######## design 1 ########
### Wire density map, design 1

Drawn at 3 px/um. The die is cut into 19 by 19 equal tiles; dark purple is low, yellow is high, scaled to the fullest tile. Values are wire area over tile area, all layers added.
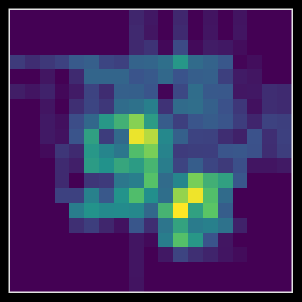

==> src/rtl/uart_defs.sv <==
// Shared UART definitions: baud encodings, oversampling constants and receiver FSM states.
// Intended to be reused by the transmit side of the link as well.
package uart_defs;

    localparam int unsigned OSR = 16;

    localparam logic [3:0] SAMPLE_A  = 4'd7;
    localparam logic [3:0] SAMPLE_B  = 4'd8;
    localparam logic [3:0] SAMPLE_C  = 4'd9;
    localparam logic [3:0] LAST_TICK = 4'd15;

    typedef enum logic [2:0] {
        BAUD_9600   = 3'd0,
        BAUD_19200  = 3'd1,
        BAUD_38400  = 3'd2,
        BAUD_57600  = 3'd3,
        BAUD_115200 = 3'd4
    } baud_e;

    typedef enum logic [1:0] {
        ST_IDLE  = 2'd0,
        ST_START = 2'd1,
        ST_DATA  = 2'd2,
        ST_STOP  = 2'd3
    } state_e;

    // Clocks per 16x tick, truncated.
    function automatic int unsigned tick_period(input int unsigned clk_freq, input int unsigned baud);
        return clk_freq / (OSR * baud);
    endfunction

    function automatic logic maj3(input logic a, input logic b, input logic c);
        return (a & b) | (a & c) | (b & c);
    endfunction

endpackage

==> src/rtl/uart_baud_tick.sv <==
// 16x oversampling tick generator; period chosen from a latched baud select.
// clr_i restarts the count so the first tick lands one full period after the start edge.
module uart_baud_tick
    import uart_defs::*;
#(
    parameter int unsigned CLK_FREQ = 50_000_000
) (
    input  logic       Clk,
    input  logic       Rst,
    input  logic       clr_i,
    input  logic [2:0] baud_sel_i,
    output logic       tick_o
);

    localparam int unsigned P0 = tick_period(CLK_FREQ, 9600);
    localparam int unsigned P1 = tick_period(CLK_FREQ, 19200);
    localparam int unsigned P2 = tick_period(CLK_FREQ, 38400);
    localparam int unsigned P3 = tick_period(CLK_FREQ, 57600);
    localparam int unsigned P4 = tick_period(CLK_FREQ, 115200);
    localparam int          CW = $clog2(P0 + 1);

    logic [CW-1:0] cnt_q, cnt_d, period_m1;

    // Constant table rather than a divider: only five rates exist.
    always_comb begin
        period_m1 = CW'(P0 - 1);
        case (baud_sel_i)
            BAUD_19200:  period_m1 = CW'(P1 - 1);
            BAUD_38400:  period_m1 = CW'(P2 - 1);
            BAUD_57600:  period_m1 = CW'(P3 - 1);
            BAUD_115200: period_m1 = CW'(P4 - 1);
            default:     period_m1 = CW'(P0 - 1);
        endcase
    end

    assign tick_o = (cnt_q == period_m1);

    always_comb begin
        cnt_d = cnt_q + CW'(1);
        if (clr_i || tick_o) cnt_d = '0;
    end

    always_ff @(posedge Clk or posedge Rst) begin
        if (Rst) cnt_q <= '0;
        else     cnt_q <= cnt_d;
    end

endmodule

==> src/rtl/uart_byte_rx.sv <==
// 8N1 UART receiver: synchronised line, 3-sample majority vote per bit, LSB-first byte
// delivered with a one-cycle Rx_Done strobe; a bad stop bit gives a frame_err strobe.
module uart_byte_rx
    import uart_defs::*;
#(
    parameter int unsigned CLK_FREQ = 50_000_000
) (
    input  logic       Clk,
    input  logic       Rst,
    input  logic       Rs232_Rx,
    input  logic [2:0] baud_set,
    output logic [7:0] data_byte,
    output logic       Rx_Done,
    output logic       frame_err,
    output logic       uart_state
);

    logic [1:0] sync_q;
    logic       prev_q;
    logic       rx_s, start_edge, tick, tick_clr, vote;
    state_e     state_q, state_d;
    logic [2:0] baud_q, baud_d;
    logic [3:0] tick_idx_q, tick_idx_d;
    logic [2:0] bit_idx_q, bit_idx_d;
    logic [1:0] samp_q, samp_d;
    logic [7:0] shift_q, shift_d, data_q, data_d;
    logic       done_q, done_d, ferr_q, ferr_d;

    assign rx_s       = sync_q[1];
    assign start_edge = prev_q & ~rx_s;

    uart_baud_tick #(.CLK_FREQ(CLK_FREQ)) u_tick (
        .Clk        (Clk),
        .Rst        (Rst),
        .clr_i      (tick_clr),
        .baud_sel_i (baud_q),
        .tick_o     (tick)
    );

    always_comb begin
        state_d    = state_q;
        baud_d     = baud_q;
        tick_idx_d = tick_idx_q;
        bit_idx_d  = bit_idx_q;
        samp_d     = samp_q;
        shift_d    = shift_q;
        data_d     = data_q;
        done_d     = 1'b0;
        ferr_d     = 1'b0;
        tick_clr   = 1'b0;
        vote       = maj3(samp_q[0], samp_q[1], rx_s);

        if (state_q == ST_IDLE) begin
            if (start_edge) begin
                state_d    = ST_START;
                baud_d     = baud_set;
                tick_clr   = 1'b1;
                tick_idx_d = '0;
                bit_idx_d  = '0;
            end
        end else if (tick) begin
            tick_idx_d = tick_idx_q + 4'd1;
            if (tick_idx_q == SAMPLE_A) samp_d[0] = rx_s;
            if (tick_idx_q == SAMPLE_B) samp_d[1] = rx_s;
            case (state_q)
                ST_START: begin
                    if (tick_idx_q == SAMPLE_C && vote)  state_d = ST_IDLE;
                    else if (tick_idx_q == LAST_TICK)    state_d = ST_DATA;
                end
                ST_DATA: begin
                    if (tick_idx_q == SAMPLE_C) begin
                        shift_d = {vote, shift_q[7:1]};
                    end else if (tick_idx_q == LAST_TICK) begin
                        if (bit_idx_q == 3'd7) state_d = ST_STOP;
                        else                   bit_idx_d = bit_idx_q + 3'd1;
                    end
                end
                ST_STOP: begin
                    // Leave at mid-stop so a back-to-back start edge is not missed.
                    if (tick_idx_q == SAMPLE_C) begin
                        state_d = ST_IDLE;
                        if (vote) begin
                            data_d = shift_q;
                            done_d = 1'b1;
                        end else begin
                            ferr_d = 1'b1;
                        end
                    end
                end
                default: state_d = ST_IDLE;
            endcase
        end
    end

    // Line flops reset high so releasing reset never looks like a start edge.
    always_ff @(posedge Clk or posedge Rst) begin
        if (Rst) begin
            sync_q     <= 2'b11;
            prev_q     <= 1'b1;
            state_q    <= ST_IDLE;
            baud_q     <= '0;
            tick_idx_q <= '0;
            bit_idx_q  <= '0;
            samp_q     <= '0;
            shift_q    <= '0;
            data_q     <= '0;
            done_q     <= 1'b0;
            ferr_q     <= 1'b0;
        end else begin
            sync_q     <= {sync_q[0], Rs232_Rx};
            prev_q     <= rx_s;
            state_q    <= state_d;
            baud_q     <= baud_d;
            tick_idx_q <= tick_idx_d;
            bit_idx_q  <= bit_idx_d;
            samp_q     <= samp_d;
            shift_q    <= shift_d;
            data_q     <= data_d;
            done_q     <= done_d;
            ferr_q     <= ferr_d;
        end
    end

    assign data_byte  = data_q;
    assign Rx_Done    = done_q;
    assign frame_err  = ferr_q;
    assign uart_state = (state_q != ST_IDLE);

endmodule

==> config.mk <==
export PLATFORM = sky130hd
export DESIGN_NAME = uart_byte_rx
export DESIGN_NICKNAME = d
export VERILOG_FILES = /design/src/rtl/uart_defs.sv /design/src/rtl/uart_baud_tick.sv /design/src/rtl/uart_byte_rx.sv
export SDC_FILE = /design/constraint.sdc
export NUM_CORES = 1
export LEC_CHECK = 0
export CAP_MARGIN = 20
export CORE_MARGIN = 10
export CORE_UTILIZATION = 41
export DETAILED_ROUTE_END_ITERATION = 12
export HOLD_SLACK_MARGIN = 0.05
export PLACE_DENSITY = 0.65
export SKIP_LAST_GASP = 1
export SLEW_MARGIN = 20
export SYNTH_ARGS = -nofsm -noshare
export SYNTH_HDL_FRONTEND = slang
export SYNTH_SLANG_ARGS = --single-unit
==> constraint.sdc <==
create_clock -name Clk -period 2.89 [get_ports Clk]
set_input_delay 0.867 -clock Clk [delete_from_list [all_inputs] [get_ports Clk]]
set_output_delay 0.867 -clock Clk [all_outputs]
set_load 0.05 [all_outputs]
######## design 2 ########
## src/rtl/debug_halt_ctrl.sv

```systemverilog
// Debug halt controller: drains the core pipeline, flushes it, parks in HALTED and
// sequences resume / single-step requests from the debug module.
module debug_halt_ctrl #(
   parameter int unsigned DRAIN_TIMEOUT = 16
) (
   input  logic        clk,
   input  logic        reset,
   input  logic        dm_haltreq_i,
   input  logic        dm_resumereq_i,
   input  logic        dm_step_i,
   input  logic        ht_inst_comp_i,
   input  logic [31:0] ht_pc_i,
   output logic        ht_halt_active_o,
   output logic        ht_reset_stages_o,
   output logic        dm_halted_o,
   output logic        dm_resumeack_o,
   output logic [31:0] dm_dpc_o,
   output logic        dm_drain_err_o
);

   typedef enum logic [2:0] {
      ST_RUN,
      ST_DRAIN,
      ST_FLUSH,
      ST_HALTED,
      ST_RESUME,
      ST_STEP
   } state_t;

   localparam logic [7:0] CNT_LAST = 8'(DRAIN_TIMEOUT - 1);

   state_t      state_q, state_d;
   logic [7:0]  cnt_q, cnt_d;
   logic [31:0] dpc_q, dpc_d;
   logic        err_q, err_d;
   logic        resreq_q, stepreq_q;
   logic        resume_edge, step_edge;

   // A held request level must drop before HALTED accepts it again.
   assign resume_edge = dm_resumereq_i & ~resreq_q;
   assign step_edge   = dm_step_i & ~stepreq_q;

   always_ff @(posedge clk or negedge reset) begin
      if (!reset) begin
         state_q <= ST_RUN;
      end else begin
         state_q <= state_d;
      end
   end

   always_ff @(posedge clk or negedge reset) begin
      if (!reset) begin
         cnt_q     <= '0;
         dpc_q     <= '0;
         err_q     <= 1'b0;
         resreq_q  <= 1'b0;
         stepreq_q <= 1'b0;
      end else begin
         cnt_q     <= cnt_d;
         dpc_q     <= dpc_d;
         err_q     <= err_d;
         resreq_q  <= dm_resumereq_i;
         stepreq_q <= dm_step_i;
      end
   end

   always_comb begin
      state_d = state_q;
      cnt_d   = cnt_q;
      dpc_d   = dpc_q;
      err_d   = err_q;
      case (state_q)
         ST_RUN: begin
            if (dm_haltreq_i) begin
               state_d = ST_DRAIN;
               cnt_d   = '0;
            end
         end
         ST_DRAIN: begin
            cnt_d = (cnt_q == '1) ? cnt_q : cnt_q + 8'd1;
            // Completion wins over a coincident timeout.
            if (ht_inst_comp_i) begin
               state_d = ST_FLUSH;
               err_d   = 1'b0;
               dpc_d   = ht_pc_i;
            end else if (cnt_q == CNT_LAST) begin
               state_d = ST_FLUSH;
               err_d   = 1'b1;
               dpc_d   = ht_pc_i;
            end
         end
         ST_FLUSH:  state_d = ST_HALTED;
         ST_HALTED: begin
            if (resume_edge) begin
               state_d = ST_RESUME;
            end else if (step_edge) begin
               state_d = ST_STEP;
            end
         end
         ST_RESUME: state_d = ST_RUN;
         ST_STEP: begin
            state_d = ST_DRAIN;
            cnt_d   = '0;
         end
         default:   state_d = ST_RUN;
      endcase
   end

   always_comb begin
      ht_halt_active_o  = 1'b0;
      ht_reset_stages_o = 1'b0;
      dm_halted_o       = 1'b0;
      dm_resumeack_o    = 1'b0;
      case (state_q)
         ST_DRAIN:  ht_halt_active_o = 1'b1;
         ST_FLUSH: begin
            ht_halt_active_o  = 1'b1;
            ht_reset_stages_o = 1'b1;
         end
         ST_HALTED: begin
            ht_halt_active_o = 1'b1;
            dm_halted_o      = 1'b1;
         end
         ST_RESUME: dm_resumeack_o = 1'b1;
         default: ;
      endcase
   end

   assign dm_dpc_o       = dpc_q;
   assign dm_drain_err_o = err_q;

endmodule

```

## config.mk

```make
export PLATFORM = sky130hd
export DESIGN_NAME = debug_halt_ctrl
export DESIGN_NICKNAME = d
export VERILOG_FILES = /design/src/rtl/debug_halt_ctrl.sv
export SDC_FILE = /design/constraint.sdc
export NUM_CORES = 1
export LEC_CHECK = 0
export CAP_MARGIN = 5
export CORE_ASPECT_RATIO = 1.5
export CORE_MARGIN = 2
export CORE_UTILIZATION = 38
export DETAILED_ROUTE_END_ITERATION = 12
export MAX_ROUTING_LAYER = met4
export PLACE_DENSITY_LB_ADDON = 0.2
export SLEW_MARGIN = 20
export SYNTH_ARGS = -nofsm -noshare
export SYNTH_HDL_FRONTEND = slang
export SYNTH_SLANG_ARGS = --single-unit
```

## constraint.sdc

```tcl
create_clock -name clk -period 1.66 [get_ports clk]
set_input_delay 0.332 -clock clk [delete_from_list [all_inputs] [get_ports clk]]
set_output_delay 0.332 -clock clk [all_outputs]
set_load 0.1 [all_outputs]
```

######## design 3 ########
File: config.mk
export PLATFORM = sky130hd
export DESIGN_NAME = ureg_xfer_ctrl_flat
export DESIGN_NICKNAME = d
export VERILOG_FILES = /design/src/rtl/ureg_xfer_ctrl_pkg.sv /design/src/rtl/ureg_xfer_ctrl_if.sv /design/src/rtl/ureg_bit_counter.sv /design/src/rtl/ureg_xfer_ctrl.sv /design/src/flat_wrapper.sv
export SDC_FILE = /design/constraint.sdc
export NUM_CORES = 1
export LEC_CHECK = 0
export ABC_CLOCK_PERIOD_IN_PS = 3400
export CORE_MARGIN = 1
export CORE_UTILIZATION = 30
export CTS_CLUSTER_DIAMETER = 100
export DETAILED_ROUTE_END_ITERATION = 8
export PLACE_DENSITY_LB_ADDON = 0.3
export SYNTH_ARGS = -nofsm -noshare
export SYNTH_HDL_FRONTEND = slang
export SYNTH_SLANG_ARGS = --single-unit
File: constraint.sdc
create_clock -name clk -period 3.4 [get_ports clk]
set_clock_uncertainty 0.1 [all_clocks]
set_input_delay 0.68 -clock clk [delete_from_list [all_inputs] [get_ports clk]]
set_output_delay 0.68 -clock clk [all_outputs]
set_load 0.005 [all_outputs]
File: src/rtl/ureg_xfer_ctrl_pkg.sv
// Shared types for the universal shift register transfer controller.
// Register mode encodings, controller states and default widths.
package ureg_ctrl_pkg;
   localparam int UREG_DATA_W = 8;
   localparam int UREG_CNT_W  = 4;

   typedef enum logic [1:0] {
      MODE_SISO = 2'b00,
      MODE_SIPO = 2'b01,
      MODE_PISO = 2'b10,
      MODE_PIPO = 2'b11
   } ureg_mode_e;

   typedef enum logic [2:0] {
      ST_IDLE,
      ST_TX_LOAD,
      ST_TX_SHIFT,
      ST_RX_SHIFT,
      ST_RX_DONE,
      ST_SCRUB
   } ureg_ctrl_state_e;
endpackage

File: src/rtl/ureg_xfer_ctrl_if.sv
// Host handshakes plus shift-register control pins of the transfer controller.
// slave = controller side, master = host/register side.
interface ureg_xfer_ctrl_if #(parameter int DATA_W = ureg_ctrl_pkg::UREG_DATA_W);
   import ureg_ctrl_pkg::*;

   logic              tx_valid;
   logic              tx_ready;
   logic [DATA_W-1:0] tx_data;
   logic              tx_done;
   logic              rx_req;
   logic              rx_valid;
   logic              rx_ready;
   logic [DATA_W-1:0] rx_data;
   logic              rx_err;
   logic              busy;
   logic              reg_enable;
   ureg_mode_e        reg_mode;
   logic              reg_load;
   logic [DATA_W-1:0] reg_parallel_in;
   logic [DATA_W-1:0] reg_parallel_out;
   logic              err_corr;
   logic              err_uncorr;
   logic [7:0]        scrub_cnt;

   modport master (
      output tx_valid, tx_data, rx_req, rx_ready, reg_parallel_out, err_corr, err_uncorr,
      input  tx_ready, tx_done, rx_valid, rx_data, rx_err, busy,
             reg_enable, reg_mode, reg_load, reg_parallel_in, scrub_cnt
   );

   modport slave (
      input  tx_valid, tx_data, rx_req, rx_ready, reg_parallel_out, err_corr, err_uncorr,
      output tx_ready, tx_done, rx_valid, rx_data, rx_err, busy,
             reg_enable, reg_mode, reg_load, reg_parallel_in, scrub_cnt
   );
endinterface

File: src/rtl/ureg_bit_counter.sv
// Frame bit counter: synchronous clear beats increment; term flags the last bit (DATA_W-1).
// Single-cycle update, no backpressure.
module ureg_bit_counter #(
   parameter int DATA_W = 8,
   parameter int CNT_W  = 4
) (
   input  logic clk,
   input  logic rst,
   input  logic clr,
   input  logic inc,
   output logic term
);
   logic [CNT_W-1:0] cnt_q;

   always_ff @(posedge clk or negedge rst) begin
      if (!rst)       cnt_q <= '0;
      else if (clr)   cnt_q <= '0;
      else if (inc)   cnt_q <= cnt_q + CNT_W'(1);
   end

   assign term = (cnt_q == CNT_W'(DATA_W - 1));
endmodule

File: src/rtl/ureg_xfer_ctrl.sv
// Sequences shift-register control for TX (load + DATA_W PISO shifts) and RX (DATA_W SIPO shifts);
// RX beats TX, RX_DONE holds until rx_ready. Optional scrub write-back under UREG_CTRL_SCRUB_EN.
module ureg_xfer_ctrl
   import ureg_ctrl_pkg::*;
#(
   parameter int DATA_W = UREG_DATA_W,
   parameter int CNT_W  = UREG_CNT_W
) (
   input logic             clk,
   input logic             rst,
   ureg_xfer_ctrl_if.slave bus
);
   ureg_ctrl_state_e  state_q, state_d;
   logic              run_q;
   logic [DATA_W-1:0] tx_q;
   logic              scrub_pend;
   logic [7:0]        scrub_cnt_q;
   logic              rx_err_q;
   logic              shifting, cnt_term;
   logic              tx_ready_c, tx_done_c, rx_valid_c;
   logic              reg_enable_c, reg_load_c;
   ureg_mode_e        reg_mode_c;
   logic [DATA_W-1:0] reg_pin_c;

   assign shifting = (state_q == ST_TX_SHIFT) || (state_q == ST_RX_SHIFT);

   ureg_bit_counter #(.DATA_W(DATA_W), .CNT_W(CNT_W)) u_cnt (
      .clk  (clk),
      .rst  (rst),
      .clr  (!shifting || cnt_term),
      .inc  (shifting),
      .term (cnt_term)
   );

   // run_q keeps tx_ready low while reset is asserted even though state is IDLE.
   assign tx_ready_c = run_q && (state_q == ST_IDLE) && !bus.rx_req && !scrub_pend;

   always_ff @(posedge clk or negedge rst) begin
      if (!rst) begin
         state_q <= ST_IDLE;
         run_q   <= 1'b0;
         tx_q    <= '0;
      end else begin
         state_q <= state_d;
         run_q   <= 1'b1;
         if (tx_ready_c && bus.tx_valid) tx_q <= bus.tx_data;
      end
   end

   always_comb begin
      state_d      = state_q;
      reg_enable_c = 1'b0;
      reg_mode_c   = MODE_SISO;
      reg_load_c   = 1'b0;
      reg_pin_c    = '0;
      tx_done_c    = 1'b0;
      rx_valid_c   = 1'b0;
      case (state_q)
         ST_IDLE: begin
            if (run_q) begin
               if (bus.rx_req)                 state_d = ST_RX_SHIFT;
               else if (scrub_pend)            state_d = ST_SCRUB;
               else if (bus.tx_valid)          state_d = ST_TX_LOAD;
            end
         end
         ST_TX_LOAD: begin
            reg_enable_c = 1'b1;
            reg_mode_c   = MODE_PISO;
            reg_load_c   = 1'b1;
            reg_pin_c    = tx_q;
            state_d      = ST_TX_SHIFT;
         end
         ST_TX_SHIFT: begin
            reg_enable_c = 1'b1;
            reg_mode_c   = MODE_PISO;
            if (cnt_term) begin
               tx_done_c = 1'b1;
               state_d   = ST_IDLE;
            end
         end
         ST_RX_SHIFT: begin
            reg_enable_c = 1'b1;
            reg_mode_c   = MODE_SIPO;
            if (cnt_term) state_d = ST_RX_DONE;
         end
         ST_RX_DONE: begin
            rx_valid_c = 1'b1;
            if (bus.rx_ready) state_d = ST_IDLE;
         end
         ST_SCRUB: begin
            // Write the decoder-corrected byte back so the stored codeword is clean again.
            reg_enable_c = 1'b1;
            reg_mode_c   = MODE_PIPO;
            reg_load_c   = 1'b1;
            reg_pin_c    = bus.reg_parallel_out;
            state_d      = ST_IDLE;
         end
         default: state_d = ST_IDLE;
      endcase
   end

`ifdef UREG_CTRL_SCRUB_EN
   always_ff @(posedge clk or negedge rst) begin
      if (!rst) begin
         scrub_pend  <= 1'b0;
         scrub_cnt_q <= '0;
         rx_err_q    <= 1'b0;
      end else begin
         if (state_q == ST_SCRUB)
            scrub_pend <= 1'b0;
         else if (bus.err_corr && (state_q == ST_IDLE || state_q == ST_RX_DONE))
            scrub_pend <= 1'b1;
         if (state_q == ST_SCRUB && scrub_cnt_q != 8'hFF)
            scrub_cnt_q <= scrub_cnt_q + 8'd1;
         if (state_q == ST_RX_SHIFT && cnt_term)
            rx_err_q <= bus.err_uncorr;
      end
   end
`else
   assign scrub_pend  = 1'b0;
   assign scrub_cnt_q = '0;
   assign rx_err_q    = 1'b0;
`endif

   assign bus.tx_ready        = tx_ready_c;
   assign bus.tx_done         = tx_done_c;
   assign bus.rx_valid        = rx_valid_c;
   assign bus.rx_data         = rx_valid_c ? bus.reg_parallel_out : '0;
   assign bus.rx_err          = rx_valid_c && rx_err_q;
   assign bus.busy            = (state_q != ST_IDLE);
   assign bus.reg_enable      = reg_enable_c;
   assign bus.reg_mode        = reg_mode_c;
   assign bus.reg_load        = reg_load_c;
   assign bus.reg_parallel_in = reg_pin_c;
   assign bus.scrub_cnt       = scrub_cnt_q;
endmodule

File: src/flat_wrapper.sv
// flat-port wrapper written by rule: the top's interface ports become plain ports
module ureg_xfer_ctrl_flat import ureg_ctrl_pkg::*;
#(
   parameter int DATA_W = UREG_DATA_W,
   parameter int CNT_W  = UREG_CNT_W
)
  (clk, rst, bus_tx_valid, bus_tx_data, bus_rx_req, bus_rx_ready, bus_reg_parallel_out, bus_err_corr, bus_err_uncorr, bus_tx_ready, bus_tx_done, bus_rx_valid, bus_rx_data, bus_rx_err, bus_busy, bus_reg_enable, bus_reg_mode, bus_reg_load, bus_reg_parallel_in, bus_scrub_cnt);
  ureg_xfer_ctrl_if #(.DATA_W(DATA_W)) bus_i ();
  input logic clk;
  input logic rst;
  input wire logic [$bits(bus_i.tx_valid)-1:0] bus_tx_valid;
  input wire logic [$bits(bus_i.tx_data)-1:0] bus_tx_data;
  input wire logic [$bits(bus_i.rx_req)-1:0] bus_rx_req;
  input wire logic [$bits(bus_i.rx_ready)-1:0] bus_rx_ready;
  input wire logic [$bits(bus_i.reg_parallel_out)-1:0] bus_reg_parallel_out;
  input wire logic [$bits(bus_i.err_corr)-1:0] bus_err_corr;
  input wire logic [$bits(bus_i.err_uncorr)-1:0] bus_err_uncorr;
  output wire logic [$bits(bus_i.tx_ready)-1:0] bus_tx_ready;
  output wire logic [$bits(bus_i.tx_done)-1:0] bus_tx_done;
  output wire logic [$bits(bus_i.rx_valid)-1:0] bus_rx_valid;
  output wire logic [$bits(bus_i.rx_data)-1:0] bus_rx_data;
  output wire logic [$bits(bus_i.rx_err)-1:0] bus_rx_err;
  output wire logic [$bits(bus_i.busy)-1:0] bus_busy;
  output wire logic [$bits(bus_i.reg_enable)-1:0] bus_reg_enable;
  output wire logic [$bits(bus_i.reg_mode)-1:0] bus_reg_mode;
  output wire logic [$bits(bus_i.reg_load)-1:0] bus_reg_load;
  output wire logic [$bits(bus_i.reg_parallel_in)-1:0] bus_reg_parallel_in;
  output wire logic [$bits(bus_i.scrub_cnt)-1:0] bus_scrub_cnt;
  assign bus_i.tx_valid = bus_tx_valid;
  assign bus_i.tx_data = bus_tx_data;
  assign bus_i.rx_req = bus_rx_req;
  assign bus_i.rx_ready = bus_rx_ready;
  assign bus_i.reg_parallel_out = bus_reg_parallel_out;
  assign bus_i.err_corr = bus_err_corr;
  assign bus_i.err_uncorr = bus_err_uncorr;
  assign bus_tx_ready = bus_i.tx_ready;
  assign bus_tx_done = bus_i.tx_done;
  assign bus_rx_valid = bus_i.rx_valid;
  assign bus_rx_data = bus_i.rx_data;
  assign bus_rx_err = bus_i.rx_err;
  assign bus_busy = bus_i.busy;
  assign bus_reg_enable = bus_i.reg_enable;
  assign bus_reg_mode = bus_i.reg_mode;
  assign bus_reg_load = bus_i.reg_load;
  assign bus_reg_parallel_in = bus_i.reg_parallel_in;
  assign bus_scrub_cnt = bus_i.scrub_cnt;
  ureg_xfer_ctrl #(.DATA_W(DATA_W), .CNT_W(CNT_W)) u_core (.clk(clk), .rst(rst), .bus(bus_i));
endmodule

==> notes/layouts.md <==
Pictures saved along the way, in no particular order.

Cell outlines without signal wires.
Plate I
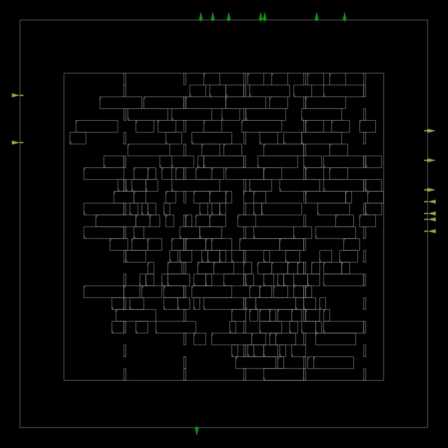
Plate II
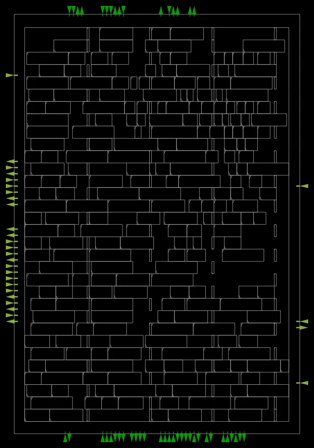
Plate III
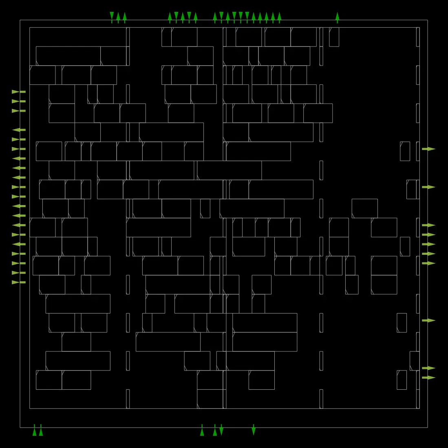
Plate I comes from design 1.
Plate II comes from design 2.
Plate III comes from design 3.

### Signal wires by layer, design 3

Drawn at 6 px/um. Only two layers are drawn.
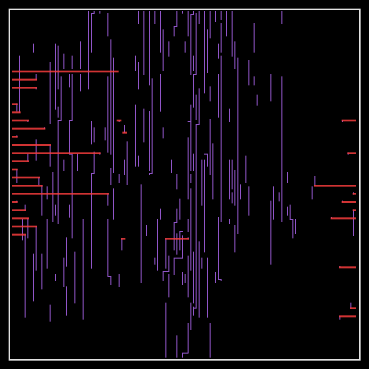
Purple is met2, wire length 1040 um. Red is met3, wire length 122 um.
average wire per cell in the routed design: 11.7 um
final WL: 2.12 mm
Overall Global Routing Usage: 13.9%
via total after detailed routing: 802

==> results.yml, design 3 <==
# generated from flow reports
status:
  status: "finished clean"
clock_network:
  clock-root-buffer: "sky130_fd_sc_hd__clkbuf_4"
  post_cts_resized: 0
  cts_setup_buffers: 0
placed_design:
  dpl.cell_count: 178
final_timing:
  timing_max_transition_violations_final: 0
  timing.final.setup_violations: 0
  final_period_minus_worst_setup_slack_ps: 2990
floorplanning:
  ioPinCount: 56
finish:
  clock_cell_area_share_pct: 2.54
  most_common_library_cell_in_the_layout_ignoring_fill_and_taps: "sky130_fd_sc_hd__clkdlybuf4s50_1"
  num-multi-input-gates: 71
  numSequentialCells: 16
  net_count_reported_at_finish: 163
  final_core_util_pct: 47.2
setup_path:
  timing.critical_path.to: "bus_tx_ready"
  reg2reg_depth: 3
route:
  drcViolationCount: 0
  routed.top_layer: "met4"
hold_path:
  holdPathStages: 1
yosys:
  yosys.cell_types.count: 30
  synth_cells: 93
global_route:
  met2_usage_pct: 23.8
  most_used_routing_layer_in_global_routing: "met2"
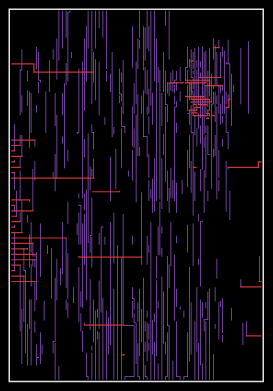
*Signal wires by layer, design 2*
Drawn at 4 px/um. Only two layers are drawn.
Purple is met2, wire length 3140 um. Red is met3, wire length 229 um.
final WL: 5.26 mm
Overall Global Routing Usage: 19.2%
average wire per cell in the routed design: 16.9 um
via total after detailed routing: 1571

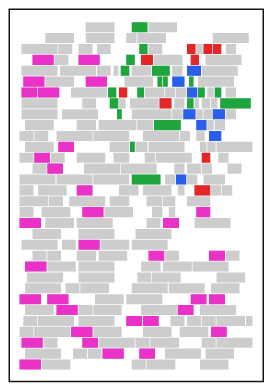
*Selected gate families, design 2*
Drawn at 4 px/um.
Magenta is multiplexers, cells 33, where spread over the die. Green is NOR gates, cells 19, where top centre. Blue is AND-OR and OR-AND gates, cells 8, where upper right. Red is AND and OR gates, cells 9, where upper right.
number of cells in the finished layout apart from fillers: 312
most common library cell in the layout ignoring fill and taps: sky130_fd_sc_hd__dfrtp_1
multi-input gate share of total cell area: 25.5%

==> results.yml, design 2 <==
# generated from flow reports
status:
  status: "finished with violations"
  failed_checks: "setup timing"
finish:
  syn_to_final_growth_pct: 79.8
  post_route_cells_drive_above_1_share_pct: 42.2
  signal_buffer_area_fraction_pct: 37.6
clock_network:
  clock-root-buffer: "sky130_fd_sc_hd__clkbuf_8"
  worstSkewPairLatency_ps: 280
final_timing:
  tightestPinTransition_ps: 341
  hold_fails_final_rpt: 0
  finalWorstSetupSlack_ps: -17.7
  timing.final.setup_violations: 10
setup_path:
  critPathTopFamily: "flip-flops"
yosys:
  synth-async-reset-ratio_pct: 100
placed_design:
  post_dp_cell_area_mm2: 0.00333
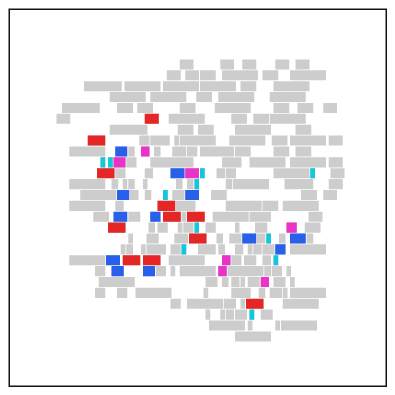
*Selected gate families, design 1*
Drawn at 4 px/um.
Red is adder and majority cells, cells 11. Cyan is inverters, cells 11, where centre. Blue is AND-OR and OR-AND gates, cells 12. Magenta is AND and OR gates, cells 7.
number of cells in the finished layout apart from fillers: 283
multi-input gate share of total cell area: 40.4%

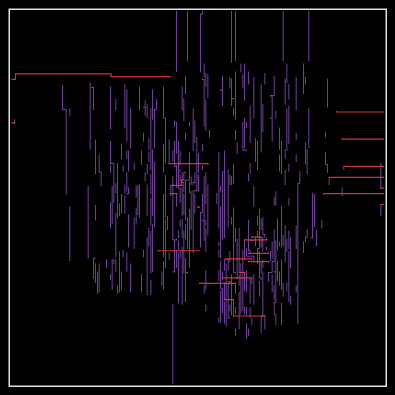
*Signal wires by layer, design 1*
Drawn at 4 px/um. Only two layers are drawn.
Red is met3, wire length 183 um. Purple is met2, wire length 2050 um.
Overall Global Routing Usage: 10.5%
final WL: 4.19 mm

Notes on 'Wire density map' of design 1 above:
The fullest tile reaches 0.45. The emptiest ninth of the die: lower left. 9.1% of the tiles are over half the peak.
via total after detailed routing: 1542
average wire per cell in the routed design: 14.8 um

==> results.yml, design 1 <==
# generated from flow reports
setup_path:
  critPathTopFamily: "simple AND/OR/NAND/NOR gates"
  cp-end-kind: "flop"
floorplanning:
  num_tap_cells: 70
  die_area_mm2: 0.00881
  num_rows: 26
  die_h_um: 93.8
yosys:
  top_area_share_pct: 45.9
  ys_cells: 192
  yosys.area_share.adder_pct: 6.04
  post_synth_most_frequent_cells: "41 x sky130_fd_sc_hd__dfrtp_1, 22 x sky130_fd_sc_hd__mux2_2, 13 x sky130_fd_sc_hd__nor2_1, 11 x sky130_fd_sc_hd__inv_1, 10 x sky130_fd_sc_hd__ha_1"
  netlist_logic_family_top: "simple AND/OR/NAND/NOR gates"
  synth_xor_xnor_area_share_pct: 3.53
finish:
  final_cell_mix: "41 x sky130_fd_sc_hd__dfrtp_1, 22 x sky130_fd_sc_hd__mux2_2, 15 x sky130_fd_sc_hd__clkdlybuf4s50_1"
  nonClockInverterCount: 11
  num-multi-input-gates: 130
  layout.non_clock_buffers: 20
  syn_to_final_growth_pct: 16.3
  signal_buffer_area_fraction_pct: 7.70
clock_network:
  cts-hold-fix-buffers: 0
  post_cts_resized: 0
  cts_setup_buffers: 0
final_timing:
  fin_worst_skew_ps: 10.1
status:
  status: "finished clean"
global_route:
  grt_max_degree: 25
flow_run:
  stage_log_warnings: 31

######## design 4 ########
## src/rtl/rv32_pipe_skid_stage.sv

```systemverilog
// Elastic valid/ready pipeline register with optional two-entry skid buffer and synchronous flush.
// One instance sits between each pair of rv32 pipeline stages and carries that stage's packed struct.
module rv32_pipe_skid_stage #(
  parameter int unsigned      WIDTH     = 32,
  parameter bit               SKID_EN   = 1'b1,
  parameter logic [WIDTH-1:0] RESET_VAL = '0
) (
  input  logic             clk,
  input  logic             rst,
  input  logic             flush_i,
  input  logic             in_valid,
  output logic             in_ready,
  input  logic [WIDTH-1:0] in_data,
  output logic             out_valid,
  input  logic             out_ready,
  output logic [WIDTH-1:0] out_data,
  output logic [1:0]       occupancy
);

  typedef enum logic [1:0] {
    EMPTY = 2'd0,
    ONE   = 2'd1,
    TWO   = 2'd2
  } state_e;

  state_e           state_q, state_d;
  logic [WIDTH-1:0] main_q, main_d;
  logic [WIDTH-1:0] skid_q, skid_d;
  logic             rdy_q;
  logic             accept;
  logic             emit;

  assign out_valid = (state_q != EMPTY);
  assign out_data  = main_q;
  assign occupancy = state_q;

  // Skid mode uses the registered ready so out_ready never reaches in_ready combinationally.
  assign in_ready = ~rst & (SKID_EN ? rdy_q : (~out_valid | out_ready));
  assign accept   = in_valid & in_ready;
  assign emit     = out_valid & out_ready;

  always_comb begin
    state_d = state_q;
    main_d  = main_q;
    skid_d  = skid_q;
    if (flush_i) begin
      state_d = EMPTY;
      main_d  = RESET_VAL;
    end else begin
      case (state_q)
        EMPTY: begin
          if (accept) begin
            state_d = ONE;
            main_d  = in_data;
          end
        end
        ONE: begin
          if (accept && emit) begin
            main_d = in_data;
          end else if (accept) begin
            state_d = TWO;
            skid_d  = in_data;
          end else if (emit) begin
            state_d = EMPTY;
          end
        end
        TWO: begin
          if (emit) begin
            state_d = ONE;
            main_d  = skid_q;
          end
        end
        default: state_d = EMPTY;
      endcase
    end
  end

  always_ff @(posedge clk) begin
    if (rst) begin
      state_q <= EMPTY;
      main_q  <= RESET_VAL;
      rdy_q   <= 1'b1;
    end else begin
      state_q <= state_d;
      main_q  <= main_d;
      rdy_q   <= (state_d != TWO);
    end
  end

  // Overflow entry is only read while state_q is TWO, so it needs no reset.
  always_ff @(posedge clk) begin
    skid_q <= skid_d;
  end

endmodule
```

## config.mk

```make
export PLATFORM = sky130hd
export DESIGN_NAME = rv32_pipe_skid_stage
export DESIGN_NICKNAME = d
export VERILOG_FILES = /design/src/rtl/rv32_pipe_skid_stage.sv
export SDC_FILE = /design/constraint.sdc
export NUM_CORES = 1
export LEC_CHECK = 0
export ABC_AREA = 1
export CORE_ASPECT_RATIO = 0.8
export CORE_MARGIN = 3
export CORE_UTILIZATION = 35
export CTS_CLUSTER_SIZE = 40
export DETAILED_ROUTE_END_ITERATION = 7
export SLEW_MARGIN = 20
export SYNTH_ARGS = -nofsm -noshare
export SYNTH_HDL_FRONTEND = slang
export SYNTH_SLANG_ARGS = --single-unit
export TNS_END_PERCENT = 10
```

## constraint.sdc

```tcl
create_clock -name clk -period 7.3 [get_ports clk]
set_clock_uncertainty 0.15 [all_clocks]
set_input_delay 0.73 -clock clk [delete_from_list [all_inputs] [get_ports clk]]
set_output_delay 0.73 -clock clk [all_outputs]
set_load 0.01 [all_outputs]
```

######## design 5 ########
--- src/rtl/mips_regfile_param.sv ---
`default_nettype none
// ============================================================================
//  Module   : mips_regfile_param
//  Purpose  : Parametrised MIPS register file. Two combinational read ports
//             with same-cycle write bypass, one write port, a per-register
//             busy scoreboard for pending writebacks, and a post-reset
//             sequential clear sweep that zeroes every entry.
//  Revision : 1.0  initial release
// ============================================================================
module mips_regfile_param #(
    parameter int DATA_W   = 32,
    parameter int ADDR_W   = 3,
    parameter int ZERO_REG = 1
) (
    input  logic              clk,
    input  logic              rst_n,
    input  logic [ADDR_W-1:0] read_reg_1,
    input  logic [ADDR_W-1:0] read_reg_2,
    output logic [DATA_W-1:0] read_data_1,
    output logic [DATA_W-1:0] read_data_2,
    output logic              busy_1,
    output logic              busy_2,
    input  logic              signal_reg_write,
    input  logic [ADDR_W-1:0] write_reg,
    input  logic [DATA_W-1:0] write_data,
    input  logic              rsv_en,
    input  logic [ADDR_W-1:0] rsv_reg,
    output logic              ready
);

    localparam int              c_DEPTH    = 2 ** ADDR_W;
    localparam logic [ADDR_W-1:0] c_LAST_IDX = '1;
    localparam logic [ADDR_W-1:0] c_IDX_ZERO = '0;
    localparam bit              c_ZERO_EN  = (ZERO_REG != 0);

    // Controller states: sweep after reset, then normal operation forever
    localparam logic [0:0] c_CLEAR = 1'b0;
    localparam logic [0:0] c_RUN   = 1'b1;

    logic [0:0]        r_state;
    logic [0:0]        w_state_next;
    logic [ADDR_W-1:0] r_clr_cnt;
    logic [DATA_W-1:0] r_mem [c_DEPTH];
    logic [c_DEPTH-1:0] r_busy;

    logic w_sweep_en;
    logic w_run;
    logic w_wr_en;
    logic w_rsv_en;

    // State register and clear counter; reset restarts the sweep at entry 0
    always_ff @(posedge clk or negedge rst_n) begin
        if (!rst_n) begin
            r_state   <= c_CLEAR;
            r_clr_cnt <= '0;
        end else begin
            r_state <= w_state_next;
            if (w_sweep_en) begin
                r_clr_cnt <= r_clr_cnt + 1'b1;
            end
        end
    end

    // Next state: leave CLEAR on the edge that clears the last entry
    always_comb begin
        w_state_next = r_state;
        case (r_state)
            c_CLEAR: begin
                if (r_clr_cnt == c_LAST_IDX) begin
                    w_state_next = c_RUN;
                end
            end
            c_RUN:   w_state_next = c_RUN;
            default: w_state_next = c_CLEAR;
        endcase
    end

    // State decode; ready is the state flop itself, so it is glitch-free
    always_comb begin
        w_sweep_en = (r_state == c_CLEAR);
        w_run      = (r_state == c_RUN);
    end

    assign ready = w_run;

    // Writes and reserves only act in RUN; register 0 is immune when hardwired
    assign w_wr_en  = w_run && signal_reg_write
                      && !(c_ZERO_EN && (write_reg == c_IDX_ZERO));
    assign w_rsv_en = w_run && rsv_en
                      && !(c_ZERO_EN && (rsv_reg == c_IDX_ZERO));

    // Storage array: the sweep owns it in CLEAR, the write port in RUN
    always_ff @(posedge clk) begin
        if (w_sweep_en) begin
            r_mem[r_clr_cnt] <= '0;
        end else if (w_wr_en) begin
            r_mem[write_reg] <= write_data;
        end
    end

    // Scoreboard: writeback clears, reserve sets; reserve is last so a new
    // producer of the same register keeps it busy
    always_ff @(posedge clk or negedge rst_n) begin
        if (!rst_n) begin
            r_busy <= '0;
        end else begin
            if (w_wr_en) begin
                r_busy[write_reg] <= 1'b0;
            end
            if (w_rsv_en) begin
                r_busy[rsv_reg] <= 1'b1;
            end
        end
    end

    // Read data for one port: zero reg, then bypass of the in-flight write,
    // then the array. Everything reads 0 until the sweep has finished.
    function automatic logic [DATA_W-1:0] f_rd_data(input logic [ADDR_W-1:0] idx);
        logic [DATA_W-1:0] v;
        v = '0;
        if (w_run && !(c_ZERO_EN && (idx == c_IDX_ZERO))) begin
            if (w_wr_en && (write_reg == idx)) begin
                v = write_data;
            end else begin
                v = r_mem[idx];
            end
        end
        return v;
    endfunction

    // Busy for one port: raw scoreboard bit, deliberately without bypass
    function automatic logic f_rd_busy(input logic [ADDR_W-1:0] idx);
        logic v;
        v = 1'b0;
        if (w_run && !(c_ZERO_EN && (idx == c_IDX_ZERO))) begin
            v = r_busy[idx];
        end
        return v;
    endfunction

    // Two independent combinational read ports
    always_comb begin
        read_data_1 = f_rd_data(read_reg_1);
        read_data_2 = f_rd_data(read_reg_2);
        busy_1      = f_rd_busy(read_reg_1);
        busy_2      = f_rd_busy(read_reg_2);
    end

endmodule
`default_nettype wire

--- config.mk ---
export PLATFORM = sky130hd
export DESIGN_NAME = mips_regfile_param
export DESIGN_NICKNAME = d
export VERILOG_FILES = /design/src/rtl/mips_regfile_param.sv
export SDC_FILE = /design/constraint.sdc
export NUM_CORES = 1
export LEC_CHECK = 0
export ABC_AREA = 1
export CAP_MARGIN = 20
export CORE_MARGIN = 5
export CORE_UTILIZATION = 45
export DETAILED_ROUTE_END_ITERATION = 7
export PLACE_DENSITY = 0.63
export SYNTH_ARGS = -nofsm -noshare
export SYNTH_HDL_FRONTEND = slang
export SYNTH_SLANG_ARGS = --single-unit
--- constraint.sdc ---
create_clock -name clk -period 3.5 [get_ports clk]
set_input_delay 0.35 -clock clk [delete_from_list [all_inputs] [get_ports clk]]
set_output_delay 0.35 -clock clk [all_outputs]
set_load 0.02 [all_outputs]
######## design 6 ########
**src/rtl/spi_frame_rx.sv**
```systemverilog
// Purpose : receives SPI register-write frames (address byte, value byte) from an MCU into the clk domain.
// Latency : strobe is high in the cycle after the (SYNC_STAGES+1)th clk edge that samples spi_cs high.
// Backpressure: none; wr_valid / frame_err are single-cycle strobes that cannot be stalled.
//
// Ports:
//   clk, rst_n           system clock, asynchronous active-low reset
//   spi_clk, spi_cs,     raw SPI pins, asynchronous to clk; spi_cs and
//   spi_special,         spi_special are active low
//   spi_mosi
//   wr_addr, wr_data     address/value of the last accepted frame
//   wr_valid             one-cycle strobe for an accepted frame
//   frame_err            one-cycle strobe for a rejected frame
//   err_count            saturating count of rejected frames
//
// Build option: define SPI_FRAME_RX_ERR_COUNT_EN to enable the err_count
// counter; otherwise err_count is tied to zero.
module spi_frame_rx #(
  parameter int FRAME_BITS  = 16,
  parameter int SYNC_STAGES = 2
) (
  input  logic       clk,
  input  logic       rst_n,
  input  logic       spi_clk,
  input  logic       spi_cs,
  input  logic       spi_special,
  input  logic       spi_mosi,
  output logic [7:0] wr_addr,
  output logic [7:0] wr_data,
  output logic       wr_valid,
  output logic       frame_err,
  output logic [7:0] err_count
);

  localparam int CNT_W = $clog2(FRAME_BITS + 2);
  localparam logic [CNT_W-1:0] CNT_FULL = CNT_W'(FRAME_BITS);
  localparam logic [CNT_W-1:0] CNT_SAT  = CNT_W'(FRAME_BITS + 1);

  localparam logic [1:0] ST_IDLE  = 2'd0;
  localparam logic [1:0] ST_RECV  = 2'd1;
  localparam logic [1:0] ST_ABORT = 2'd2;

  // Synchronizer chains; bit SYNC_STAGES-1 is the synchronized copy.
  logic [SYNC_STAGES-1:0] sclk_sync_q, sclk_sync_d;
  logic [SYNC_STAGES-1:0] cs_sync_q, cs_sync_d;
  logic [SYNC_STAGES-1:0] spc_sync_q, spc_sync_d;
  logic [SYNC_STAGES-1:0] mosi_sync_q, mosi_sync_d;
  // Fills with ones after reset; once full, the cs chain holds real samples
  // rather than its reset value.
  logic [SYNC_STAGES-1:0] flush_q, flush_d;

  logic [SYNC_STAGES:0] sclk_ext, cs_ext, spc_ext, mosi_ext, flush_ext;

  logic sclk_s, cs_s, spc_s, mosi_s, sclk_fall, sync_live;

  logic                  sclk_prev_q, sclk_prev_d;
  logic                  armed_q, armed_d;
  logic [1:0]            state_q, state_d;
  logic [FRAME_BITS-1:0] shift_q, shift_d;
  logic [CNT_W-1:0]      cnt_q, cnt_d;
  logic [7:0]            wr_addr_q, wr_addr_d;
  logic [7:0]            wr_data_q, wr_data_d;
  logic                  wr_valid_q, wr_valid_d;
  logic                  frame_err_q, frame_err_d;

  assign sclk_ext  = {sclk_sync_q, spi_clk};
  assign cs_ext    = {cs_sync_q, spi_cs};
  assign spc_ext   = {spc_sync_q, spi_special};
  assign mosi_ext  = {mosi_sync_q, spi_mosi};
  assign flush_ext = {flush_q, 1'b1};

  always_comb begin
    sclk_sync_d = sclk_ext[SYNC_STAGES-1:0];
    cs_sync_d   = cs_ext[SYNC_STAGES-1:0];
    spc_sync_d  = spc_ext[SYNC_STAGES-1:0];
    mosi_sync_d = mosi_ext[SYNC_STAGES-1:0];
    flush_d     = flush_ext[SYNC_STAGES-1:0];
  end

  assign sclk_s    = sclk_sync_q[SYNC_STAGES-1];
  assign cs_s      = cs_sync_q[SYNC_STAGES-1];
  assign spc_s     = spc_sync_q[SYNC_STAGES-1];
  assign mosi_s    = mosi_sync_q[SYNC_STAGES-1];
  assign sync_live = flush_q[SYNC_STAGES-1];
  assign sclk_fall = sclk_prev_q & ~sclk_s;

  always_comb begin
    sclk_prev_d = sclk_s;
    // A frame may only start after cs has genuinely been seen high, so a
    // reset released mid-frame does not pick up the frame tail.
    armed_d     = armed_q | (sync_live & cs_s);
    state_d     = state_q;
    shift_d     = shift_q;
    cnt_d       = cnt_q;
    wr_addr_d   = wr_addr_q;
    wr_data_d   = wr_data_q;
    wr_valid_d  = 1'b0;
    frame_err_d = 1'b0;

    case (state_q)
      ST_IDLE: begin
        if (armed_q && !cs_s && !spc_s) begin
          state_d = ST_RECV;
          shift_d = '0;
          cnt_d   = '0;
        end
      end
      ST_RECV: begin
        // Shift first so a final edge coinciding with cs rise is counted.
        if (sclk_fall) begin
          shift_d = {shift_q[FRAME_BITS-2:0], mosi_s};
          cnt_d   = (cnt_q == CNT_SAT) ? cnt_q : cnt_q + 1'b1;
        end
        if (cs_s) begin
          state_d = ST_IDLE;
          if (cnt_d == CNT_FULL) begin
            wr_addr_d  = shift_d[FRAME_BITS-1 -: 8];
            wr_data_d  = shift_d[7:0];
            wr_valid_d = 1'b1;
          end else begin
            frame_err_d = 1'b1;
          end
        end else if (spc_s) begin
          state_d     = ST_ABORT;
          frame_err_d = 1'b1;
        end
      end
      ST_ABORT: begin
        if (cs_s) state_d = ST_IDLE;
      end
      default: state_d = ST_IDLE;
    endcase
  end

  always_ff @(posedge clk or negedge rst_n) begin
    if (!rst_n) begin
      sclk_sync_q <= '0;
      cs_sync_q   <= '1;
      spc_sync_q  <= '1;
      mosi_sync_q <= '0;
      flush_q     <= '0;
      sclk_prev_q <= 1'b0;
      armed_q     <= 1'b0;
      state_q     <= ST_IDLE;
      shift_q     <= '0;
      cnt_q       <= '0;
      wr_addr_q   <= '0;
      wr_data_q   <= '0;
      wr_valid_q  <= 1'b0;
      frame_err_q <= 1'b0;
    end else begin
      sclk_sync_q <= sclk_sync_d;
      cs_sync_q   <= cs_sync_d;
      spc_sync_q  <= spc_sync_d;
      mosi_sync_q <= mosi_sync_d;
      flush_q     <= flush_d;
      sclk_prev_q <= sclk_prev_d;
      armed_q     <= armed_d;
      state_q     <= state_d;
      shift_q     <= shift_d;
      cnt_q       <= cnt_d;
      wr_addr_q   <= wr_addr_d;
      wr_data_q   <= wr_data_d;
      wr_valid_q  <= wr_valid_d;
      frame_err_q <= frame_err_d;
    end
  end

  assign wr_addr   = wr_addr_q;
  assign wr_data   = wr_data_q;
  assign wr_valid  = wr_valid_q;
  assign frame_err = frame_err_q;

`ifdef SPI_FRAME_RX_ERR_COUNT_EN
  logic [7:0] err_cnt_q, err_cnt_d;

  // Counts alongside the strobe so err_count is current while frame_err is high.
  always_comb begin
    err_cnt_d = err_cnt_q;
    if (frame_err_d && (err_cnt_q != 8'hFF)) err_cnt_d = err_cnt_q + 8'd1;
  end

  always_ff @(posedge clk or negedge rst_n) begin
    if (!rst_n) err_cnt_q <= '0;
    else        err_cnt_q <= err_cnt_d;
  end

  assign err_count = err_cnt_q;
`else
  assign err_count = 8'h00;
`endif

endmodule

```
**config.mk**
```make
export PLATFORM = sky130hd
export DESIGN_NAME = spi_frame_rx
export DESIGN_NICKNAME = d
export VERILOG_FILES = /design/src/rtl/spi_frame_rx.sv
export SDC_FILE = /design/constraint.sdc
export NUM_CORES = 1
export LEC_CHECK = 0
export CORE_ASPECT_RATIO = 1.75
export CORE_MARGIN = 5
export CORE_UTILIZATION = 49
export CTS_CLUSTER_DIAMETER = 60
export DETAILED_ROUTE_END_ITERATION = 6
export PLACE_DENSITY = 0.75
export REMOVE_ABC_BUFFERS = 1
export SYNTH_ARGS = -nofsm -noshare
export SYNTH_HDL_FRONTEND = slang
export SYNTH_SLANG_ARGS = --single-unit
```
**constraint.sdc**
```tcl
create_clock -name clk -period 2.2 [get_ports clk]
set_clock_uncertainty 0.05 [all_clocks]
set_input_delay 0.44 -clock clk [delete_from_list [all_inputs] [get_ports clk]]
set_output_delay 0.44 -clock clk [all_outputs]
set_load 0.01 [all_outputs]
```
######## design 7 ########
[src/rtl/clk_period_meter.sv]
// Measures period and high time of a slow clock-like input in sys_clk cycles,
// with stall detection and lock tracking. Define CLK_PERIOD_METER_SYNC_EN for a 2-flop input synchronizer.
module clk_period_meter #(
  parameter int unsigned CNT_W    = 16,
  parameter int unsigned TIMEOUT  = 1000,
  parameter int unsigned LOCK_CNT = 4
) (
  input  logic             sys_clk,
  input  logic             sys_rst_n,
  input  logic             in_clk,
  output logic [CNT_W-1:0] period,
  output logic [CNT_W-1:0] high_time,
  output logic             meas_valid,
  output logic             locked,
  output logic             lost
);

  localparam int unsigned      MATCH_W      = 4;
  localparam logic [CNT_W-1:0] CNT_ONE      = CNT_W'(1);
  localparam logic [CNT_W-1:0] TIMEOUT_LAST = CNT_W'(TIMEOUT - 1);
  localparam logic [MATCH_W-1:0] LOCK_TARGET = MATCH_W'(LOCK_CNT);
  localparam logic [MATCH_W-1:0] MATCH_ONE   = MATCH_W'(1);

  typedef enum logic {
    SEEK,
    MEASURE
  } state_t;

  state_t             state, state_nxt;
  logic               in_s, in_d, rise;
  logic [CNT_W-1:0]   cnt, cnt_nxt;
  logic [CNT_W-1:0]   hi_cnt, hi_cnt_nxt;
  logic [CNT_W-1:0]   period_nxt, high_time_nxt;
  logic [CNT_W-1:0]   prev_period, prev_period_nxt;
  logic               prev_vld, prev_vld_nxt;
  logic [MATCH_W-1:0] match, match_nxt;
  logic               meas_valid_nxt, locked_nxt, lost_nxt;

`ifdef CLK_PERIOD_METER_SYNC_EN
  logic in_meta;

  always_ff @(posedge sys_clk or negedge sys_rst_n) begin
    if (!sys_rst_n) begin
      in_meta <= 1'b0;
      in_s    <= 1'b0;
    end else begin
      in_meta <= in_clk;
      in_s    <= in_meta;
    end
  end
`else
  always_ff @(posedge sys_clk or negedge sys_rst_n) begin
    if (!sys_rst_n) begin
      in_s <= 1'b0;
    end else begin
      in_s <= in_clk;
    end
  end
`endif

  always_ff @(posedge sys_clk or negedge sys_rst_n) begin
    if (!sys_rst_n) begin
      in_d <= 1'b0;
    end else begin
      in_d <= in_s;
    end
  end

  assign rise = in_s & ~in_d;

  always_ff @(posedge sys_clk or negedge sys_rst_n) begin
    if (!sys_rst_n) begin
      state       <= SEEK;
      cnt         <= '0;
      hi_cnt      <= '0;
      period      <= '0;
      high_time   <= '0;
      prev_period <= '0;
      prev_vld    <= 1'b0;
      match       <= '0;
      meas_valid  <= 1'b0;
      locked      <= 1'b0;
      lost        <= 1'b0;
    end else begin
      state       <= state_nxt;
      cnt         <= cnt_nxt;
      hi_cnt      <= hi_cnt_nxt;
      period      <= period_nxt;
      high_time   <= high_time_nxt;
      prev_period <= prev_period_nxt;
      prev_vld    <= prev_vld_nxt;
      match       <= match_nxt;
      meas_valid  <= meas_valid_nxt;
      locked      <= locked_nxt;
      lost        <= lost_nxt;
    end
  end

  // The rise cycle is cycle 1 of the new period, so counters restart at 1.
  always_comb begin
    state_nxt       = state;
    cnt_nxt         = cnt;
    hi_cnt_nxt      = hi_cnt;
    period_nxt      = period;
    high_time_nxt   = high_time;
    prev_period_nxt = prev_period;
    prev_vld_nxt    = prev_vld;
    match_nxt       = match;
    meas_valid_nxt  = 1'b0;
    locked_nxt      = locked;
    lost_nxt        = lost;

    case (state)
      SEEK: begin
        if (rise) begin
          state_nxt  = MEASURE;
          cnt_nxt    = CNT_ONE;
          hi_cnt_nxt = CNT_ONE;
          lost_nxt   = 1'b0;
        end
      end

      MEASURE: begin
        if (rise) begin
          period_nxt     = cnt;
          high_time_nxt  = hi_cnt;
          meas_valid_nxt = 1'b1;
          if (prev_vld && (cnt == prev_period)) begin
            match_nxt = (match == LOCK_TARGET) ? match : match + MATCH_ONE;
          end else begin
            match_nxt = '0;
          end
          locked_nxt      = (match_nxt == LOCK_TARGET);
          prev_period_nxt = cnt;
          prev_vld_nxt    = 1'b1;
          cnt_nxt         = CNT_ONE;
          hi_cnt_nxt      = CNT_ONE;
        end else if (cnt == TIMEOUT_LAST) begin
          // Stall: drop back to SEEK, forget lock history, keep last measurement.
          state_nxt       = SEEK;
          lost_nxt        = 1'b1;
          locked_nxt      = 1'b0;
          match_nxt       = '0;
          prev_vld_nxt    = 1'b0;
          prev_period_nxt = '0;
          cnt_nxt         = '0;
          hi_cnt_nxt      = '0;
        end else begin
          cnt_nxt = cnt + CNT_ONE;
          if (in_s) begin
            hi_cnt_nxt = hi_cnt + CNT_ONE;
          end
        end
      end

      default: begin
        state_nxt = SEEK;
      end
    endcase
  end

endmodule
[config.mk]
export PLATFORM = sky130hd
export DESIGN_NAME = clk_period_meter
export DESIGN_NICKNAME = d
export VERILOG_FILES = /design/src/rtl/clk_period_meter.sv
export SDC_FILE = /design/constraint.sdc
export NUM_CORES = 1
export LEC_CHECK = 0
export ABC_AREA = 1
export CORE_MARGIN = 3
export CORE_UTILIZATION = 50
export DETAILED_ROUTE_END_ITERATION = 6
export GPL_TIMING_DRIVEN = 0
export PLACE_DENSITY = 0.73
export SYNTH_ARGS = -nofsm -noshare
export SYNTH_HDL_FRONTEND = slang
export SYNTH_SLANG_ARGS = --single-unit
[constraint.sdc]
create_clock -name sys_clk -period 2.9 [get_ports sys_clk]
set_clock_uncertainty 0.1 [all_clocks]
set_input_delay 0.435 -clock sys_clk [delete_from_list [all_inputs] [get_ports sys_clk]]
set_output_delay 0.435 -clock sys_clk [all_outputs]
set_load 0.02 [all_outputs]
######## design 8 ########
<file path="src/rtl/argmax_classifier.sv">
// Final MNIST classification stage: latches the layer-2 scores and scans them
// one per cycle for the winning class, its score and the best-minus-runner-up margin.
module argmax_classifier #(
  parameter int DATA_WIDTH  = 8,
  parameter int CLASS_COUNT = 10,
  parameter int IDX_WIDTH   = 4
) (
  input  logic                              clk,
  input  logic                              rst,
  input  logic                              start,
  input  logic [CLASS_COUNT*DATA_WIDTH-1:0] scores,
  output logic                              busy,
  output logic                              result_valid,
  input  logic                              result_ack,
  output logic [IDX_WIDTH-1:0]              class_idx,
  output logic [DATA_WIDTH-1:0]             class_score,
  output logic [DATA_WIDTH-1:0]             margin
);

  // state  | meaning
  // IDLE   | waiting for start, last result held on outputs
  // SCAN   | comparing latched score[k] against running best/second
  // RESULT | result_valid high, waiting for result_ack
  typedef enum logic [1:0] {
    IDLE   = 2'd0,
    SCAN   = 2'd1,
    RESULT = 2'd2
  } state_t;

  localparam logic [IDX_WIDTH-1:0] LAST_K = IDX_WIDTH'(CLASS_COUNT - 1);

  state_t                state;
  logic [DATA_WIDTH-1:0] score_mem [CLASS_COUNT];
  logic [IDX_WIDTH-1:0]  k;
  logic [IDX_WIDTH-1:0]  best_idx;
  logic [DATA_WIDTH-1:0] best;
  logic [DATA_WIDTH-1:0] second;

  logic [DATA_WIDTH-1:0] s;
  logic [DATA_WIDTH-1:0] best_nxt;
  logic [DATA_WIDTH-1:0] second_nxt;
  logic [IDX_WIDTH-1:0]  idx_nxt;

  // Strict greater-than keeps the lowest index on ties; the tied value still
  // lands in second so the margin reads zero.
  always_comb begin
    s          = score_mem[k];
    best_nxt   = best;
    second_nxt = second;
    idx_nxt    = best_idx;
    if (s > best) begin
      second_nxt = best;
      best_nxt   = s;
      idx_nxt    = k;
    end else if (s > second) begin
      second_nxt = s;
    end
  end

  always_ff @(posedge clk) begin
    if (rst) begin
      state        <= IDLE;
      k            <= '0;
      best_idx     <= '0;
      best         <= '0;
      second       <= '0;
      busy         <= 1'b0;
      result_valid <= 1'b0;
      class_idx    <= '0;
      class_score  <= '0;
      margin       <= '0;
      for (int i = 0; i < CLASS_COUNT; i++) score_mem[i] <= '0;
    end else begin
      case (state)
        IDLE: begin
          if (start) begin
            for (int i = 0; i < CLASS_COUNT; i++)
              score_mem[i] <= scores[i*DATA_WIDTH +: DATA_WIDTH];
            best     <= scores[DATA_WIDTH-1:0];
            best_idx <= '0;
            second   <= '0;
            k        <= IDX_WIDTH'(1);
            busy     <= 1'b1;
            state    <= SCAN;
          end
        end
        SCAN: begin
          best     <= best_nxt;
          second   <= second_nxt;
          best_idx <= idx_nxt;
          if (k == LAST_K) begin
            // k parks at 0 so the score read never leaves the table
            k            <= '0;
            class_idx    <= idx_nxt;
            class_score  <= best_nxt;
            margin       <= best_nxt - second_nxt;
            result_valid <= 1'b1;
            state        <= RESULT;
          end else begin
            k <= k + 1'b1;
          end
        end
        RESULT: begin
          if (result_ack) begin
            result_valid <= 1'b0;
            busy         <= 1'b0;
            state        <= IDLE;
          end
        end
        default: state <= IDLE;
      endcase
    end
  end

endmodule

</file>
<file path="config.mk">
export PLATFORM = sky130hd
export DESIGN_NAME = argmax_classifier
export DESIGN_NICKNAME = d
export VERILOG_FILES = /design/src/rtl/argmax_classifier.sv
export SDC_FILE = /design/constraint.sdc
export NUM_CORES = 1
export LEC_CHECK = 0
export CAP_MARGIN = 5
export CORE_MARGIN = 1
export CORE_UTILIZATION = 39
export CTS_CLUSTER_DIAMETER = 80
export DETAILED_ROUTE_END_ITERATION = 8
export GPL_ROUTABILITY_DRIVEN = 1
export MAX_ROUTING_LAYER = met4
export PLACE_DENSITY_LB_ADDON = 0.3
export SLEW_MARGIN = 40
export SYNTH_ARGS = -nofsm -noshare
export SYNTH_HDL_FRONTEND = slang
export SYNTH_SLANG_ARGS = --single-unit
</file>
<file path="constraint.sdc">
create_clock -name clk -period 12.4 [get_ports clk]
set_input_delay 1.86 -clock clk [delete_from_list [all_inputs] [get_ports clk]]
set_output_delay 1.86 -clock clk [all_outputs]
set_load 0.01 [all_outputs]
</file>
### Cell outlines without signal wires, design 8

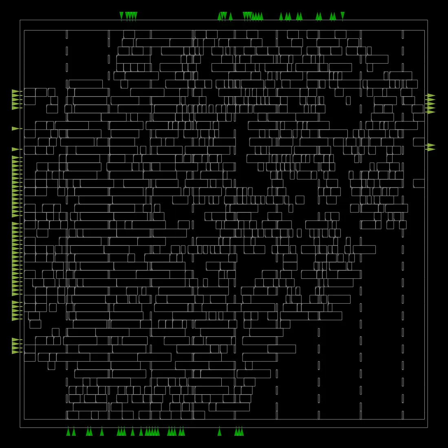
number of inserted filler cells in the final layout: 1532
sequential share of cell area: 40.0%
number of cells in the finished layout apart from fillers: 957

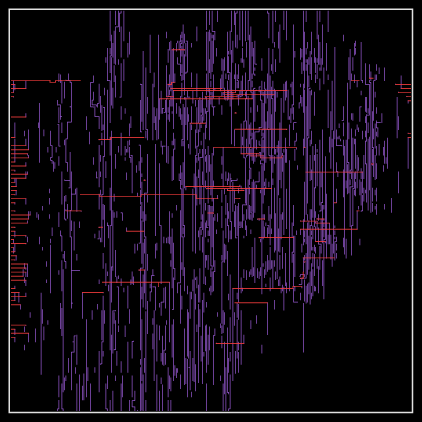
*Signal wires by layer, design 8*
Drawn at 3 px/um. Only two layers are drawn.
Purple is met2, wire length 7730 um. Red is met3, wire length 671 um.
Overall Global Routing Usage: 19.3%
average wire per cell in the routed design: 16.6 um
final WL: 15.9 mm
via total after detailed routing: 5051

==> results.yml, design 8 <==
# generated from flow reports
status:
  status: "finished clean"
yosys:
  synth.area.mux_share_pct: 8.38
  ys_cells: 627
  synth_cells: 627
finish:
  comb_area_mm2: 0.00312
  combAreaFraction_pct: 36.2
  count_of_clock_buffers_in_the_final_design: 19
  largest-register: "score_mem"
  numSequentialCells: 132
  nonClockInverterCount: 24
final_timing:
  finalCritPeriodShare_pct: 47.0
  fin_worst_skew_ps: 20.0
  worst_slew_slack_as_a_fraction_of_its_limit_pct: 41.8
flow_run:
  stage_log_warnings: 27
pwr:
  power.sequential.total_mw: 0.512
floorplanning:
  num_tap_cells: 220
  initial_core_util_pct: 40.4
clock_network:
  numCtsBuffers: 17
  cts-hold-fix-buffers: 0
  ctsHtreeMaxLevel: 4
  cts_setup_buffers: 0
global_route:
  grt_antenna_before_repair: 0
setup_path:
  crit_arrival_ps: 6150
  cp_cell_sequence: "buf_4, mux4_2, nor2b_4, o41ai_4, inv_2, ha_1, nand4_1, nor2_1, a21oi_1, nand2_1, mux2i_1, o21ai_0, ha_1, fa_1, o211ai_1, o21ai_1, o31ai_1, a21oi_1, mux2i_1, a2111oi_2"
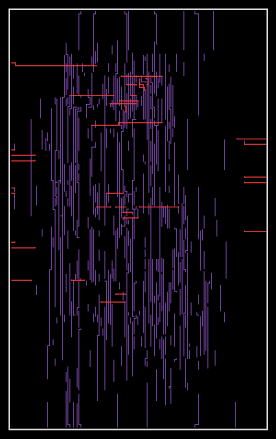
*Signal wires by layer, design 6*
Drawn at 4 px/um. Only two layers are drawn.
Purple is met2, wire length 2680 um. Red is met3, wire length 175 um.
Overall Global Routing Usage: 15.2%
final WL: 5.07 mm
via total after detailed routing: 1724
average wire per cell in the routed design: 17.3 um

==> results.yml, design 6 <==
# generated from flow reports
finish:
  sequential_cell_area_mm2: 0.00133
  final_cell_area_mm2: 0.00293
  clock_cell_area_share_pct: 4.70
  syn_to_final_growth_pct: 16.7
  combAreaFraction_pct: 33.6
  insertedDiodeCount: 0
hold_path:
  holdPathStages: 0
  hold_path.class: "flop to flop"
yosys:
  synth_top_cell_by_area: "sky130_fd_sc_hd__dfrtp_1"
  yosys.area_share.aoi_pct: 24.2
  edf_count: 0
  synth.area.mux_share_pct: 0.399
  synth_xor_xnor_area_share_pct: 0.349
final_timing:
  hold_fails_final_rpt: 0
  fmax_ghz: 0.466
  rsz_0062_raised_after_global_routing: "yes"
clock_network:
  clock-root-buffer: "sky130_fd_sc_hd__clkbuf_8"
route:
  drt-met1-wl_mm: 2.14
setup_path:
  critical_path_buf_inv_count: 2
status:
  status: "finished clean"
global_route:
  most_used_routing_layer_in_global_routing: "met2"
pwr:
  netSwitchingFraction_pct: 30.5
  pwr.group.combinational_mw: 0.567
floorplanning:
  ioPinCount: 32
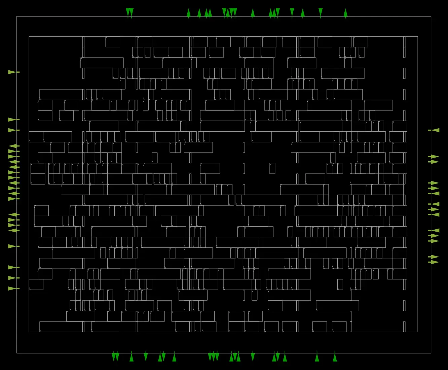
*Cell outlines without signal wires, design 4*
Tap Cells: 105
number of cells in the finished layout apart from fillers: 546

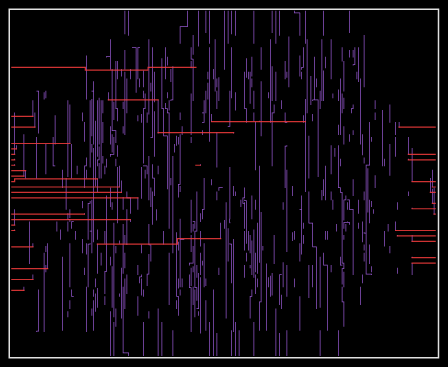
*Signal wires by layer, design 4*
Drawn at 4 px/um. Only two layers are drawn.
Purple is met2, wire length 2980 um. Red is met3, wire length 423 um.
via total after detailed routing: 2281
Overall Global Routing Usage: 14.3%

==> results.yml, design 4 <==
# generated from flow reports
status:
  status: "finished clean"
setup_path:
  worstReg2RegEnd: "rdy_q"
global_route:
  grt.overflow.total: 0
route:
  average_wire_per_cell_in_the_routed_design_um: 11.3
  met3_routed_wirelength_um: 423
  vias_per_cell: 4.18
finish:
  numSequentialCells: 67
  syn_to_final_growth_pct: 34.1
  most_common_library_cell_in_the_layout_ignoring_fill_and_taps: "sky130_fd_sc_hd__nand2_1"
pwr:
  intPower_mw: 0.617
  finalPower_mw: 0.788
clock_network:
  worstSkewPairLatency_ps: 330
placed_design:
  post_dp_cell_area_mm2: 0.00363
  finalWeightedCongestion: 0.732
yosys:
  synthesis.nets: 403
  synth.ff_latch_count: 67
  edf_count: 32
  yosys.area_share.aoi_pct: 0
  netlist_logic_family_top: "simple AND/OR/NAND/NOR gates"
hold_path:
  hold_path.class: "flop to flop"
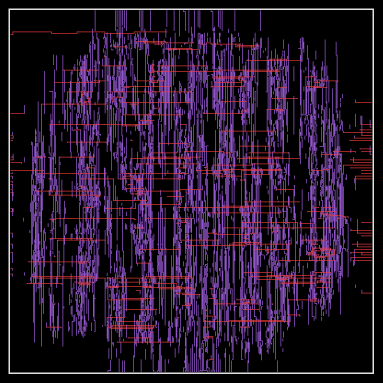
*Signal wires by layer, design 5*
Drawn at 2 px/um. Only two layers are drawn.
Purple is met2, wire length 20000 um. Red is met3, wire length 3390 um.
average wire per cell in the routed design: 19.3 um
final WL: 41.5 mm
Overall Global Routing Usage: 24.5%

==> results.yml, design 5 <==
# generated from flow reports
status:
  status: "finished clean"
yosys:
  synth-async-reset-ratio_pct: 5.08
  ys_cells: 1667
  yosys.area_share.adder_pct: 0.190
  top_area_share_pct: 50.9
  netlist_logic_family_top: "simple AND/OR/NAND/NOR gates"
pwr:
  pwr.group.combinational_mw: 1.19
floorplanning:
  die_span_in_x_um: 181
finish:
  combAreaFraction_pct: 32.7
  count_of_clock_buffers_in_the_final_design: 38
  numSequentialCells: 236
  signal_buffer_area_fraction_pct: 10.3
final_timing:
  worst_slew_slack_as_a_fraction_of_its_limit_pct: 58.1
  timing.final.setup_violations: 0
route:
  vias_per_cell: 5.54
  vias: 11900
setup_path:
  crit_arrival_ps: 2800
placed_design:
  placement.io_buffers: 114
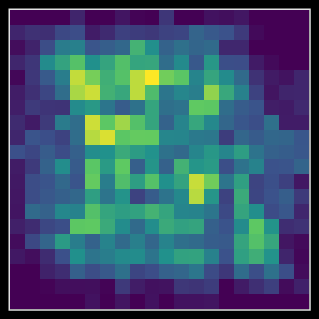
*Wire density map, design 7*
Drawn at 3 px/um. The die is cut into 20 by 20 equal tiles; dark purple is low, yellow is high, scaled to the fullest tile. Values are wire area over tile area, all layers added.
The emptiest ninth of the die: upper right. The mean over all tiles is 0.16. The fullest tile reaches 0.51. 23% of the tiles are over half the peak.
average wire per cell in the routed design: 14.6 um
Overall Global Routing Usage: 21.6%

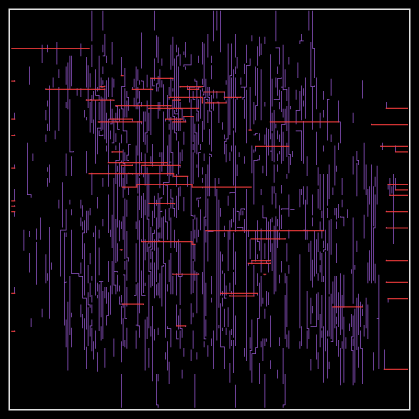
*Signal wires by layer, design 7*
Drawn at 4 px/um. Only two layers are drawn.
Red is met3, wire length 432 um. Purple is met2, wire length 4610 um.
via total after detailed routing: 3772
final WL: 10.2 mm

==> results.yml, design 7 <==
# generated from flow reports
status:
  status: "finished clean"
yosys:
  mappedNetlistArea_mm2: 0.00439
  synth_xor_xnor_area_share_pct: 2.79
  yosys.cell_types.count: 32
final_timing:
  hold_fails_final_rpt: 0
route:
  drt-met1-wl_mm: 5.04
global_route:
  grt_use_met3_pct: 2.66
  most_used_routing_layer_in_global_routing: "met1"
  met2_usage_pct: 32.2
setup_path:
  critical-path-slowest-cell: "sky130_fd_sc_hd__dfrtp_1"
finish:
  post_route_cells_drive_above_1_share_pct: 8.08
  count_of_clock_buffers_in_the_final_design: 12
floorplanning:
  ioPinCount: 38
placed_design:
  finalWeightedCongestion: 0.933
hold_path:
  hold_path.class: "flop to flop"

==> notes/layouts.md <==
Pictures saved along the way, in no particular order.

Selected gate families.
picture 1
Drawn at 2 px/um.
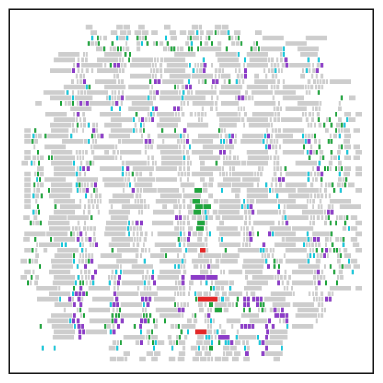
picture 2
Drawn at 4 px/um.
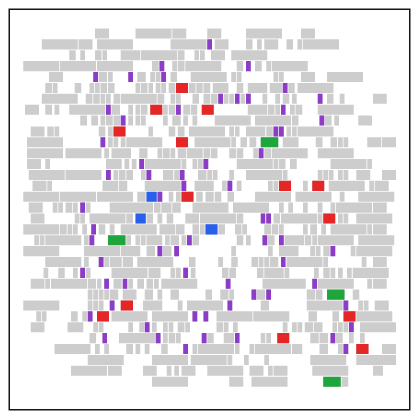
picture 3
Drawn at 4 px/um.
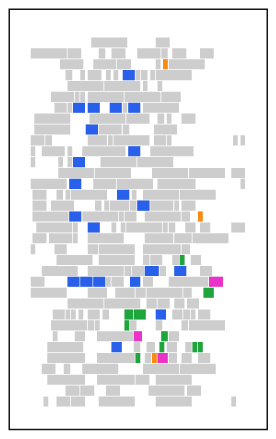
picture 4
Drawn at 3 px/um.
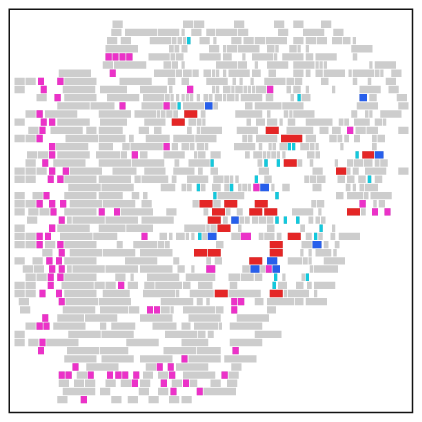
picture 5
Drawn at 4 px/um.
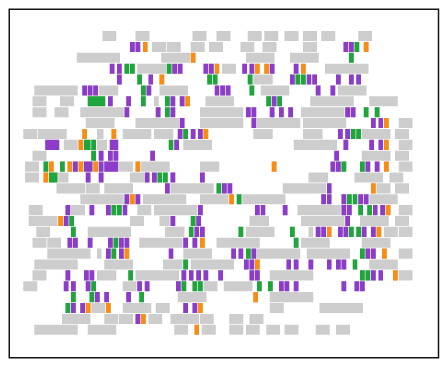
| picture | from |
|---|---|
| picture 5 | design 4 |
| picture 2 | design 7 |
| picture 4 | design 8 |
| picture 1 | design 5 |
| picture 3 | design 6 |

Key to picture 2:
Red is XOR/XNOR gates, cells 14. Purple is inverters, cells 64. Green is adder and majority cells, cells 4. Blue is AND-OR and OR-AND gates, cells 3.


######## design 9 ########
### Selected gate families, design 9

Drawn at 4 px/um.
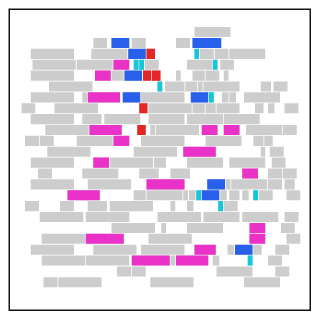

==> src/rtl/adder_issue_stage.sv <==
// rtl/adder_issue_stage.sv - clocked, back-pressured operand front end for a combinational adder
//
// Buffers operand pairs in a DEPTH-entry FIFO. Each pair is issued to an
// external combinational adder. The adder result and its carry-out are
// captured and then offered downstream over a valid/ready handshake.
//
// Optional build macro: ADDER_ISSUE_STATS_EN adds the ovf_count output.
//
// Ports:
//   clk, rst_n           clock, asynchronous active-low reset
//   in_valid/in_ready    operand pair handshake; in_ready = FIFO not full
//   in_a, in_b           operand pair
//   add_a, add_b         registered operands driven to the adder
//   add_result           adder sum (combinational from add_a/add_b)
//   out_valid/out_ready  result handshake
//   out_sum, out_carry   captured sum and unsigned carry-out
//   fifo_count           current FIFO occupancy
//   ovf_count            (ADDER_ISSUE_STATS_EN) saturating count of carried results

module adder_issue_stage #(
    parameter int WIDTH = 4,
    parameter int DEPTH = 4
) (
    input  logic                       clk,
    input  logic                       rst_n,
    input  logic                       in_valid,
    output logic                       in_ready,
    input  logic [WIDTH-1:0]           in_a,
    input  logic [WIDTH-1:0]           in_b,
    output logic [WIDTH-1:0]           add_a,
    output logic [WIDTH-1:0]           add_b,
    input  logic [WIDTH-1:0]           add_result,
    output logic                       out_valid,
    input  logic                       out_ready,
    output logic [WIDTH-1:0]           out_sum,
    output logic                       out_carry,
    output logic [$clog2(DEPTH+1)-1:0] fifo_count
`ifdef ADDER_ISSUE_STATS_EN
    ,
    output logic [15:0]                ovf_count
`endif
);

    localparam int CNT_W = $clog2(DEPTH + 1);
    localparam int PTR_W = (DEPTH > 1) ? $clog2(DEPTH) : 1;

    localparam logic [1:0] ST_IDLE  = 2'd0;
    localparam logic [1:0] ST_ISSUE = 2'd1;
    localparam logic [1:0] ST_HOLD  = 2'd2;

    logic [WIDTH-1:0] mem_a_q [DEPTH];
    logic [WIDTH-1:0] mem_b_q [DEPTH];

    logic [PTR_W-1:0] wr_ptr_q, wr_ptr_d;
    logic [PTR_W-1:0] rd_ptr_q, rd_ptr_d;
    logic [CNT_W-1:0] count_q, count_d;
    logic [1:0]       state_q, state_d;
    logic [WIDTH-1:0] add_a_q, add_a_d;
    logic [WIDTH-1:0] add_b_q, add_b_d;
    logic             out_valid_q, out_valid_d;
    logic [WIDTH-1:0] out_sum_q, out_sum_d;
    logic             out_carry_q, out_carry_d;

    logic full;
    logic empty;
    logic push;
    logic pop;

    assign full  = (count_q == CNT_W'(DEPTH));
    assign empty = (count_q == '0);
    // A full FIFO refuses the push even if a pop frees a slot this cycle.
    assign push  = in_valid && !full;

    always_comb begin
        state_d     = state_q;
        pop         = 1'b0;
        out_valid_d = out_valid_q;
        out_sum_d   = out_sum_q;
        out_carry_d = out_carry_q;
        case (state_q)
            ST_IDLE: begin
                if (!empty) begin
                    pop     = 1'b1;
                    state_d = ST_ISSUE;
                end
            end
            ST_ISSUE: begin
                // For unsigned wrap-around addition the sum is below an
                // operand exactly when the addition carried out.
                out_sum_d   = add_result;
                out_carry_d = (add_result < add_a_q);
                out_valid_d = 1'b1;
                state_d     = ST_HOLD;
            end
            ST_HOLD: begin
                if (out_ready) begin
                    out_valid_d = 1'b0;
                    if (!empty) begin
                        pop     = 1'b1;
                        state_d = ST_ISSUE;
                    end else begin
                        state_d = ST_IDLE;
                    end
                end
            end
            default: begin
                state_d     = ST_IDLE;
                out_valid_d = 1'b0;
            end
        endcase
    end

    always_comb begin
        wr_ptr_d = push ? wr_ptr_q + PTR_W'(1) : wr_ptr_q;
        rd_ptr_d = pop  ? rd_ptr_q + PTR_W'(1) : rd_ptr_q;
        add_a_d  = pop  ? mem_a_q[rd_ptr_q] : add_a_q;
        add_b_d  = pop  ? mem_b_q[rd_ptr_q] : add_b_q;
        case ({push, pop})
            2'b10:   count_d = count_q + CNT_W'(1);
            2'b01:   count_d = count_q - CNT_W'(1);
            default: count_d = count_q;
        endcase
    end

    // Storage needs no reset; occupancy is tracked by count_q alone.
    always_ff @(posedge clk) begin
        if (push) begin
            mem_a_q[wr_ptr_q] <= in_a;
            mem_b_q[wr_ptr_q] <= in_b;
        end
    end

    always_ff @(posedge clk or negedge rst_n) begin
        if (!rst_n) begin
            wr_ptr_q    <= '0;
            rd_ptr_q    <= '0;
            count_q     <= '0;
            state_q     <= ST_IDLE;
            add_a_q     <= '0;
            add_b_q     <= '0;
            out_valid_q <= 1'b0;
            out_sum_q   <= '0;
            out_carry_q <= 1'b0;
        end else begin
            wr_ptr_q    <= wr_ptr_d;
            rd_ptr_q    <= rd_ptr_d;
            count_q     <= count_d;
            state_q     <= state_d;
            add_a_q     <= add_a_d;
            add_b_q     <= add_b_d;
            out_valid_q <= out_valid_d;
            out_sum_q   <= out_sum_d;
            out_carry_q <= out_carry_d;
        end
    end

`ifdef ADDER_ISSUE_STATS_EN
    logic [15:0] ovf_count_q, ovf_count_d;

    always_comb begin
        ovf_count_d = ovf_count_q;
        if (out_valid_q && out_ready && out_carry_q && (ovf_count_q != 16'hFFFF)) begin
            ovf_count_d = ovf_count_q + 16'd1;
        end
    end

    always_ff @(posedge clk or negedge rst_n) begin
        if (!rst_n) begin
            ovf_count_q <= '0;
        end else begin
            ovf_count_q <= ovf_count_d;
        end
    end

    assign ovf_count = ovf_count_q;
`endif

    assign in_ready   = !full;
    assign add_a      = add_a_q;
    assign add_b      = add_b_q;
    assign out_valid  = out_valid_q;
    assign out_sum    = out_sum_q;
    assign out_carry  = out_carry_q;
    assign fifo_count = count_q;

endmodule

==> config.mk <==
export PLATFORM = sky130hd
export DESIGN_NAME = adder_issue_stage
export DESIGN_NICKNAME = d
export VERILOG_FILES = /design/src/rtl/adder_issue_stage.sv
export SDC_FILE = /design/constraint.sdc
export NUM_CORES = 1
export LEC_CHECK = 0
export CAP_MARGIN = 10
export CORE_MARGIN = 2
export CORE_UTILIZATION = 45
export CTS_BUF_LIST = sky130_fd_sc_hd__clkbuf_8
export DETAILED_ROUTE_END_ITERATION = 16
export PLACE_DENSITY = 0.67
export SLEW_MARGIN = 10
export SYNTH_ARGS = -nofsm -noshare
export SYNTH_HDL_FRONTEND = slang
export SYNTH_SLANG_ARGS = --single-unit
==> constraint.sdc <==
create_clock -name clk -period 2.4 [get_ports clk]
set_input_delay 0.48 -clock clk [delete_from_list [all_inputs] [get_ports clk]]
set_output_delay 0.48 -clock clk [all_outputs]
set_load 0.05 [all_outputs]
######## design 10 ########
==> src/rtl/mbscore_int_arbiter.sv <==
// mbscore_int_arbiter: edge-latched, masked, priority interrupt entry sequencer; define MBSCORE_INT_NEST_EN for preemptive nesting
module mbscore_int_arbiter #(
  parameter int INT_SEL_WIDTH = 7,
  parameter int ADDR_WIDTH = 32,
  parameter logic [ADDR_WIDTH-1:0] VEC_BASE = 32'h0000_0100,
  parameter int VEC_STRIDE = 16,
  parameter int ID_W = 3
) (
  input  logic clk,
  input  logic rst,
  input  logic [INT_SEL_WIDTH-1:0] int_vec,
  input  logic int_en_n,
  input  logic [INT_SEL_WIDTH-1:0] int_mask,
  input  logic pipe_idle,
  input  logic eoi,
  output logic stop,
  output logic setINTR,
  output logic int_jump,
  output logic [ADDR_WIDTH-1:0] int_addr,
  output logic [ID_W-1:0] int_id,
  output logic [INT_SEL_WIDTH-1:0] pending,
  output logic [INT_SEL_WIDTH-1:0] in_service
);
  typedef enum logic [1:0] {IDLE, STALL, JUMP, SERVICE} state_t;
  localparam logic [INT_SEL_WIDTH-1:0] ONE = 1;
  state_t state_q, state_d;
  logic [INT_SEL_WIDTH-1:0] prev_q, pending_q, pending_d, in_service_q, in_service_d;
  logic [INT_SEL_WIDTH-1:0] rise, elig, id_oh;
  logic [ID_W-1:0] int_id_q, int_id_d, win;
  logic [ADDR_WIDTH-1:0] int_addr_q, int_addr_d;
  logic stop_q, stop_d, set_intr_q, set_intr_d, int_jump_q, int_jump_d, preempt;
  assign rise = int_vec & ~prev_q;
  assign elig = int_en_n ? '0 : pending_q & ~int_mask;
  assign id_oh = ONE << int_id_q;
`ifdef MBSCORE_INT_NEST_EN
  assign preempt = |(elig & ((in_service_q & (~in_service_q + ONE)) - ONE));
`else
  assign preempt = 1'b0;
`endif
  always_comb begin
    win = '0;
    for (int i = INT_SEL_WIDTH - 1; i >= 0; i--) win = elig[i] ? ID_W'(i) : win;
  end
  always_comb begin
    state_d = state_q;
    pending_d = pending_q | rise;
    in_service_d = in_service_q;
    int_id_d = int_id_q;
    int_addr_d = '0;
    stop_d = 1'b0;
    set_intr_d = 1'b0;
    int_jump_d = 1'b0;
    case (state_q)
      IDLE: begin
        state_d = |elig ? STALL : IDLE;
        int_id_d = |elig ? win : int_id_q;
        stop_d = |elig;
      end
      STALL: begin
        stop_d = 1'b1;
        state_d = pipe_idle ? JUMP : STALL;
        set_intr_d = pipe_idle;
        int_jump_d = pipe_idle;
        int_addr_d = pipe_idle ? VEC_BASE + ADDR_WIDTH'(int_id_q) * ADDR_WIDTH'(VEC_STRIDE) : '0;
      end
      JUMP: begin
        state_d = SERVICE;
        pending_d = (pending_q & ~id_oh) | rise;
        in_service_d = in_service_q | id_oh;
      end
      SERVICE: begin
        in_service_d = eoi ? in_service_q & (in_service_q - ONE) : in_service_q;
        state_d = eoi ? (in_service_d == '0 ? IDLE : SERVICE) : (preempt ? STALL : SERVICE);
        int_id_d = (!eoi && preempt) ? win : int_id_q;
        stop_d = !eoi && preempt;
      end
    endcase
  end
  always_ff @(posedge clk) begin
    if (rst) begin
      state_q <= IDLE;
      prev_q <= '0;
      pending_q <= '0;
      in_service_q <= '0;
      int_id_q <= '0;
      int_addr_q <= '0;
      stop_q <= 1'b0;
      set_intr_q <= 1'b0;
      int_jump_q <= 1'b0;
    end else begin
      state_q <= state_d;
      prev_q <= int_vec;
      pending_q <= pending_d;
      in_service_q <= in_service_d;
      int_id_q <= int_id_d;
      int_addr_q <= int_addr_d;
      stop_q <= stop_d;
      set_intr_q <= set_intr_d;
      int_jump_q <= int_jump_d;
    end
  end
  assign stop = stop_q;
  assign setINTR = set_intr_q;
  assign int_jump = int_jump_q;
  assign int_addr = int_addr_q;
  assign int_id = int_id_q;
  assign pending = pending_q;
  assign in_service = in_service_q;
endmodule

==> config.mk <==
export PLATFORM = sky130hd
export DESIGN_NAME = mbscore_int_arbiter
export DESIGN_NICKNAME = d
export VERILOG_FILES = /design/src/rtl/mbscore_int_arbiter.sv
export SDC_FILE = /design/constraint.sdc
export NUM_CORES = 1
export LEC_CHECK = 0
export CAP_MARGIN = 20
export CORE_MARGIN = 2
export CORE_UTILIZATION = 35
export CTS_CLUSTER_DIAMETER = 80
export CTS_CLUSTER_SIZE = 16
export DETAILED_ROUTE_END_ITERATION = 8
export PLACE_DENSITY = 0.8
export SLEW_MARGIN = 25
export SYNTH_ARGS = -nofsm -noshare
export SYNTH_HDL_FRONTEND = slang
export SYNTH_SLANG_ARGS = --single-unit
==> constraint.sdc <==
create_clock -name clk -period 1.8 [get_ports clk]
set_input_delay 0.27 -clock clk [delete_from_list [all_inputs] [get_ports clk]]
set_output_delay 0.27 -clock clk [all_outputs]
set_load 0.01 [all_outputs]
### Wire density map, design 9

Drawn at 4 px/um. The die is cut into 15 by 15 equal tiles; dark purple is low, yellow is high, scaled to the fullest tile. Values are wire area over tile area, all layers added.
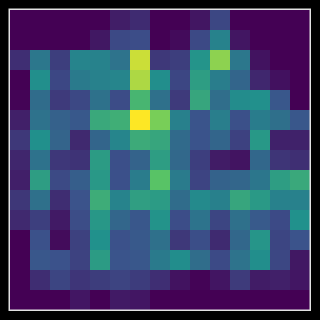
The mean over all tiles is 0.11. 14% of the tiles are over half the peak. The fullest tile reaches 0.40.
Overall Global Routing Usage: 15.3%
via total after detailed routing: 1174
average wire per cell in the routed design: 15.6 um
final WL: 3.73 mm

Notes on 'Selected gate families' of design 9 above:
Red is AND and OR gates, cells 5, where top centre. Magenta is multiplexers, cells 18. Blue is adder and majority cells, cells 9. Cyan is inverters, cells 10.
most common library cell in the layout ignoring fill and taps: sky130_fd_sc_hd__clkdlybuf4s50_1
multi-input gate share of total cell area: 24.4%
number of cells in the finished layout apart from fillers: 239

==> results.yml, design 9 <==
# generated from flow reports
finish:
  num-multi-input-gates: 64
  area_dominant_class: "registers"
  insertedDiodeCount: 0
  numSequentialCells: 55
  signal_buffer_area_fraction_pct: 12.5
  final_cell_area_mm2: 0.00276
  clock_cell_area_share_pct: 2.91
clock_network:
  cts_tree: "built"
  clkTransAtPathRegs_ps: 90
global_route:
  grt_max_degree: 24
  first_global_vias: 1296
pwr:
  vdd.ir_drop.worst_mv: 0.572
  power.clock.total_mw: 0.468
hold_path:
  hold-path-endpoint: "out_valid"
  hold_path.class: "flop to flop"
final_timing:
  final_period_minus_worst_setup_slack_ps: 2260
  worst_slew_slack_as_a_fraction_of_its_limit_pct: 61.7
  rsz_0062_raised_after_global_routing: "no"
  hold_fails_final_rpt: 0
setup_path:
  timing.reg2reg.setup_slack_ps: 310
  reg2reg_depth: 10
  cp-end-kind: "output port"
status:
  status: "finished clean"
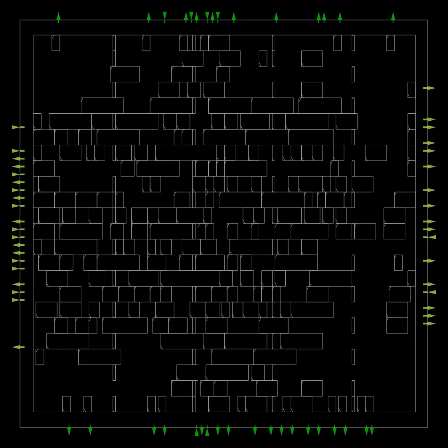
*Cell outlines without signal wires, design 10*
core area: 0.00432 mm^2
flop count: 32
sequential share of cell area: 31.0%
number of cells in the finished layout apart from fillers: 280
final core utilization: 47.8%

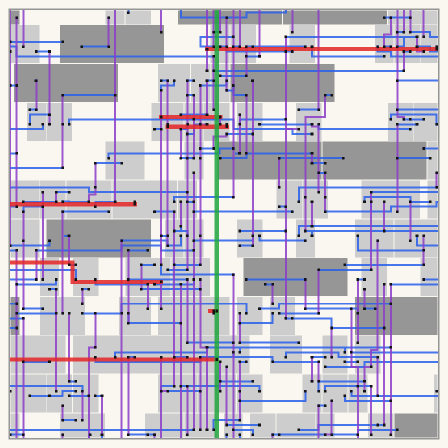
*A small window of the routed layout, design 10*
Window x 20 to 50, y 20 to 50 um. Cells in grey, sequential cells in the stronger grey; small squares are vias.
Green is met4. Red is met3. Blue is met1. Purple is met2.
76 logic cells have their middle in the window. Sequential cells in the window: 8. Most frequent: a21oi_1 (13), nand2_1 (10), buf_4 (9). Netlist names of flops here include `in_service` (3), `pending` (2), `state_q` (2).

==> results.yml, design 10 <==
# generated from flow reports
route:
  average_wire_per_cell_in_the_routed_design_um: 10.8
yosys:
  netlist_logic_family_top: "simple AND/OR/NAND/NOR gates"
  yosys.area_share.adder_pct: 0.645
status:
  status: "finished clean"
global_route:
  grt.overflow.total: 0
  most_used_routing_layer_in_global_routing: "met2"
  first_global_vias: 1133
finish:
  most_common_library_cell_in_the_layout_ignoring_fill_and_taps: "sky130_fd_sc_hd__clkdlybuf4s50_1"
  insertedDiodeCount: 0
  final.fill_count: 439
clock_network:
  post_cts_resized: 0
pwr:
  share_of_power_burned_in_the_clock_network_pct: 32.4
final_timing:
  timing_max_transition_violations_final: 0
flow_run:
  stage_log_warnings: 26
setup_path:
  critPathLaunch: "int_mask[0]"

######## design 11 ########
--- config.mk ---
export PLATFORM = sky130hd
export DESIGN_NAME = reg_file_2r1w
export DESIGN_NICKNAME = d
export VERILOG_FILES = /design/src/rtl/reg_file_2r1w.sv
export SDC_FILE = /design/constraint.sdc
export NUM_CORES = 1
export LEC_CHECK = 0
export ABC_AREA = 1
export CAP_MARGIN = 20
export CORE_MARGIN = 2
export CORE_UTILIZATION = 40
export CTS_CLUSTER_SIZE = 28
export DETAILED_ROUTE_END_ITERATION = 8
export PLACE_DENSITY_LB_ADDON = 0.2
export SKIP_LAST_GASP = 1
export SYNTH_ARGS = -nofsm -noshare
export SYNTH_HDL_FRONTEND = slang
export SYNTH_SLANG_ARGS = --single-unit
export TNS_END_PERCENT = 1
--- constraint.sdc ---
create_clock -name clk -period 1.2 [get_ports clk]
set_input_delay 0.24 -clock clk [delete_from_list [all_inputs] [get_ports clk]]
set_output_delay 0.24 -clock clk [all_outputs]
set_load 0.1 [all_outputs]
--- src/rtl/reg_file_2r1w.sv ---
// Two-read/one-write register file: NUM_REGS general registers plus one working
// register reachable only through port B and the write port, with write-to-read bypass.
module reg_file_2r1w #(
    parameter int unsigned DATA_W    = 16,
    parameter int unsigned NUM_REGS  = 28,
    parameter int unsigned SEL_A_W   = 5,
    parameter int unsigned SEL_B_W   = 6,
    parameter int unsigned WREG_ADDR = 34
) (
    input  logic               clk,
    input  logic               rst_n,
    input  logic               rd_en,
    input  logic [SEL_A_W-1:0] sel_a,
    input  logic [SEL_B_W-1:0] sel_b,
    input  logic               wr_en,
    input  logic [SEL_B_W-1:0] wr_addr,
    input  logic [DATA_W-1:0]  wr_data,
    output logic [DATA_W-1:0]  data_a,
    output logic [DATA_W-1:0]  data_b,
    output logic               rd_valid,
    output logic               addr_err
);

    localparam int unsigned IDX_W = (NUM_REGS > 1) ? $clog2(NUM_REGS) : 1;

    logic [DATA_W-1:0] regs_q [NUM_REGS];
    logic [DATA_W-1:0] wreg_q;
    logic [DATA_W-1:0] data_a_q, data_a_d;
    logic [DATA_W-1:0] data_b_q, data_b_d;
    logic              rd_valid_q, rd_valid_d;
    logic              addr_err_q, addr_err_d;

    logic              wr_gen_c, wr_wreg_c;
    logic              a_gen_c, b_gen_c, b_wreg_c;
    logic [IDX_W-1:0]  wr_idx_c, a_idx_c, b_idx_c;

    // Address decode for the write port and both read selects
    always_comb begin
        wr_gen_c  = wr_en && (32'(wr_addr) < NUM_REGS);
        wr_wreg_c = wr_en && (wr_addr == SEL_B_W'(WREG_ADDR));
        a_gen_c   = 32'(sel_a) < NUM_REGS;
        b_gen_c   = 32'(sel_b) < NUM_REGS;
        b_wreg_c  = sel_b == SEL_B_W'(WREG_ADDR);
        wr_idx_c  = IDX_W'(wr_addr);
        a_idx_c   = IDX_W'(sel_a);
        b_idx_c   = IDX_W'(sel_b);
    end

    // Next-state for the read outputs; a same-edge write to the selected register wins
    always_comb begin
        data_a_d   = data_a_q;
        data_b_d   = data_b_q;
        rd_valid_d = rd_en;
        addr_err_d = (rd_en && (!a_gen_c || !(b_gen_c || b_wreg_c)))
                  || (wr_en && !(wr_gen_c || wr_wreg_c));
        if (rd_en) begin
            data_a_d = '0;
            if (a_gen_c) begin
                if (wr_gen_c && (32'(wr_addr) == 32'(sel_a))) data_a_d = wr_data;
                else                                          data_a_d = regs_q[a_idx_c];
            end
            data_b_d = '0;
            if (b_gen_c) begin
                if (wr_gen_c && (wr_addr == sel_b)) data_b_d = wr_data;
                else                                data_b_d = regs_q[b_idx_c];
            end else if (b_wreg_c) begin
                if (wr_wreg_c) data_b_d = wr_data;
                else           data_b_d = wreg_q;
            end
        end
    end

    always_ff @(posedge clk or negedge rst_n) begin
        if (!rst_n) begin
            for (int i = 0; i < int'(NUM_REGS); i++) regs_q[i] <= '0;
            wreg_q     <= '0;
            data_a_q   <= '0;
            data_b_q   <= '0;
            rd_valid_q <= 1'b0;
            addr_err_q <= 1'b0;
        end else begin
            if (wr_gen_c)  regs_q[wr_idx_c] <= wr_data;
            if (wr_wreg_c) wreg_q           <= wr_data;
            data_a_q   <= data_a_d;
            data_b_q   <= data_b_d;
            rd_valid_q <= rd_valid_d;
            addr_err_q <= addr_err_d;
        end
    end

    assign data_a   = data_a_q;
    assign data_b   = data_b_q;
    assign rd_valid = rd_valid_q;
    assign addr_err = addr_err_q;

endmodule

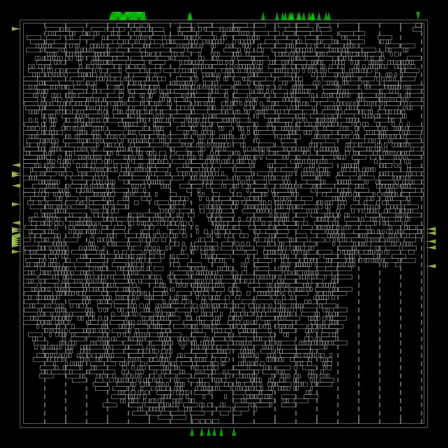
*Cell outlines without signal wires, design 11*
flop count: 498
number of inserted filler cells in the final layout: 6840
Rows: 97
sequential share of cell area: 34.6%
core area: 0.0697 mm^2

==> results.yml <==
# generated from flow reports
status:
  status: "finished with violations"
  failed_checks: "setup timing"
final_timing:
  fin_worst_skew_ps: 18.2
  timing.final.setup_violations: 174
  finalWorstSetupSlack_ps: -384
  finalCritPeriodShare_pct: 132
finish:
  final_cell_area_mm2: 0.0361
yosys:
  mappedNetlistArea_mm2: 0.0280
  edf_count: 0
  ys_cells: 4030
  synth-area-yosys_mm2: 0.0280
  yosys.cell_types.count: 35
route:
  met3_routed_wirelength_mm: 7.67
pwr:
  finalPower_mw: 50.4
  power.leakage_nw: 17.1
global_route:
  grt_use_met3_pct: 4.06
clock_network:
  cts_setup_buffers: 4
placed_design:
  post_dp_cell_area_mm2: 0.0337
setup_path:
  critPathTopFamily: "simple AND/OR/NAND/NOR gates"
  reg2reg_depth: 10
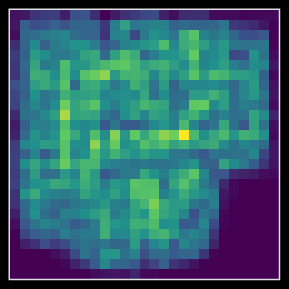
*Wire density map, design 11*
Drawn at 1 px/um. The die is cut into 27 by 27 equal tiles; dark purple is low, yellow is high, scaled to the fullest tile. Values are wire area over tile area, all layers added.
12% of the tiles are nearly empty. The fullest tile reaches 0.67. 31% of the tiles are over half the peak. The emptiest ninth of the die: lower right. The mean over all tiles is 0.25.
average wire per cell in the routed design: 20.8 um
final WL: 110 mm
via total after detailed routing: 28200



## Gallery

Signal wires by layer.
(a)
Drawn at 6 px/um. Only two layers are drawn.
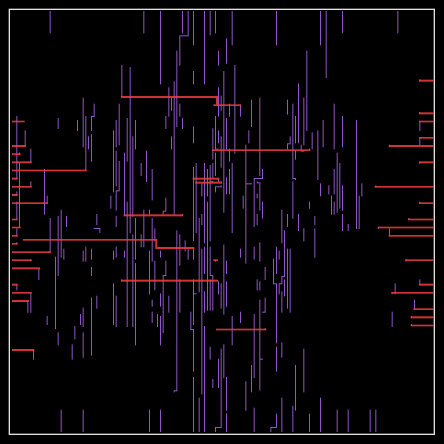
(b)
Drawn at 4 px/um. Only two layers are drawn.
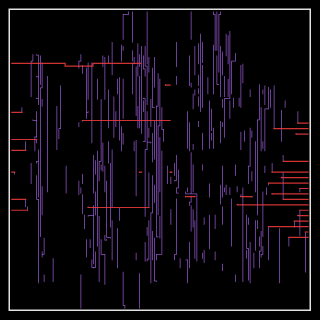
(c)
Drawn at 1.5 px/um. Only two layers are drawn.
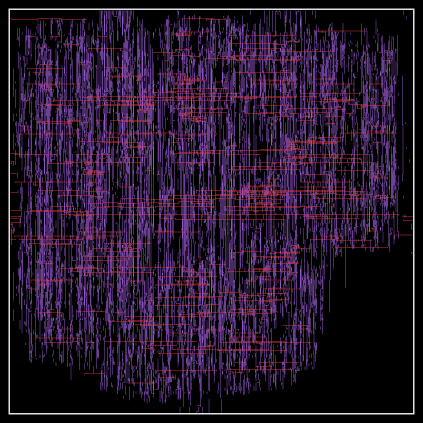
(b) comes from design 9.
(a) comes from design 10.
(c) comes from design 11.
- largest die: (c)

Key to (c):
Red is met3, wire length 7670 um. Purple is met2, wire length 49.5 mm.


==> gallery <==
Cell outlines without signal wires.
image #1
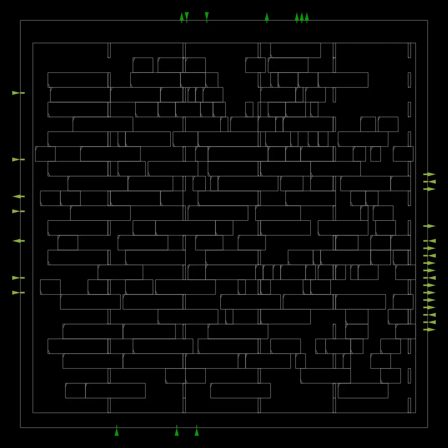
image #2
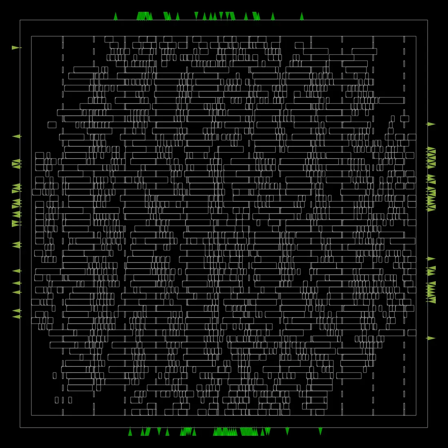
image #3
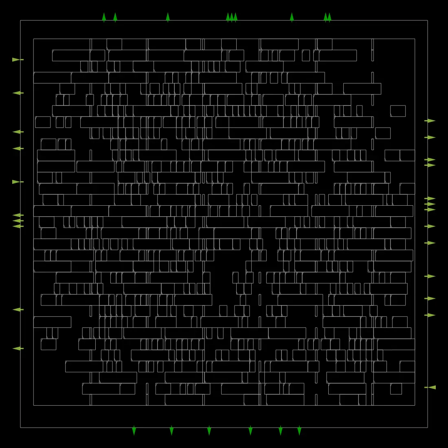
image #4
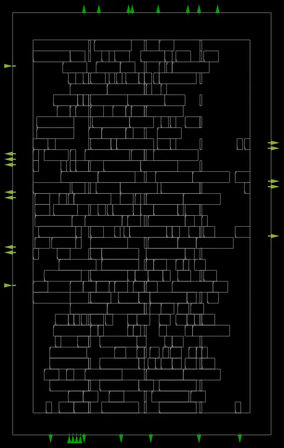
Design 9 is image #1.
Design 5 is image #2.
Design 7 is image #3.
Design 6 is image #4.
- most sequential cells: image #2
- fewest cells: image #1

Power figures rest on the tool's default switching activity, not on a simulated workload.
